# ---- pulse_meter ----
### Placement view, pulse_meter

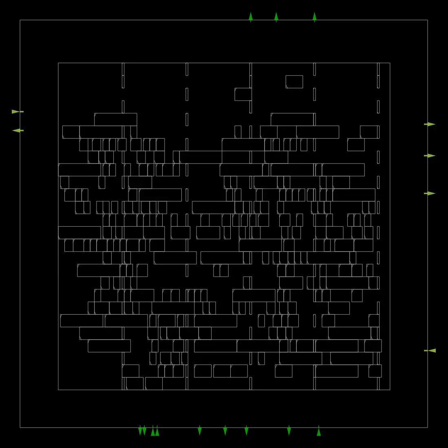

[src/rtl/pulse_meter_pkg.sv]
// Shared types and defaults for the pulse_meter gated edge counter.
// FSM encodings are fixed so debug taps and checkers can decode state_dbg directly.
package pulse_meter_pkg;

    typedef enum logic [1:0] {
        ST_IDLE    = 2'd0,
        ST_MEASURE = 2'd1,
        ST_HOLD    = 2'd2
    } state_t;

    localparam int DEF_GATE_CYCLES = 1000;
    localparam int DEF_CNT_W       = 8;
    localparam int DEF_SYNC_STAGES = 2;

    // Timer only ever needs to reach GATE_CYCLES-1.
    function automatic int timer_width(input int gate_cycles);
        return (gate_cycles > 2) ? $clog2(gate_cycles) : 1;
    endfunction

endpackage

[src/rtl/pulse_meter_edge_sync.sv]
// Multi-flop synchroniser for an asynchronous pin followed by a history flop,
// producing a single-cycle pulse on each synchronised rising edge.
module edge_sync #(
    parameter int STAGES = 2
) (
    input  logic clk,
    input  logic rst_n,
    input  logic async_in,
    output logic rise
);

    logic [STAGES-1:0] sync_q;
    logic              hist_q;

    always_ff @(posedge clk or negedge rst_n) begin
        if (!rst_n) begin
            sync_q <= '0;
            hist_q <= 1'b0;
        end else begin
            sync_q <= {sync_q[STAGES-2:0], async_in};
            hist_q <= sync_q[STAGES-1];
        end
    end

    assign rise = sync_q[STAGES-1] & ~hist_q;

endmodule

[src/rtl/pulse_meter.sv]
// Counts synchronised rising edges of sig_in over a GATE_CYCLES-clock window and
// presents each completed result on a count_valid/ack handshake.
module pulse_meter
    import pulse_meter_pkg::*;
#(
    parameter int GATE_CYCLES = DEF_GATE_CYCLES,
    parameter int CNT_W       = DEF_CNT_W,
    parameter int SYNC_STAGES = DEF_SYNC_STAGES
) (
    input  logic             clk,
    input  logic             rst_n,
    input  logic             sig_in,
    input  logic             ena,
    input  logic             ack,
    output logic [CNT_W-1:0] count_out,
    output logic             count_valid,
    output logic             overflow,
    output logic             busy,
    output logic [1:0]       state_dbg
);

    localparam int               TW        = timer_width(GATE_CYCLES);
    localparam logic [TW-1:0]    LAST_TICK = TW'(GATE_CYCLES - 1);
    localparam logic [CNT_W-1:0] CNT_MAX   = {CNT_W{1'b1}};

    // Handshake: a result transfers on any clock edge where count_valid and ack are both
    // high; count_valid then drops and count_out/overflow stay put until the next window.

    state_t             state, state_nxt;
    logic [TW-1:0]      timer;
    logic [CNT_W-1:0]   acc, acc_nxt;
    logic               ovf_acc, ovf_nxt;
    logic               rise;

    edge_sync #(.STAGES(SYNC_STAGES)) u_sync (
        .clk     (clk),
        .rst_n   (rst_n),
        .async_in(sig_in),
        .rise    (rise)
    );

    always_ff @(posedge clk or negedge rst_n) begin
        if (!rst_n) state <= ST_IDLE;
        else        state <= state_nxt;
    end

    always_comb begin
        state_nxt = state;
        case (state)
            ST_IDLE:    if (ena) state_nxt = ST_MEASURE;
            ST_MEASURE: begin
                if (!ena)                   state_nxt = ST_IDLE;
                else if (timer == LAST_TICK) state_nxt = ST_HOLD;
            end
            ST_HOLD:    if (ack) state_nxt = ena ? ST_MEASURE : ST_IDLE;
            default:    state_nxt = ST_IDLE;
        endcase
    end

    // Saturating accumulate; the final-cycle rise is folded in before latching.
    always_comb begin
        acc_nxt = acc;
        ovf_nxt = ovf_acc;
        if (rise) begin
            if (acc != CNT_MAX) acc_nxt = acc + CNT_W'(1);
            else                ovf_nxt = 1'b1;
        end
    end

    always_ff @(posedge clk or negedge rst_n) begin
        if (!rst_n) begin
            timer       <= '0;
            acc         <= '0;
            ovf_acc     <= 1'b0;
            count_out   <= '0;
            count_valid <= 1'b0;
            overflow    <= 1'b0;
        end else begin
            case (state)
                ST_IDLE: begin
                    if (ena) begin
                        timer   <= '0;
                        acc     <= '0;
                        ovf_acc <= 1'b0;
                    end
                end
                ST_MEASURE: begin
                    if (ena) begin
                        timer   <= timer + TW'(1);
                        acc     <= acc_nxt;
                        ovf_acc <= ovf_nxt;
                        if (timer == LAST_TICK) begin
                            count_out   <= acc_nxt;
                            overflow    <= ovf_nxt;
                            count_valid <= 1'b1;
                        end
                    end
                end
                ST_HOLD: begin
                    if (ack) begin
                        count_valid <= 1'b0;
                        timer       <= '0;
                        acc         <= '0;
                        ovf_acc     <= 1'b0;
                    end
                end
                default: ;
            endcase
        end
    end

    assign busy      = (state == ST_MEASURE);
    assign state_dbg = state;

endmodule

[config.mk]
export PLATFORM = sky130hd
export DESIGN_NAME = pulse_meter
export DESIGN_NICKNAME = d
export VERILOG_FILES = /design/src/rtl/pulse_meter_pkg.sv /design/src/rtl/pulse_meter_edge_sync.sv /design/src/rtl/pulse_meter.sv
export SDC_FILE = /design/constraint.sdc
export NUM_CORES = 1
export LEC_CHECK = 0
export ABC_AREA = 1
export CAP_MARGIN = 20
export CORE_MARGIN = 8
export CORE_UTILIZATION = 35
export DETAILED_ROUTE_END_ITERATION = 10
export PLACE_DENSITY_LB_ADDON = 0.2
export SYNTH_ARGS = -nofsm -noshare
export SYNTH_HDL_FRONTEND = slang
export SYNTH_HIERARCHICAL = 1
export SYNTH_SLANG_ARGS = --single-unit
[constraint.sdc]
create_clock -name clk -period 3.9 [get_ports clk]
set_clock_uncertainty 0.05 [all_clocks]
set_input_delay 0.78 -clock clk [delete_from_list [all_inputs] [get_ports clk]]
set_output_delay 0.78 -clock clk [all_outputs]
set_load 0.005 [all_outputs]
# ---- xnor_8_bit ----
`config.mk`:
```
export PLATFORM = sky130hd
export DESIGN_NAME = xnor_8_bit
export DESIGN_NICKNAME = d
export VERILOG_FILES = /design/src/rtl/xnor_8_bit.sv
export SDC_FILE = /design/constraint.sdc
export NUM_CORES = 1
export LEC_CHECK = 0
export ABC_CLOCK_PERIOD_IN_PS = 2200
export CAP_MARGIN = 20
export CORE_MARGIN = 2
export CORE_UTILIZATION = 42
export CTS_BUF_LIST = sky130_fd_sc_hd__clkbuf_4 sky130_fd_sc_hd__clkbuf_8 sky130_fd_sc_hd__clkbuf_16
export DETAILED_ROUTE_END_ITERATION = 10
export GPL_TIMING_DRIVEN = 0
export PLACE_DENSITY = 0.83
export SETUP_SLACK_MARGIN = 0.1
export SYNTH_ARGS = -nofsm -noshare
export SYNTH_HDL_FRONTEND = slang
export SYNTH_SLANG_ARGS = --single-unit
```
`constraint.sdc`:
```
create_clock -name clk -period 2.2 [get_ports clk]
set_input_delay 0.22 -clock clk [delete_from_list [all_inputs] [get_ports clk]]
set_output_delay 0.22 -clock clk [all_outputs]
set_load 0.05 [all_outputs]
```
`src/rtl/xnor_8_bit.sv`:
```
// Bitwise XNOR unit for the ALU logic datapath.
// Produces a live combinational XNOR of the operands and a one-cycle
// registered copy with a valid strobe, equal/zero flags and a match count.
module xnor_8_bit #(
    parameter int WIDTH = 8,
    parameter int CNT_W = 4
) (
    input  logic             clk,
    input  logic             rst_n,
    input  logic             in_valid,
    input  logic [WIDTH-1:0] a,
    input  logic [WIDTH-1:0] b,
    output logic [WIDTH-1:0] out_comb,
    output logic [WIDTH-1:0] out,
    output logic             out_valid,
    output logic             eq,
    output logic             zero,
    output logic [CNT_W-1:0] match_cnt
);

    // Number of set bits in v, i.e. the count of operand bit positions that agree.
    function automatic logic [CNT_W-1:0] popcount(input logic [WIDTH-1:0] v);
        logic [CNT_W-1:0] c;
        c = '0;
        for (int i = 0; i < WIDTH; i++) begin
            c = c + CNT_W'(v[i]);
        end
        return c;
    endfunction

    // ---- stage p0: combinational XNOR and status from the live operands ----
    logic [WIDTH-1:0] res_p0;
    logic             eq_p0;
    logic             zero_p0;
    logic [CNT_W-1:0] cnt_p0;

    assign res_p0   = ~(a ^ b);
    assign eq_p0    = &res_p0;
    assign zero_p0  = ~|res_p0;
    assign cnt_p0   = popcount(res_p0);
    assign out_comb = res_p0;

    // ---- stage p1: registered result, loaded only on accepted operands ----
    logic [WIDTH-1:0] res_p1;
    logic             eq_p1;
    logic             zero_p1;
    logic [CNT_W-1:0] cnt_p1;
    logic             vld_p1;

    // Capture result and flags on in_valid; valid strobes for exactly one cycle.
    // Reset clears the result too so no undefined value reaches the result mux.
    always_ff @(posedge clk or negedge rst_n) begin
        if (!rst_n) begin
            res_p1  <= '0;
            eq_p1   <= 1'b0;
            zero_p1 <= 1'b0;
            cnt_p1  <= '0;
            vld_p1  <= 1'b0;
        end else begin
            vld_p1 <= in_valid;
            if (in_valid) begin
                res_p1  <= res_p0;
                eq_p1   <= eq_p0;
                zero_p1 <= zero_p0;
                cnt_p1  <= cnt_p0;
            end
        end
    end

    assign out       = res_p1;
    assign out_valid = vld_p1;
    assign eq        = eq_p1;
    assign zero      = zero_p1;
    assign match_cnt = cnt_p1;

endmodule

```
### M2 wires, pulse_meter

The bar under the picture is 20 µm long.
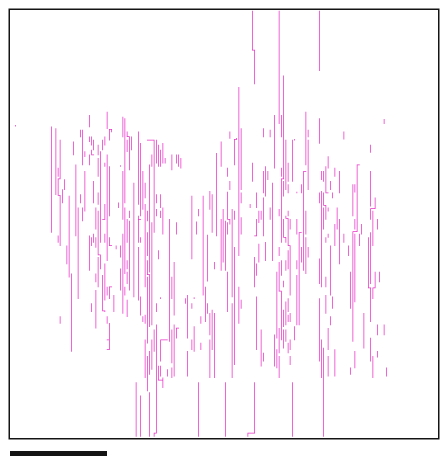
wire length on this layer: 1990 µm
nets with wire on the layer: 211
longest straight run: 34.7 µm
main direction: vertical

About 'Placement view' of pulse_meter:
Layout Cells excl Fill: 331
tap cell count: 70
Core Util, Final: 42.5%
FP Rows: 26
core area: 5070 µm²

==> flow_summary_export.csv, pulse_meter <==
group,metric,value,unit
synth,synth_area,1820,µm²
synth,avgSynthCellArea,7.66,µm²
placement,detailed_place_hpwl,2.99,mm
synth,ys_area,1820,µm²
final_layout,num-nonclk-inverters,29,
final_layout,nets,267,
synth,ys_ff,34,
final_layout,nFillCells,544,
run_status,run_status,"completed",
sta,fin_setup_tns,0,ns
global_route,antenna_found_initial,0,
synth,synthArstFlopShare,100,%
clock_network,path_clk_slew,0.07,ns
final_layout,logic_gate_count,171,
critical_path,reg2regPathDepth,9,
synth,synth_cell_type_count,25,
synth,top_cells_by_area,"dfrtp_1 47%, nand2_1 16%, nand3_1 6.9%",
power,clk-power,265,µW
job,warnings,26,
critical_path,worstPathBufferInverterCount,2,
synth,yosysWarnings,6,
clock_network,post_cts_buffers,0,
final_layout,nNonClkBuffers,19,
final_layout,flop_area,851,µm²
routing,final_antenna_net_count,0,
synth,postSynthSeqShare,46.7,%
power,power_leader,"sequential cells",
critical_path,worstPathRequired,3.07,ns
power,netSwitchingFraction,26.5,%
synth,synthMostInstantiatedCell,"nand2_1",
worst_hold_path,holdPathEnd,"u_sync/sync_q[1]",
critical_path,r2r_start,"timer[0]",
power,clkPwrFrac,35.6,%
global_route,grt_pass1_vias,1517,
power,vdd_drop_max,0.000190,V
critical_path,path_depth,3,
global_route,grt_overflow,0,
worst_hold_path,min_path_cells,0,
global_route,grt_max_degree,35,
synth,enable_flop_cells,0,
critical_path,crit_arrival,1.74,ns
final_layout,comb_share,38.6,%
critical_path,crit_end,"busy",
placement,placed_cells,323,
==> pulse_meter: cell families after synthesis <==
family	synth area share, %
adders and majority gates	1.37
AOI/OAI and AO/OA	3.91
buffers and inverters	7.69
and+or+nand+nor	39.9
xor gates and xnor gates	0.481
DFF	46.7
==> pulse_meter: layout by cell type, fill, tap and decap left out, types with 2 or more instances in the layout <==
cell	synthesis	final
nand2_1	76	76
dfrtp_1	34	34
inv_1	27	27
nand3_1	25	25
nor2_1	18	18
clkdlybuf4s50_1	0	17
nand4_1	12	12
o21ai_0	7	7
clkbuf_8	0	6
nand2_2	5	5
nor3_1	5	5
nor2_2	4	4
nand3b_1	3	3
a21oi_1	3	3
inv_2	2	2
nand2_4	2	2
nor2_4	2	2
nor3b_1	2	2
ha_1	2	2
buf_4	2	2
==> pulse_meter: layer usage <==
metal	share of wire [%]	track usage [%]	vias up
li1	-	-	812
met2	49	19.2	18
met4	0.54	3.23	0
met1	46	13.9	732
met3	4.0	4.22	2
met5	0	0	-
==> pulse_meter: state kept, by name, indices dropped and copies added (netlist names) <==
register / count
overflow: 1
count_out: 8
state_dbg: 2
u_sync/hist_q: 1
ovf_acc: 1
acc: 8
count_valid: 1
u_sync/sync_q: 2
timer: 10
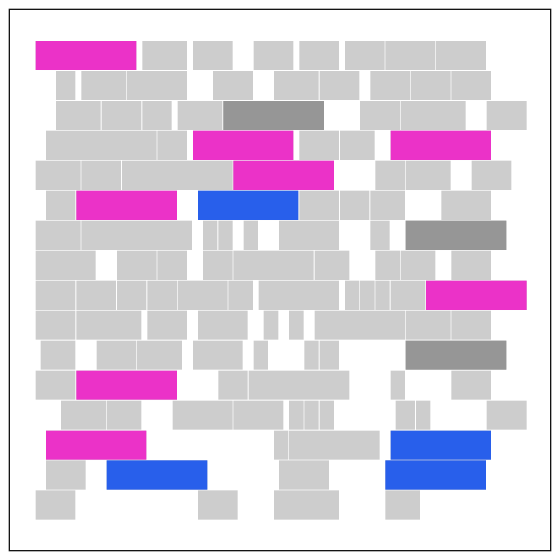
*Sequential cells grouped by signal name, xnor_8_bit*
legend:
  `out`:
    colour: magenta
    placed_flops: 8
  `match_cnt`:
    colour: blue
    placed_flops: 4
not coloured: 3

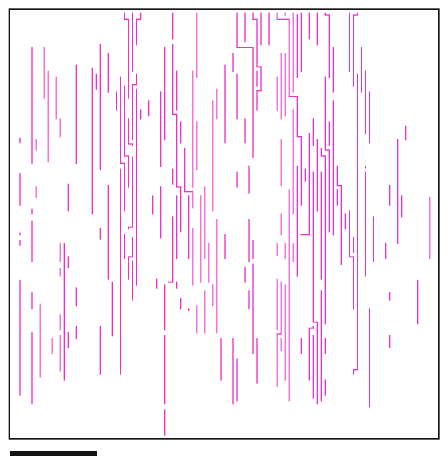
*M2 wires, xnor_8_bit*
The bar under the picture is 10 µm long.
share of all routed wire: 55%
wire length on this layer: 1120 µm
main direction: vertical

==> flow_summary_export.csv, xnor_8_bit <==
group,metric,value,unit
run_status,run_status,"finished, violations left",
run_status,violations,"negative setup slack",
synth,synthMostInstantiatedCell,"dfrtp_1",
clock_network,path_clk_slew,0.09,ns
synth,ys_sh_adder,16.8,%
sta,hold-worst-slack,0.328,ns
power,comb_power_share,59.9,%
placement,dp_slack,-1.38,ns
sta,hold_viol,0,
power,netSwitchingFraction,43.6,%
sta,setup_violations,4,
final_layout,seq_share,25.5,%
synth,yosys.area.top_type_share,44.1,%
sta,setup_ws,-0.578,ns
power,seq_power_share,26.9,%
[xnor_8_bit: through the flow]
stage | area, µm² | util [%] | TNS [ns]
after detailed placement | 1360 | 70.2 | -4.44
final | 1470 | 75.8 | -1.23
after global placement | 1360 | 70.2 | -4.31
after global routing | 1470 | 75.8 | -1.46
after CTS | 1440 | 74.2 | -1.44
after floorplan | 920 | - | -2.74
[xnor_8_bit: worst min-delay path by stage]
stage / cells past startpoint / startpoint / slack [ns] / endpoint
2_1_floorplan: 0 / rst_n / -0.08 / eq
3_3_place_gp: 1 / match_cnt[3] / 0.47 / match_cnt[3]
3_5_place_dp: 2 / match_cnt[1] / 0.48 / match_cnt[1]
4_1_cts: 1 / rst_n / 0.35 / out_valid
5_1_grt: 4 / b[6] / 0.36 / eq
6_report: 1 / rst_n / 0.33 / out_valid
[xnor_8_bit: state kept, by name, indices dropped and copies added (netlist names)]
name,count
out_valid,1
match_cnt,4
eq,1
zero,1
out,8
[xnor_8_bit: metal layers]
metal  wire, µm  GRT usage (%)
met1        756           20.8
met2       1120           35.6
met3        106           5.52
met4         39           7.14
met5          0              0

# ---- registro_switches ----
### Routed metal, one colour a layer, registro_switches

Only two layers are drawn.
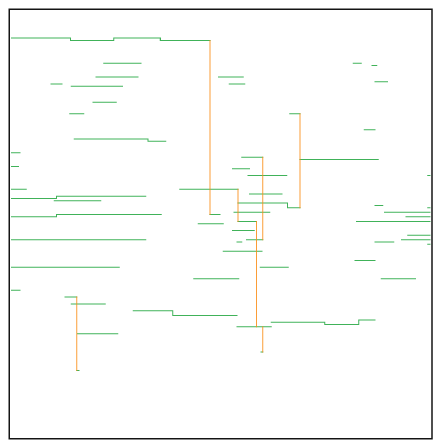

<file path="src/rtl/registro_pkg.sv">
// rtl/registro_pkg.sv - shared constants for the switch register peripheral
// Purpose: register-select encodings and debounce counter width.
package registro_pkg;

  localparam int CNT_W = 16;

  localparam logic [1:0] REG_LEVEL = 2'b00;
  localparam logic [1:0] REG_EDGE  = 2'b01;
  localparam logic [1:0] REG_MASK  = 2'b10;

endpackage

</file>
<file path="src/rtl/debounce_bit.sv">
// rtl/debounce_bit.sv - single-bit synchronizer and debouncer
// Purpose: 2-flop synchronizer followed by a stability counter.
// Ports:
//   clk, rst  - clock, synchronous active-high reset
//   din       - raw asynchronous level
//   stable    - debounced level
module debounce_bit
  import registro_pkg::*;
#(
  parameter logic [CNT_W-1:0] DEBOUNCE_CYCLES = 16'd50000
) (
  input  logic clk,
  input  logic rst,
  input  logic din,
  output logic stable
);

  localparam logic [CNT_W-1:0] LAST = DEBOUNCE_CYCLES - CNT_W'(1);

  logic             sync1_q, sync2_q, stable_q, stable_d;
  logic [CNT_W-1:0] cnt_q, cnt_d;

  // The counter only runs while the synchronized input disagrees with the
  // accepted level; any return to agreement throws the partial count away.
  always_comb begin
    stable_d = stable_q;
    cnt_d    = '0;
    if (sync2_q != stable_q) begin
      if (cnt_q == LAST) begin
        stable_d = sync2_q;
      end else begin
        cnt_d = cnt_q + CNT_W'(1);
      end
    end
  end

  always_ff @(posedge clk) begin
    if (rst) begin
      sync1_q  <= 1'b0;
      sync2_q  <= 1'b0;
      stable_q <= 1'b0;
      cnt_q    <= '0;
    end else begin
      sync1_q  <= din;
      sync2_q  <= sync1_q;
      stable_q <= stable_d;
      cnt_q    <= cnt_d;
    end
  end

  assign stable = stable_q;

endmodule

</file>
<file path="src/rtl/registro_switches.sv">
// rtl/registro_switches.sv - debounced switch register block with edge flags and irq
// Purpose: 8 debounced switches exposed as LEVEL, sticky rising-edge EDGE
//          flags, an interrupt MASK and a level interrupt.
// Ports:
//   clk, rst             - clock, synchronous active-high reset
//   switches[7:0]        - raw switch levels
//   bitAddress           - chip select
//   regSel[1:0]          - 00 LEVEL, 01 EDGE, 10 MASK, 11 reserved
//   read, write          - access strobes
//   dataWrite[7:0]       - write data
//   dataRead[7:0]        - registered read data
//   irq                  - registered |(EDGE & MASK)
module registro_switches
  import registro_pkg::*;
#(
  parameter logic [CNT_W-1:0] DEBOUNCE_CYCLES = 16'd50000
) (
  input  logic       clk,
  input  logic       rst,
  input  logic [7:0] switches,
  input  logic       bitAddress,
  input  logic [1:0] regSel,
  input  logic       read,
  input  logic       write,
  input  logic [7:0] dataWrite,
  output logic [7:0] dataRead,
  output logic       irq
);

  logic [7:0] level;
  logic [7:0] level_prev_q, level_prev_d;
  logic [7:0] edge_q, edge_d;
  logic [7:0] mask_q, mask_d;
  logic [7:0] data_read_q, data_read_d;
  logic       irq_q, irq_d;
  logic [7:0] rise;
  logic       rd_acc, wr_acc;

  for (genvar i = 0; i < 8; i++) begin : g_deb
    debounce_bit #(
      .DEBOUNCE_CYCLES(DEBOUNCE_CYCLES)
    ) u_deb (
      .clk    (clk),
      .rst    (rst),
      .din    (switches[i]),
      .stable (level[i])
    );
  end

  assign rd_acc = bitAddress & read;
  assign wr_acc = bitAddress & write;
  // level_prev resets to 0 together with level, so reset itself never looks like a rise.
  assign rise   = level & ~level_prev_q;

  always_comb begin
    level_prev_d = level;
    mask_d       = mask_q;
    data_read_d  = data_read_q;
    edge_d       = edge_q;

    if (rd_acc) begin
      case (regSel)
        REG_LEVEL: data_read_d = level;
        REG_EDGE:  data_read_d = edge_q;
        REG_MASK:  data_read_d = mask_q;
        default:   data_read_d = 8'h00;
      endcase
    end

    // Clear only what the read returned; a rise in the same cycle survives.
    if (rd_acc && regSel == REG_EDGE) begin
      edge_d = 8'h00;
    end
    edge_d = edge_d | rise;

    if (wr_acc && regSel == REG_MASK) begin
      mask_d = dataWrite;
    end

    irq_d = |(edge_q & mask_q);
  end

  always_ff @(posedge clk) begin
    if (rst) begin
      level_prev_q <= 8'h00;
      edge_q       <= 8'h00;
      mask_q       <= 8'h00;
      data_read_q  <= 8'h00;
      irq_q        <= 1'b0;
    end else begin
      level_prev_q <= level_prev_d;
      edge_q       <= edge_d;
      mask_q       <= mask_d;
      data_read_q  <= data_read_d;
      irq_q        <= irq_d;
    end
  end

  assign dataRead = data_read_q;
  assign irq      = irq_q;

endmodule

</file>
<file path="config.mk">
export PLATFORM = sky130hd
export DESIGN_NAME = registro_switches
export DESIGN_NICKNAME = d
export VERILOG_FILES = /design/src/rtl/registro_pkg.sv /design/src/rtl/debounce_bit.sv /design/src/rtl/registro_switches.sv
export SDC_FILE = /design/constraint.sdc
export NUM_CORES = 1
export LEC_CHECK = 0
export ABC_AREA = 1
export CORE_AREA = 2 2 123 125
export CTS_CLUSTER_SIZE = 14
export DETAILED_ROUTE_END_ITERATION = 10
export DIE_AREA = 0 0 125 127
export PLACE_DENSITY = 0.74
export RECOVER_POWER = 25
export SETUP_SLACK_MARGIN = 0.02
export SYNTH_ARGS = -nofsm -noshare
export SYNTH_HDL_FRONTEND = slang
export SYNTH_SLANG_ARGS = --single-unit
export TNS_END_PERCENT = 1
</file>
<file path="constraint.sdc">
create_clock -name clk -period 1.5 [get_ports clk]
set_input_delay 0.15 -clock clk [delete_from_list [all_inputs] [get_ports clk]]
set_output_delay 0.15 -clock clk [all_outputs]
set_load 0.01 [all_outputs]
</file>
# ---- dmem_if ----
## src/rtl/dmem_if_pkg.sv

```systemverilog
`default_nettype none
// ============================================================================
//  Module   : dmem_if_pkg
//  Brief    : Shared size codes, FSM state encoding and defaults for dmem_if.
//  Revision : 1.0  initial release
// ============================================================================
package dmem_if_pkg;

    localparam logic [1:0] SZ_BYTE = 2'b00;
    localparam logic [1:0] SZ_HALF = 2'b01;
    localparam logic [1:0] SZ_WORD = 2'b10;

    localparam logic [1:0] c_st_idle = 2'd0;
    localparam logic [1:0] c_st_req  = 2'd1;
    localparam logic [1:0] c_st_resp = 2'd2;

    localparam int c_timeout_cyc_dflt = 255;

endpackage : dmem_if_pkg
`default_nettype wire

```

## src/rtl/dmem_align.sv

```systemverilog
`default_nettype none
// ============================================================================
//  Module   : dmem_align
//  Brief    : Store byte-enable / lane replication and load lane select / extend.
//  Revision : 1.0  initial release
// ============================================================================
module dmem_align
    import dmem_if_pkg::*;
(
    input  logic [1:0]  i_st_addr_lo,
    input  logic [1:0]  i_st_size,
    input  logic [31:0] i_st_wdata,
    output logic [3:0]  o_st_be,
    output logic [31:0] o_st_lanes,
    input  logic [1:0]  i_ld_addr_lo,
    input  logic [1:0]  i_ld_size,
    input  logic        i_ld_uns,
    input  logic [31:0] i_ld_word,
    output logic [31:0] o_ld_data
);

    logic [7:0]  w_byte;
    logic [15:0] w_half;

    // Reserved size code 2'b11 falls into the word branch on both sides.
    always_comb begin
        o_st_be    = 4'b1111;
        o_st_lanes = i_st_wdata;
        case (i_st_size)
            SZ_BYTE: begin
                o_st_be    = 4'b0001 << i_st_addr_lo;
                o_st_lanes = {4{i_st_wdata[7:0]}};
            end
            SZ_HALF: begin
                o_st_be    = i_st_addr_lo[1] ? 4'b1100 : 4'b0011;
                o_st_lanes = {2{i_st_wdata[15:0]}};
            end
            default: ;
        endcase
    end

    always_comb begin
        w_byte = i_ld_word[7:0];
        case (i_ld_addr_lo)
            2'd1:    w_byte = i_ld_word[15:8];
            2'd2:    w_byte = i_ld_word[23:16];
            2'd3:    w_byte = i_ld_word[31:24];
            default: w_byte = i_ld_word[7:0];
        endcase
        w_half = i_ld_addr_lo[1] ? i_ld_word[31:16] : i_ld_word[15:0];

        o_ld_data = i_ld_word;
        case (i_ld_size)
            SZ_BYTE: o_ld_data = {{24{~i_ld_uns & w_byte[7]}}, w_byte};
            SZ_HALF: o_ld_data = {{16{~i_ld_uns & w_half[15]}}, w_half};
            default: ;
        endcase
    end

endmodule : dmem_align
`default_nettype wire

```

## src/rtl/dmem_if.sv

```systemverilog
`default_nettype none
// ============================================================================
//  Module   : dmem_if
//  Brief    : Core-to-data-memory req/ack bridge with alignment, stall and errors.
//  Revision : 1.0  initial release
// ============================================================================
module dmem_if
    import dmem_if_pkg::*;
#(
    parameter int TIMEOUT_CYC = c_timeout_cyc_dflt
)
(
    input  logic        clk,
    input  logic        rst,
    input  logic        mem_read,
    input  logic        mem_write,
    input  logic [31:0] addr,
    input  logic [31:0] wdata,
    input  logic [1:0]  size,
    input  logic        load_uns,
    output logic [31:0] rdata,
    output logic        stall,
    output logic        mem_err,
    output logic        bus_req,
    output logic        bus_we,
    output logic [31:0] bus_addr,
    output logic [3:0]  bus_be,
    output logic [31:0] bus_wdata,
    input  logic        bus_ack,
    input  logic [31:0] bus_rdata
);

    localparam logic [7:0] c_cnt_last = 8'(TIMEOUT_CYC - 1);

    logic [1:0]  r_state;
    logic [1:0]  w_state_nxt;
    logic [7:0]  r_cnt;
    logic        r_err;
    logic        r_bus_we;
    logic [31:0] r_bus_addr;
    logic [3:0]  r_bus_be;
    logic [31:0] r_bus_wdata;
    logic [31:0] r_rdata;
    logic [1:0]  r_addr_lo;
    logic [1:0]  r_size;
    logic        r_uns;

    logic        w_access;
    logic        w_misalign;
    logic        w_limit;
    logic [3:0]  w_st_be;
    logic [31:0] w_st_lanes;
    logic [31:0] w_ld_data;

    assign w_access   = mem_read | mem_write;
    assign w_misalign = ((size == SZ_HALF) & addr[0]) |
                        ((size[1] == 1'b1) & (addr[1:0] != 2'b00));
    assign w_limit    = (r_cnt == c_cnt_last);

    dmem_align u_align (
        .i_st_addr_lo (addr[1:0]),
        .i_st_size    (size),
        .i_st_wdata   (wdata),
        .o_st_be      (w_st_be),
        .o_st_lanes   (w_st_lanes),
        .i_ld_addr_lo (r_addr_lo),
        .i_ld_size    (r_size),
        .i_ld_uns     (r_uns),
        .i_ld_word    (bus_rdata),
        .o_ld_data    (w_ld_data)
    );

    always_ff @(posedge clk) begin
        if (!rst) begin
            r_state <= c_st_idle;
        end else begin
            r_state <= w_state_nxt;
        end
    end

    // An ack in the same cycle as the timeout limit completes normally.
    always_comb begin
        w_state_nxt = c_st_idle;
        case (r_state)
            c_st_idle: begin
                if (w_access) begin
                    w_state_nxt = w_misalign ? c_st_resp : c_st_req;
                end
            end
            c_st_req: begin
                w_state_nxt = (bus_ack | w_limit) ? c_st_resp : c_st_req;
            end
            default: w_state_nxt = c_st_idle;
        endcase
    end

    always_comb begin
        stall   = ((r_state == c_st_idle) & w_access) | (r_state == c_st_req);
        bus_req = (r_state == c_st_req);
        mem_err = (r_state == c_st_resp) & r_err;
    end

    always_ff @(posedge clk) begin
        if (!rst) begin
            r_cnt       <= 8'd0;
            r_err       <= 1'b0;
            r_bus_we    <= 1'b0;
            r_bus_addr  <= 32'd0;
            r_bus_be    <= 4'd0;
            r_bus_wdata <= 32'd0;
            r_rdata     <= 32'd0;
            r_addr_lo   <= 2'd0;
            r_size      <= 2'd0;
            r_uns       <= 1'b0;
        end else begin
            case (r_state)
                c_st_idle: begin
                    r_cnt <= 8'd0;
                    if (w_access) begin
                        if (w_misalign) begin
                            r_err   <= 1'b1;
                            r_rdata <= 32'd0;
                        end else begin
                            r_err       <= 1'b0;
                            r_bus_we    <= mem_write;
                            r_bus_addr  <= {addr[31:2], 2'b00};
                            r_bus_be    <= w_st_be;
                            r_bus_wdata <= w_st_lanes;
                            r_addr_lo   <= addr[1:0];
                            r_size      <= size;
                            r_uns       <= load_uns;
                        end
                    end
                end
                c_st_req: begin
                    if (bus_ack) begin
                        r_cnt <= 8'd0;
                        if (!r_bus_we) begin
                            r_rdata <= w_ld_data;
                        end
                    end else if (w_limit) begin
                        r_cnt   <= 8'd0;
                        r_err   <= 1'b1;
                        r_rdata <= 32'd0;
                    end else begin
                        r_cnt <= r_cnt + 8'd1;
                    end
                end
                default: ;
            endcase
        end
    end

    assign rdata     = r_rdata;
    assign bus_we    = r_bus_we;
    assign bus_addr  = r_bus_addr;
    assign bus_be    = r_bus_be;
    assign bus_wdata = r_bus_wdata;

endmodule : dmem_if
`default_nettype wire

```

## config.mk

```make
export PLATFORM = sky130hd
export DESIGN_NAME = dmem_if
export DESIGN_NICKNAME = d
export VERILOG_FILES = /design/src/rtl/dmem_if_pkg.sv /design/src/rtl/dmem_align.sv /design/src/rtl/dmem_if.sv
export SDC_FILE = /design/constraint.sdc
export NUM_CORES = 1
export LEC_CHECK = 0
export CAP_MARGIN = 20
export CORE_ASPECT_RATIO = 1.25
export CORE_MARGIN = 4
export CORE_UTILIZATION = 43
export DETAILED_ROUTE_END_ITERATION = 8
export GPL_TIMING_DRIVEN = 0
export PLACE_DENSITY = 0.9
export SETUP_SLACK_MARGIN = 0.1
export SKIP_CTS_REPAIR_TIMING = 1
export SYNTH_ARGS = -nofsm -noshare
export SYNTH_HDL_FRONTEND = slang
export SYNTH_SLANG_ARGS = --single-unit
```

## constraint.sdc

```tcl
create_clock -name clk -period 2 [get_ports clk]
set_input_delay 0.3 -clock clk [delete_from_list [all_inputs] [get_ports clk]]
set_output_delay 0.3 -clock clk [all_outputs]
set_load 0.005 [all_outputs]
```

# ---- mem_arbiter_flat ----
$ cat src/rtl/mem_arbiter_if.sv
// Bundle of the three requesting-master ports and the single slave port of mem_arbiter.
// The slave modport is the arbiter's view; the master modport is the environment's view.
interface mem_arbiter_if #(
    parameter int ADDR_W = 32,
    parameter int DATA_W = 32
);
    logic              m0_req, m1_req, m2_req;
    logic              m0_we, m1_we, m2_we;
    logic [ADDR_W-1:0] m0_addr, m1_addr, m2_addr;
    logic [DATA_W-1:0] m0_wdata, m1_wdata, m2_wdata;
    logic              m0_gnt, m1_gnt, m2_gnt;
    logic              m0_ack, m1_ack, m2_ack;
    logic [DATA_W-1:0] m_rdata;
    logic              m_err;
    logic              s_req, s_we;
    logic [ADDR_W-1:0] s_addr;
    logic [DATA_W-1:0] s_wdata;
    logic [DATA_W-1:0] s_rdata;
    logic              s_ack;

    modport slave (
        input  m0_req, m1_req, m2_req, m0_we, m1_we, m2_we,
        input  m0_addr, m1_addr, m2_addr, m0_wdata, m1_wdata, m2_wdata,
        output m0_gnt, m1_gnt, m2_gnt, m0_ack, m1_ack, m2_ack, m_rdata, m_err,
        output s_req, s_we, s_addr, s_wdata,
        input  s_rdata, s_ack
    );

    modport master (
        output m0_req, m1_req, m2_req, m0_we, m1_we, m2_we,
        output m0_addr, m1_addr, m2_addr, m0_wdata, m1_wdata, m2_wdata,
        input  m0_gnt, m1_gnt, m2_gnt, m0_ack, m1_ack, m2_ack, m_rdata, m_err,
        input  s_req, s_we, s_addr, s_wdata,
        output s_rdata, s_ack
    );
endinterface

$ cat src/rtl/mem_arbiter.sv
// Three-master round-robin arbiter onto one memory slave (IDLE -> BUSY -> RESP).
// Optional slave timeout abort enabled by defining ARB_TIMEOUT_EN.
module mem_arbiter #(
    parameter int ADDR_W  = 32,
    parameter int DATA_W  = 32,
    parameter int TIMEOUT = 16
) (
    input logic        clk,
    input logic        rst,
    mem_arbiter_if.slave bus
);
    typedef enum logic [1:0] {IDLE, BUSY, RESP} state_t;

    state_t            state, state_nx;
    logic [1:0]        last, sel;
    logic              found;
    logic [2:0]        req, gnt_q, ack_q;
    logic              sel_we, we_q, sreq_q, tout;
    logic [ADDR_W-1:0] sel_addr, addr_q;
    logic [DATA_W-1:0] sel_wdata, wdata_q, rdata_q;

    function automatic logic [1:0] rr_idx(input logic [1:0] base, input int unsigned off);
        int unsigned c;
        c = {30'd0, base} + off;
        if (c >= 3) c = c - 3;
        return c[1:0];
    endfunction

    assign req = {bus.m2_req, bus.m1_req, bus.m0_req};

    // Search starts one past the previous winner, so every master waits at most two transfers.
    always_comb begin
        sel   = last;
        found = 1'b0;
        for (int unsigned i = 1; i <= 3; i++) begin
            if (!found && req[rr_idx(last, i)]) begin
                found = 1'b1;
                sel   = rr_idx(last, i);
            end
        end
    end

    always_comb begin
        sel_we    = bus.m0_we;
        sel_addr  = bus.m0_addr;
        sel_wdata = bus.m0_wdata;
        case (sel)
            2'd1: begin
                sel_we    = bus.m1_we;
                sel_addr  = bus.m1_addr;
                sel_wdata = bus.m1_wdata;
            end
            2'd2: begin
                sel_we    = bus.m2_we;
                sel_addr  = bus.m2_addr;
                sel_wdata = bus.m2_wdata;
            end
            default: ;
        endcase
    end

    always_ff @(posedge clk) begin
        if (rst) state <= IDLE;
        else     state <= state_nx;
    end

    always_comb begin
        state_nx = state;
        case (state)
            IDLE:    if (found) state_nx = BUSY;
            BUSY:    if (bus.s_ack || tout) state_nx = RESP;
            RESP:    state_nx = IDLE;
            default: state_nx = IDLE;
        endcase
    end

    always_ff @(posedge clk) begin
        if (rst) begin
            last    <= 2'd2;
            gnt_q   <= '0;
            ack_q   <= '0;
            sreq_q  <= 1'b0;
            we_q    <= 1'b0;
            addr_q  <= '0;
            wdata_q <= '0;
            rdata_q <= '0;
        end else begin
            gnt_q <= '0;
            ack_q <= '0;
            case (state)
                IDLE: if (found) begin
                    last    <= sel;
                    we_q    <= sel_we;
                    addr_q  <= sel_addr;
                    wdata_q <= sel_wdata;
                    gnt_q   <= 3'b001 << sel;
                    sreq_q  <= 1'b1;
                end
                // A timeout (no s_ack) and a write both return zero data.
                BUSY: if (bus.s_ack || tout) begin
                    rdata_q <= (we_q || !bus.s_ack) ? '0 : bus.s_rdata;
                    ack_q   <= 3'b001 << last;
                    sreq_q  <= 1'b0;
                end
                default: ;
            endcase
        end
    end

`ifdef ARB_TIMEOUT_EN
    localparam int TW = $clog2(TIMEOUT + 1);
    logic [TW-1:0] tmr;
    logic          err_q;

    // Expiry is the cycle whose increment would reach TIMEOUT; s_ack in that cycle still wins.
    assign tout = (state == BUSY) && !bus.s_ack && (tmr == TW'(TIMEOUT - 1));

    always_ff @(posedge clk) begin
        if (rst) begin
            tmr   <= '0;
            err_q <= 1'b0;
        end else begin
            err_q <= tout;
            if (state == BUSY && !bus.s_ack) tmr <= tmr + TW'(1);
            else if (state == IDLE)          tmr <= '0;
        end
    end

    assign bus.m_err = err_q;
`else
    localparam int unused_timeout = TIMEOUT;
    assign tout      = 1'b0;
    assign bus.m_err = 1'b0;
`endif

    assign bus.m0_gnt  = gnt_q[0];
    assign bus.m1_gnt  = gnt_q[1];
    assign bus.m2_gnt  = gnt_q[2];
    assign bus.m0_ack  = ack_q[0];
    assign bus.m1_ack  = ack_q[1];
    assign bus.m2_ack  = ack_q[2];
    assign bus.m_rdata = rdata_q;
    assign bus.s_req   = sreq_q;
    assign bus.s_we    = we_q;
    assign bus.s_addr  = addr_q;
    assign bus.s_wdata = wdata_q;
endmodule

$ cat src/flat_wrapper.sv
// flat-port wrapper written by rule: the top's interface ports become plain ports
module mem_arbiter_flat 
#(
    parameter int ADDR_W  = 32,
    parameter int DATA_W  = 32,
    parameter int TIMEOUT = 16
)
  (clk, rst, bus_m0_req, bus_m1_req, bus_m2_req, bus_m0_we, bus_m1_we, bus_m2_we, bus_m0_addr, bus_m1_addr, bus_m2_addr, bus_m0_wdata, bus_m1_wdata, bus_m2_wdata, bus_m0_gnt, bus_m1_gnt, bus_m2_gnt, bus_m0_ack, bus_m1_ack, bus_m2_ack, bus_m_rdata, bus_m_err, bus_s_req, bus_s_we, bus_s_addr, bus_s_wdata, bus_s_rdata, bus_s_ack);
  mem_arbiter_if #(.ADDR_W(ADDR_W), .DATA_W(DATA_W)) bus_i ();
  input logic clk;
  input logic rst;
  input wire logic [$bits(bus_i.m0_req)-1:0] bus_m0_req;
  input wire logic [$bits(bus_i.m1_req)-1:0] bus_m1_req;
  input wire logic [$bits(bus_i.m2_req)-1:0] bus_m2_req;
  input wire logic [$bits(bus_i.m0_we)-1:0] bus_m0_we;
  input wire logic [$bits(bus_i.m1_we)-1:0] bus_m1_we;
  input wire logic [$bits(bus_i.m2_we)-1:0] bus_m2_we;
  input wire logic [$bits(bus_i.m0_addr)-1:0] bus_m0_addr;
  input wire logic [$bits(bus_i.m1_addr)-1:0] bus_m1_addr;
  input wire logic [$bits(bus_i.m2_addr)-1:0] bus_m2_addr;
  input wire logic [$bits(bus_i.m0_wdata)-1:0] bus_m0_wdata;
  input wire logic [$bits(bus_i.m1_wdata)-1:0] bus_m1_wdata;
  input wire logic [$bits(bus_i.m2_wdata)-1:0] bus_m2_wdata;
  output wire logic [$bits(bus_i.m0_gnt)-1:0] bus_m0_gnt;
  output wire logic [$bits(bus_i.m1_gnt)-1:0] bus_m1_gnt;
  output wire logic [$bits(bus_i.m2_gnt)-1:0] bus_m2_gnt;
  output wire logic [$bits(bus_i.m0_ack)-1:0] bus_m0_ack;
  output wire logic [$bits(bus_i.m1_ack)-1:0] bus_m1_ack;
  output wire logic [$bits(bus_i.m2_ack)-1:0] bus_m2_ack;
  output wire logic [$bits(bus_i.m_rdata)-1:0] bus_m_rdata;
  output wire logic [$bits(bus_i.m_err)-1:0] bus_m_err;
  output wire logic [$bits(bus_i.s_req)-1:0] bus_s_req;
  output wire logic [$bits(bus_i.s_we)-1:0] bus_s_we;
  output wire logic [$bits(bus_i.s_addr)-1:0] bus_s_addr;
  output wire logic [$bits(bus_i.s_wdata)-1:0] bus_s_wdata;
  input wire logic [$bits(bus_i.s_rdata)-1:0] bus_s_rdata;
  input wire logic [$bits(bus_i.s_ack)-1:0] bus_s_ack;
  assign bus_i.m0_req = bus_m0_req;
  assign bus_i.m1_req = bus_m1_req;
  assign bus_i.m2_req = bus_m2_req;
  assign bus_i.m0_we = bus_m0_we;
  assign bus_i.m1_we = bus_m1_we;
  assign bus_i.m2_we = bus_m2_we;
  assign bus_i.m0_addr = bus_m0_addr;
  assign bus_i.m1_addr = bus_m1_addr;
  assign bus_i.m2_addr = bus_m2_addr;
  assign bus_i.m0_wdata = bus_m0_wdata;
  assign bus_i.m1_wdata = bus_m1_wdata;
  assign bus_i.m2_wdata = bus_m2_wdata;
  assign bus_m0_gnt = bus_i.m0_gnt;
  assign bus_m1_gnt = bus_i.m1_gnt;
  assign bus_m2_gnt = bus_i.m2_gnt;
  assign bus_m0_ack = bus_i.m0_ack;
  assign bus_m1_ack = bus_i.m1_ack;
  assign bus_m2_ack = bus_i.m2_ack;
  assign bus_m_rdata = bus_i.m_rdata;
  assign bus_m_err = bus_i.m_err;
  assign bus_s_req = bus_i.s_req;
  assign bus_s_we = bus_i.s_we;
  assign bus_s_addr = bus_i.s_addr;
  assign bus_s_wdata = bus_i.s_wdata;
  assign bus_i.s_rdata = bus_s_rdata;
  assign bus_i.s_ack = bus_s_ack;
  mem_arbiter #(.ADDR_W(ADDR_W), .DATA_W(DATA_W), .TIMEOUT(TIMEOUT)) u_core (.clk(clk), .rst(rst), .bus(bus_i));
endmodule
$ cat config.mk
export PLATFORM = sky130hd
export DESIGN_NAME = mem_arbiter_flat
export DESIGN_NICKNAME = d
export VERILOG_FILES = /design/src/rtl/mem_arbiter_if.sv /design/src/rtl/mem_arbiter.sv /design/src/flat_wrapper.sv
export SDC_FILE = /design/constraint.sdc
export NUM_CORES = 1
export LEC_CHECK = 0
export ABC_AREA = 1
export CAP_MARGIN = 30
export CORE_ASPECT_RATIO = 1.25
export CORE_MARGIN = 10
export CORE_UTILIZATION = 34
export CTS_BUF_LIST = sky130_fd_sc_hd__clkbuf_4
export CTS_CLUSTER_DIAMETER = 100
export DETAILED_ROUTE_END_ITERATION = 8
export MAX_ROUTING_LAYER = met4
export PLACE_DENSITY = 0.78
export REMOVE_ABC_BUFFERS = 1
export SLEW_MARGIN = 20
export SYNTH_ARGS = -nofsm -noshare
export SYNTH_HDL_FRONTEND = slang
export SYNTH_SLANG_ARGS = --single-unit
$ cat constraint.sdc
create_clock -name clk -period 2.6 [get_ports clk]
set_input_delay 0.26 -clock clk [delete_from_list [all_inputs] [get_ports clk]]
set_output_delay 0.26 -clock clk [all_outputs]
set_load 0.01 [all_outputs]
# ---- xoodyak_op_sequencer ----
<file path="src/rtl/xoodyak_op_sequencer.sv">
// xoodyak_op_sequencer
//   Host-side command issuer for the Xoodyak core. A command taken on the
//   valid/ready command port is held on opmode/input_data for HOLD_CYCLES
//   cycles. Output-producing operations (func 4,5,6,8) then wait for the
//   core's textout_valid strobe, bounded by TIMEOUT cycles. The captured text
//   goes back on the valid/ready response port. Illegal funcs (>= 9) are
//   answered at once with an error response and never reach the core.
// Ports
//   eph1, reset                  clock (rising edge), async active-low reset
//   cmd_valid/ready/op/data      command port (op[4]=hash mode, op[3:0]=func)
//   opmode, input_data           drive to the core
//   textout, textout_valid       result from the core (1-cycle strobe)
//   rsp_valid/ready/text/op/err  response port
module xoodyak_op_sequencer #(
   parameter int HOLD_CYCLES = 4,
   parameter int TIMEOUT     = 64
) (
   input  logic         eph1,
   input  logic         reset,
   input  logic         cmd_valid,
   output logic         cmd_ready,
   input  logic [4:0]   cmd_op,
   input  logic [351:0] cmd_data,
   output logic [4:0]   opmode,
   output logic [351:0] input_data,
   input  logic [191:0] textout,
   input  logic         textout_valid,
   output logic         rsp_valid,
   input  logic         rsp_ready,
   output logic [191:0] rsp_text,
   output logic [4:0]   rsp_op,
   output logic         rsp_err
);

   localparam logic [1:0] ST_IDLE  = 2'd0;
   localparam logic [1:0] ST_ISSUE = 2'd1;
   localparam logic [1:0] ST_WAIT  = 2'd2;
   localparam logic [1:0] ST_RESP  = 2'd3;

   localparam int HW = (HOLD_CYCLES > 1) ? $clog2(HOLD_CYCLES) : 1;
   localparam int TW = (TIMEOUT > 1) ? $clog2(TIMEOUT) : 1;
   localparam logic [HW-1:0] HOLD_LAST = HW'(HOLD_CYCLES - 1);
   localparam logic [TW-1:0] TO_LAST   = TW'(TIMEOUT - 1);

   // Funcs whose result comes back on textout.
   function automatic logic is_output_op(input logic [3:0] func);
      case (func)
         4'd4, 4'd5, 4'd6, 4'd8: is_output_op = 1'b1;
         default:                is_output_op = 1'b0;
      endcase
   endfunction

   logic [1:0]    state_r;
   logic [1:0]    state_nxt_s;
   logic [HW-1:0] hold_r;
   logic [TW-1:0] to_cnt_r;
   logic          pend_r;
   logic          cmd_ready_r;
   logic          rsp_valid_r;
   logic [4:0]    opmode_r;
   logic [351:0]  input_data_r;
   logic [191:0]  rsp_text_r;
   logic [4:0]    rsp_op_r;
   logic          rsp_err_r;
   logic          illegal_s;
   logic          out_op_s;
   logic          hold_done_s;
   logic          to_done_s;

   assign illegal_s   = (cmd_op[3:0] >= 4'd9);
   assign out_op_s    = is_output_op(rsp_op_r[3:0]);  // rsp_op_r holds the op in flight
   assign hold_done_s = (hold_r == {HW{1'b0}});
   assign to_done_s   = (to_cnt_r == TO_LAST);

   assign cmd_ready  = cmd_ready_r;
   assign rsp_valid  = rsp_valid_r;
   assign opmode     = opmode_r;
   assign input_data = input_data_r;
   assign rsp_text   = rsp_text_r;
   assign rsp_op     = rsp_op_r;
   assign rsp_err    = rsp_err_r;

   // Next-state decode of the command/response sequencer.
   always_comb begin
      state_nxt_s = state_r;
      case (state_r)
         ST_IDLE: begin
            if (cmd_valid) begin
               state_nxt_s = illegal_s ? ST_RESP : ST_ISSUE;
            end else begin
               state_nxt_s = ST_IDLE;
            end
         end
         ST_ISSUE: begin
            if (!hold_done_s) begin
               state_nxt_s = ST_ISSUE;
            end else if (!out_op_s) begin
               state_nxt_s = ST_IDLE;
            end else if (pend_r || textout_valid) begin
               // Result already arrived while the operands were still held.
               state_nxt_s = ST_RESP;
            end else begin
               state_nxt_s = ST_WAIT;
            end
         end
         ST_WAIT: begin
            if (textout_valid || to_done_s) begin
               state_nxt_s = ST_RESP;
            end else begin
               state_nxt_s = ST_WAIT;
            end
         end
         ST_RESP: begin
            if (rsp_ready) begin
               state_nxt_s = ST_IDLE;
            end else begin
               state_nxt_s = ST_RESP;
            end
         end
         default: state_nxt_s = ST_IDLE;
      endcase
   end

   // State, handshake flags and core/response datapath registers.
   always_ff @(posedge eph1 or negedge reset) begin
      if (!reset) begin
         state_r      <= ST_IDLE;
         cmd_ready_r  <= 1'b1;
         rsp_valid_r  <= 1'b0;
         hold_r       <= {HW{1'b0}};
         to_cnt_r     <= {TW{1'b0}};
         pend_r       <= 1'b0;
         opmode_r     <= 5'd0;
         input_data_r <= 352'd0;
         rsp_text_r   <= 192'd0;
         rsp_op_r     <= 5'd0;
         rsp_err_r    <= 1'b0;
      end else begin
         state_r     <= state_nxt_s;
         cmd_ready_r <= (state_nxt_s == ST_IDLE);
         rsp_valid_r <= (state_nxt_s == ST_RESP);
         case (state_r)
            ST_IDLE: begin
               if (cmd_valid) begin
                  rsp_op_r <= cmd_op;
                  pend_r   <= 1'b0;
                  hold_r   <= HOLD_LAST;
                  if (illegal_s) begin
                     rsp_err_r  <= 1'b1;
                     rsp_text_r <= 192'd0;
                  end else begin
                     rsp_err_r    <= 1'b0;
                     opmode_r     <= cmd_op;
                     input_data_r <= cmd_data;
                  end
               end
            end
            ST_ISSUE: begin
               if (out_op_s && textout_valid) begin
                  pend_r     <= 1'b1;
                  rsp_text_r <= textout;
               end
               if (hold_done_s) begin
                  opmode_r     <= 5'd0;
                  input_data_r <= 352'd0;
                  to_cnt_r     <= {TW{1'b0}};
               end else begin
                  hold_r <= hold_r - HW'(1);
               end
            end
            ST_WAIT: begin
               // Data wins over a simultaneous timeout.
               if (textout_valid) begin
                  rsp_text_r <= textout;
                  rsp_err_r  <= 1'b0;
               end else if (to_done_s) begin
                  rsp_text_r <= 192'd0;
                  rsp_err_r  <= 1'b1;
               end else begin
                  to_cnt_r <= to_cnt_r + TW'(1);
               end
            end
            ST_RESP: begin
               if (rsp_ready) begin
                  pend_r <= 1'b0;
               end
            end
            default: begin
               opmode_r     <= 5'd0;
               input_data_r <= 352'd0;
            end
         endcase
      end
   end

endmodule
</file>
<file path="config.mk">
export PLATFORM = sky130hd
export DESIGN_NAME = xoodyak_op_sequencer
export DESIGN_NICKNAME = d
export VERILOG_FILES = /design/src/rtl/xoodyak_op_sequencer.sv
export SDC_FILE = /design/constraint.sdc
export NUM_CORES = 1
export LEC_CHECK = 0
export ABC_AREA = 1
export CORE_AREA = 8 8 422 424
export DETAILED_ROUTE_END_ITERATION = 7
export DIE_AREA = 0 0 430 432
export GPL_TIMING_DRIVEN = 0
export MAX_ROUTING_LAYER = met4
export PLACE_DENSITY_LB_ADDON = 0.1
export SYNTH_ARGS = -nofsm -noshare
export SYNTH_HDL_FRONTEND = slang
export SYNTH_SLANG_ARGS = --single-unit
</file>
<file path="constraint.sdc">
create_clock -name eph1 -period 2.5 [get_ports eph1]
set_input_delay 0.5 -clock eph1 [delete_from_list [all_inputs] [get_ports eph1]]
set_output_delay 0.5 -clock eph1 [all_outputs]
set_load 0.005 [all_outputs]
</file>
### Port wiring, registro_switches

The bar under the picture is 50 µm long.
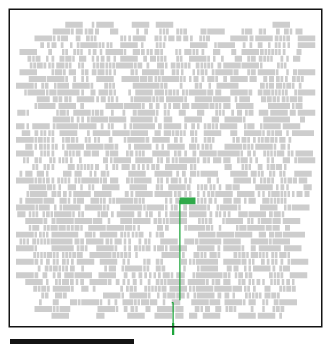
legend:
  `write`:
    colour: green
    direction: input
    end_cells: 1
    wire: 49.6 µm

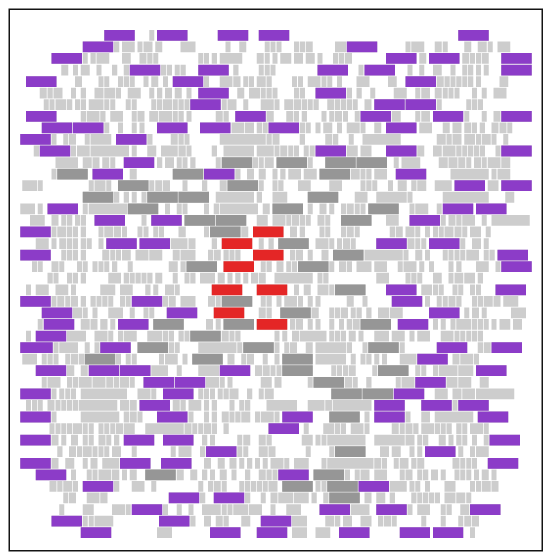
*Sequential cells grouped by signal name, registro_switches*
legend:
  `g_deb.u_deb.cnt_q`:
    colour: purple
    placed_flops: 128
    where: widely spread
  `mask_q`:
    colour: red
    placed_flops: 8
    where: centre
not coloured: 49

## Picture notes: 'Routed metal, one colour a layer' of registro_switches
legend:
  M4:
    colour: orange
    wire_length: 174 µm
  M3:
    colour: green
    wire_length: 700 µm

==> flow_summary_export.csv, registro_switches <==
group,metric,value,unit
run_status,run_status,"completed",
floorplanning,chipWidth,125,µm
final_layout,buf_share,5.11,%
synth,ys_area,8560,µm²
worst_hold_path,min_path_cells,4,
floorplanning,fp_util,59.3,%
routing,drt-initial-drc-count,401,
critical_path,crit_path_start,"regSel[1]",
routing,route.met2.wl,8.26,mm
critical_path,cp_common_cell,"nor2_1",
routing,num_vias,7350,
critical_path,cp_slowest_cell,"dlygate4sd3_1",
sta,skew,0.00695,ns
floorplanning,dieHeight,127,µm
final_layout,largestClassByArea,"multi-input combinational cells",
final_layout,seq_cells,185,
final_layout,flop_area,3700,µm²
global_route,antenna_found_initial,0,
synth,yosysCellCount,1210,
clock_network,path_clk_slew,0.07,ns
critical_path,cp_max_fo,8,
critical_path,crit_family,"buffers and inverters",
final_layout,final_area,9850,µm²
floorplanning,row_count,44,
final_layout,layout-drive-gt1-share,9.85,%
synth,synth_nets,1242,
clock_network,cts.path.max_buffers,2,
critical_path,worst-setup-path-type,"primary input to register",
global_route,track_usage,22.4,%
final_layout,final-clk-cell-share,6.52,%
==> registro_switches: state kept, by name, summed over array words and instances (netlist names) <==
name / cells
dataRead: 8
edge_q: 8
g_deb.u_deb.cnt_q: 128
g_deb.u_deb.stable: 8
g_deb.u_deb.sync1_q: 8
g_deb.u_deb.sync2_q: 8
irq: 1
level_prev_q: 8
mask_q: 8
==> registro_switches: power by group <==
group / internal (µW) / switching, µW / total, µW
logic: 113 / 145 / 258
clock network: 2900 / 1950 / 4850
registers: 4940 / 18.5 / 4960
total: 7960 / 2120 / 10100
==> registro_switches: cells in the mapped netlist, drive strengths merged <==
cell type,count
a21oi,73
a22o,3
buf,14
clkbuf,1
clkinv,2
dfxtp,185
ha,9
inv,119
nand2,285
nand3,79
nand3b,2
nand4,36
nor2,309
nor3,5
nor4,1
o21ai,19
o21bai,5
or2,9
xnor2,25
xor2,29
==> registro_switches: cells by family (layout without fill, tap and decap cells) <==
group                    after synthesis  after routing  share of synthesized area [%]
AND-OR/OR-AND                        100            100                           6.43
XOR/XNOR                              54             54                           5.53
adder cells (fa/ha/maj)                9              9                           1.32
buffers and inverters                136            205                           6.80
flip-flops                           185            185                           43.3
AND/OR/NAND/NOR                      726            726                           36.7
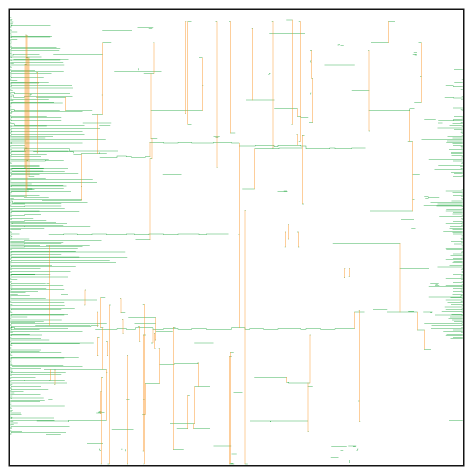
*Routed metal, one colour a layer, xoodyak_op_sequencer*
Only two layers are drawn.
legend:
  M3:
    colour: green
    wire_length: 11800 µm
  M4:
    colour: orange
    wire_length: 4620 µm

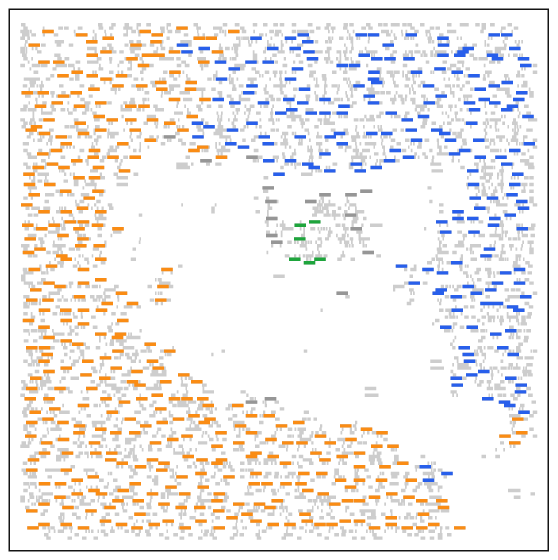
*Sequential cells grouped by signal name, xoodyak_op_sequencer*
legend:
  `rsp_text`:
    colour: blue
    placed_flops: 192
  `to_cnt_r`:
    colour: green
    placed_flops: 6
    where: centre
  `input_data`:
    colour: orange
    placed_flops: 352

==> flow_summary_export.csv, xoodyak_op_sequencer <==
group,metric,value,unit
power,power_leader,"combinational cells",
synth,simple_gate_area_share,26.2,%
floorplanning,die-area,186000,µm²
final_layout,logic_gate_count,1953,
final_layout,nets,4732,
final_layout,final_cells,6516,
synth,synth_nets,3523,
power,seq-power,15900,µW
synth,synthArstFlopShare,100,%
floorplanning,fp_util,14.3,%
power,clk-power,12100,µW
sta,max_slew_margin,54.6,%
power,netSwitchingFraction,43.7,%
critical_path,crit_end,"input_data[275]",
synth,enable_flop_cells,0,
placement,placed_cell_area,38600,µm²
synth,synth_area,24500,µm²
final_layout,comb_share,20.2,%
final_layout,n_clock_buffer,121,
final_layout,area_growth,70.5,%
synth,ys_sh_adder,0.306,%
placement,dp_slack,-1.14,ns
sta,hold_viol,0,
routing,routed.top_layer,"met4",
global_route,grt_max_degree,100,
run_status,run_status,"completed",
routing,wl,153,mm
placement,detailed_place_hpwl,122,mm
final_layout,largest_reg_flops,352,
synth,ys.flop_type,"dfrtp_1",
critical_path,crit_arrival,1.81,ns
critical_path,reg2regPathDepth,13,
critical_path,crit_family,"buffers and inverters",
sta,tightest_slew,0.681,ns
clock_network,post_cts_buffers,6,
sta,max_freq,0.433,GHz
critical_path,worstPathRequired,2.00,ns
clock_network,cts.path.max_buffers,3,
==> xoodyak_op_sequencer: cell usage after synthesis, types with 2 or more instances <==
cell type,n,area [µm²]
o21ai_0,368,1840
nor2_2,2,12.5
buf_1,9,33.8
nand3_1,11,55.1
buf_4,21,158
clkbuf_1,80,300
dfrtp_1,567,14200
buf_2,115,576
nand4_1,194,1210
o21ai_1,3,15.0
inv_1,214,803
ha_1,6,75.1
inv_2,3,11.3
a21oi_1,2,10.0
or2_2,2,12.5
nor2_1,203,762
nand2_1,1153,4330
==> xoodyak_op_sequencer: per-layer routing <==
layer / vias to the layer above / GRT usage, %
met5: - / -
met4: 0 / 4.55
met3: 183 / 5.85
met2: 767 / 29.4
met1: 11800 / 16.4
li1: 11900 / -
==> xoodyak_op_sequencer: worst reg2reg max path: stages, from the launching register on <==
cell and delay (ns):
dfrtp_1 0.40, inv_1 0.09, ha_1 0.14, buf_4 0.17, inv_2 0.08, o21ai_2 0.17
o21ai_4 0.08, buf_12 0.16, nor2_4 0.14, buf_4 0.16, buf_4 0.19, clkbuf_4 0.25
nand2_1 0.08, nand2_1 0.07
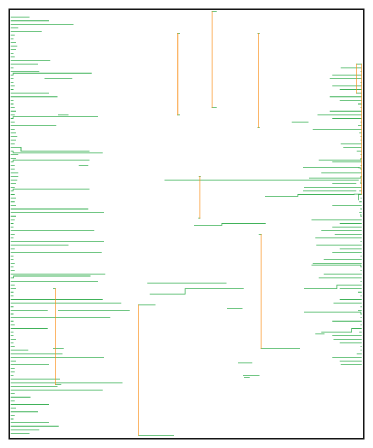
*Routed metal, one colour a layer, mem_arbiter_flat*
Only two layers are drawn.
legend:
  M4:
    colour: orange
    wire_length: 305 µm
  M3:
    colour: green
    wire_length: 2080 µm

==> flow_summary_export.csv, mem_arbiter_flat <==
group,metric,value,unit
routing,wl_met1,9.30,mm
placement,detailed_place_hpwl,17.8,mm
synth,synthArstFlopShare,0,%
final_layout,seq_cells,108,
routing,routed.top_layer,"met4",
routing,drc,3,
critical_path,worstPathBufferInverterCount,6,
final_layout,buf_share,40.9,%
synth,ys_sh_xor,0,%
power,power_density,1340,nW/µm²
final_layout,comb_area,2940,µm²
sta,skew,0.0294,ns
critical_path,r2r_start,"u_core.last[0]",
worst_hold_path,hold_class,"primary input to register",
final_layout,utilization,60.8,%
synth,logic_family,"simple AND/OR/NAND/NOR gates",
synth,simple_gate_area_share,40.9,%
final_layout,final-clk-cell-share,1.49,%
floorplanning,fp_util,34.6,%
clock_network,htreeDepth,3,
critical_path,reg2regPathDepth,18,
sta,finalCritPeriodShare,95.0,%
routing,final_antenna_net_count,0,
sta,post-route-min-period,2.47,ns
floorplanning,die-area,21300,µm²
run_status,run_status,"finished, violations left",
critical_path,worstPathRequired,2.96,ns
critical_path,critical-path-max-stage-delay,0.36,ns
clock_network,root_buffer,"clkbuf_4",
final_layout,final_layout_top_logic_cells,"452 x nand2_1, 336 x clkdlybuf4s50_1, 106 x dfxtp_1",
run_status,violations,"design-rule violations",
final_layout,nFillCells,1472,
mem_arbiter_flat: power by group:
| group | total, µW | internal (µW) | switching (µW) | leakage (µW) |
|---|---|---|---|---|
| clock network | 876 | 300 | 576 | 0.0000767 |
| logic | 9630 | 4320 | 5310 | 0.00345 |
| registers | 2210 | 2040 | 165 | 0.000884 |
| total | 12700 | 6670 | 6050 | 0.00441 |
mem_arbiter_flat: timing repair:
action | CTS | global route
cloned | 0 | 8
resized | 4 | 23
setup endpoints to repair | 65 | 65
pin swaps | 0 | 6
buffers inserted | 0 | 5
mem_arbiter_flat: per-stage QoR:
stage               TNS (ns)  setup WS [ns]  total power [µW]
floorplan            -108.50          -1.67              6290
finish                     0          0.129             12700
detailed placement    -0.120        -0.0370             10300
global route          -0.178        -0.0492             13800
CTS                 -0.00933       -0.00933             11300
global placement           0         0.0626             10200
mem_arbiter_flat: kinds of logic after synthesis:
logic type,after synthesis
adders and majority gates,5
other,1
DFF,108
AOI/OAI and AO/OA,68
buffers and inverters,74
and+or+nand+nor,551
mem_arbiter_flat: layer usage:
metal  GRT usage, %  vias up
li1               -     3240
met1           20.8     2866
met2           35.1      250
met3           7.83       18
met4           4.51        0
met5              -        -
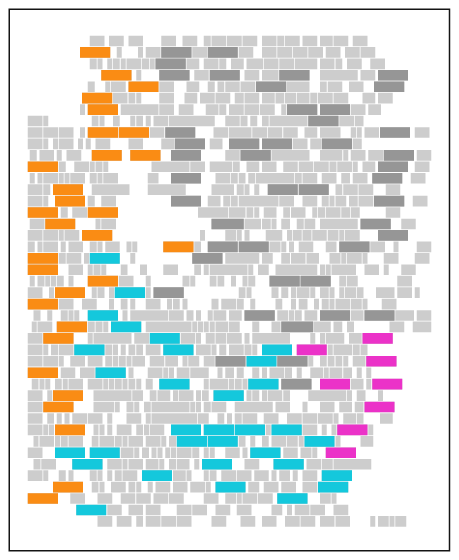
*Sequential cells grouped by signal name, dmem_if*
legend:
  `bus_wdata`:
    colour: cyan
    placed_flops: 32
  `bus_addr`:
    colour: orange
    placed_flops: 30
  `r_cnt`:
    colour: magenta
    placed_flops: 8

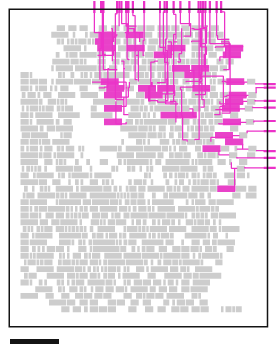
*Port wiring, dmem_if*
The bar under the picture is 20 µm long.
legend:
  `rdata`:
    colour: magenta
    direction: output
    end_cells: 32
    wire: 1190 µm

==> flow_summary_export.csv, dmem_if <==
group,metric,value,unit
routing,num_vias,5330,
routing,routed.top_layer,"met4",
placement,placed_cells,929,
synth,synthArstFlopShare,0,%
sta,rsz0062_at_grt,"true",
critical_path,crit_arrival,2.18,ns
final_layout,comb_area,2490,µm²
final_layout,nFillCells,790,
final_layout,largestClassByArea,"multi-input combinational cells",
final_layout,final_layout_top_logic_cells,"199 x clkdlybuf4s50_1, 134 x nand2_1, 113 x dfxtp_1",
routing,routed_via_density,5.48,
critical_path,path_cells,"buf_6 -> mux4_2 -> or3_4 -> o311ai_4 -> clkbuf_16 -> o2bb2ai_2",
floorplanning,core_area,11200,µm²
synth,yosys.area.top_type_share,46.2,%
clock_network,cts_tree,"yes",
final_layout,n_antenna_cell,3,
synth,top_cells_by_area,"dfxtp_1 46%, nand2_1 10%, a21oi_1 7.3%",
sta,setup_violations,0,
power,p_sw,1750,µW
floorplanning,fp_util,44.4,%
final_layout,layout_top_cell_excl_fill_tap,"clkdlybuf4s50_1",
power,clkPwrFrac,44.4,%
synth,yosysCellCount,589,
final_layout,utilization,71.1,%
clock_network,cts_buffers,17,
synth,ys_ff,115,
synth,synth_cell_type_count,50,
critical_path,worstPathRequired,2.30,ns
run_status,run_status,"completed",
placement,place.gp.congestion,0.875,
job,maxCapViolCount,0,
global_route,grt_pass1_vias,5209,
global_route,use_met1,26.8,%
worst_hold_path,worstHoldStart,"addr[1]",
critical_path,end_kind,"register",
critical_path,cp_slowest_cell,"mux4_2",
floorplanning,nWellTaps,135,
sta,post-route-min-period,1.88,ns
-- dmem_if: sequential cells by signal, summed over array words and instances (netlist names) --
register   count
bus_wdata     32
rdata         32
bus_addr      30
r_cnt          8
bus_be         4
r_addr_lo      2
r_size         2
r_state        2
bus_we         1
r_err          1
r_uns          1
-- dmem_if: metrics by stage --
| step | instance area, µm² | hold slack [ns] | total power (µW) |
|---|---|---|---|
| after floorplan | 4990 | 0.436 | 3110 |
| after global placement | 7200 | 0.441 | 3760 |
| after detailed placement | 7200 | 0.446 | 3780 |
| after CTS | 7790 | 0.269 | 6810 |
| after global routing | 7990 | 0.293 | 7120 |
| final | 8000 | 0.266 | 6850 |
-- dmem_if: logic make-up after synthesis --
| logic type | count (synthesis) |
|---|---|
| compound gates | 157 |
| xor+xnor | 7 |
| fa+ha+maj | 2 |
| buf+inv | 54 |
| flops | 115 |
| mux | 38 |
| other cells | 1 |
| simple gates | 215 |
-- dmem_if: power groups by stage --
stage,Clock [µW],Combinational [µW],Sequential (µW)
final,3040,1280,2530
after global routing,3200,1380,2540
after CTS,3060,1230,2520
after detailed placement,0,1220,2570
after global placement,0,1200,2560
after floorplan,0,537,2570


==> screenshots <==
Routed metal, one colour a layer.
Only two layers are drawn.
picture 1
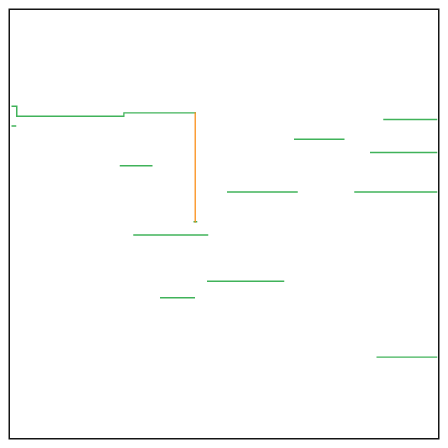
picture 2
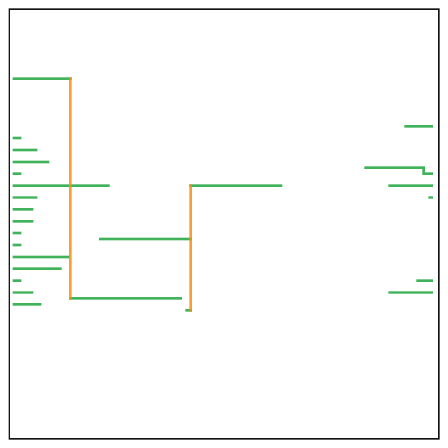
picture 3
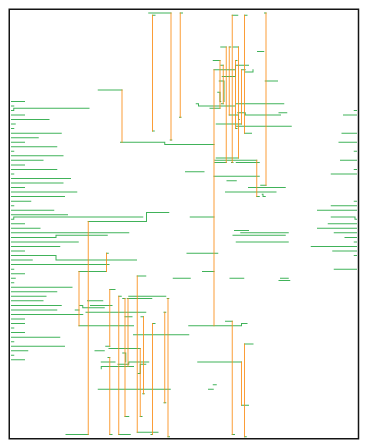
| from | picture |
|---|---|
| pulse_meter | picture 1 |
| dmem_if | picture 3 |
| xnor_8_bit | picture 2 |


==> screenshots <==
Placement view.
image #1
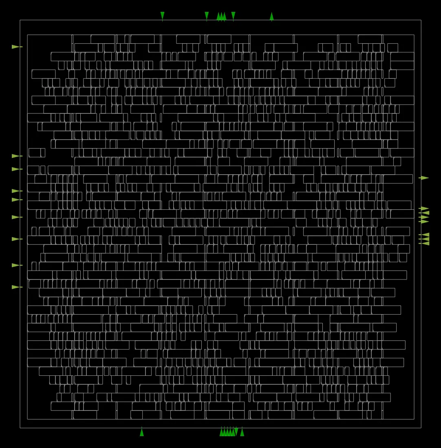
image #2
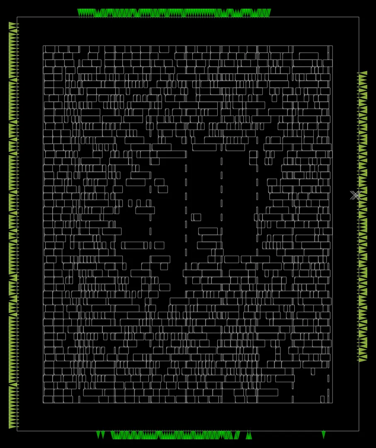
image #3
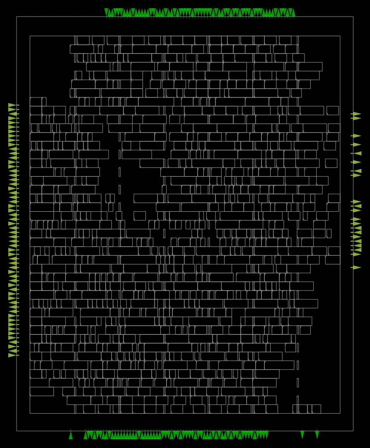
image #4
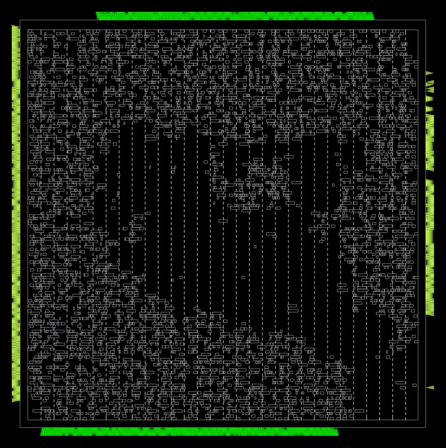
image #5
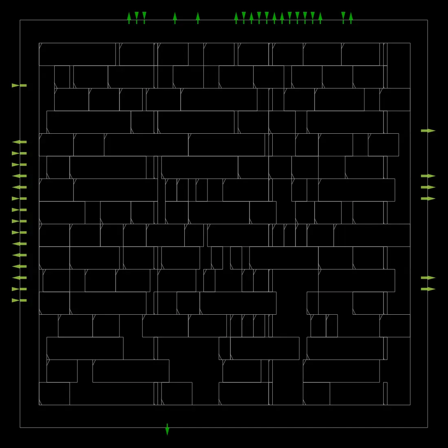
For registro_switches, see image #1.
For mem_arbiter_flat, see image #2.
For dmem_if, see image #3.
For xoodyak_op_sequencer, see image #4.
For xnor_8_bit, see image #5.

Power is estimated from default activity; no workload was simulated.
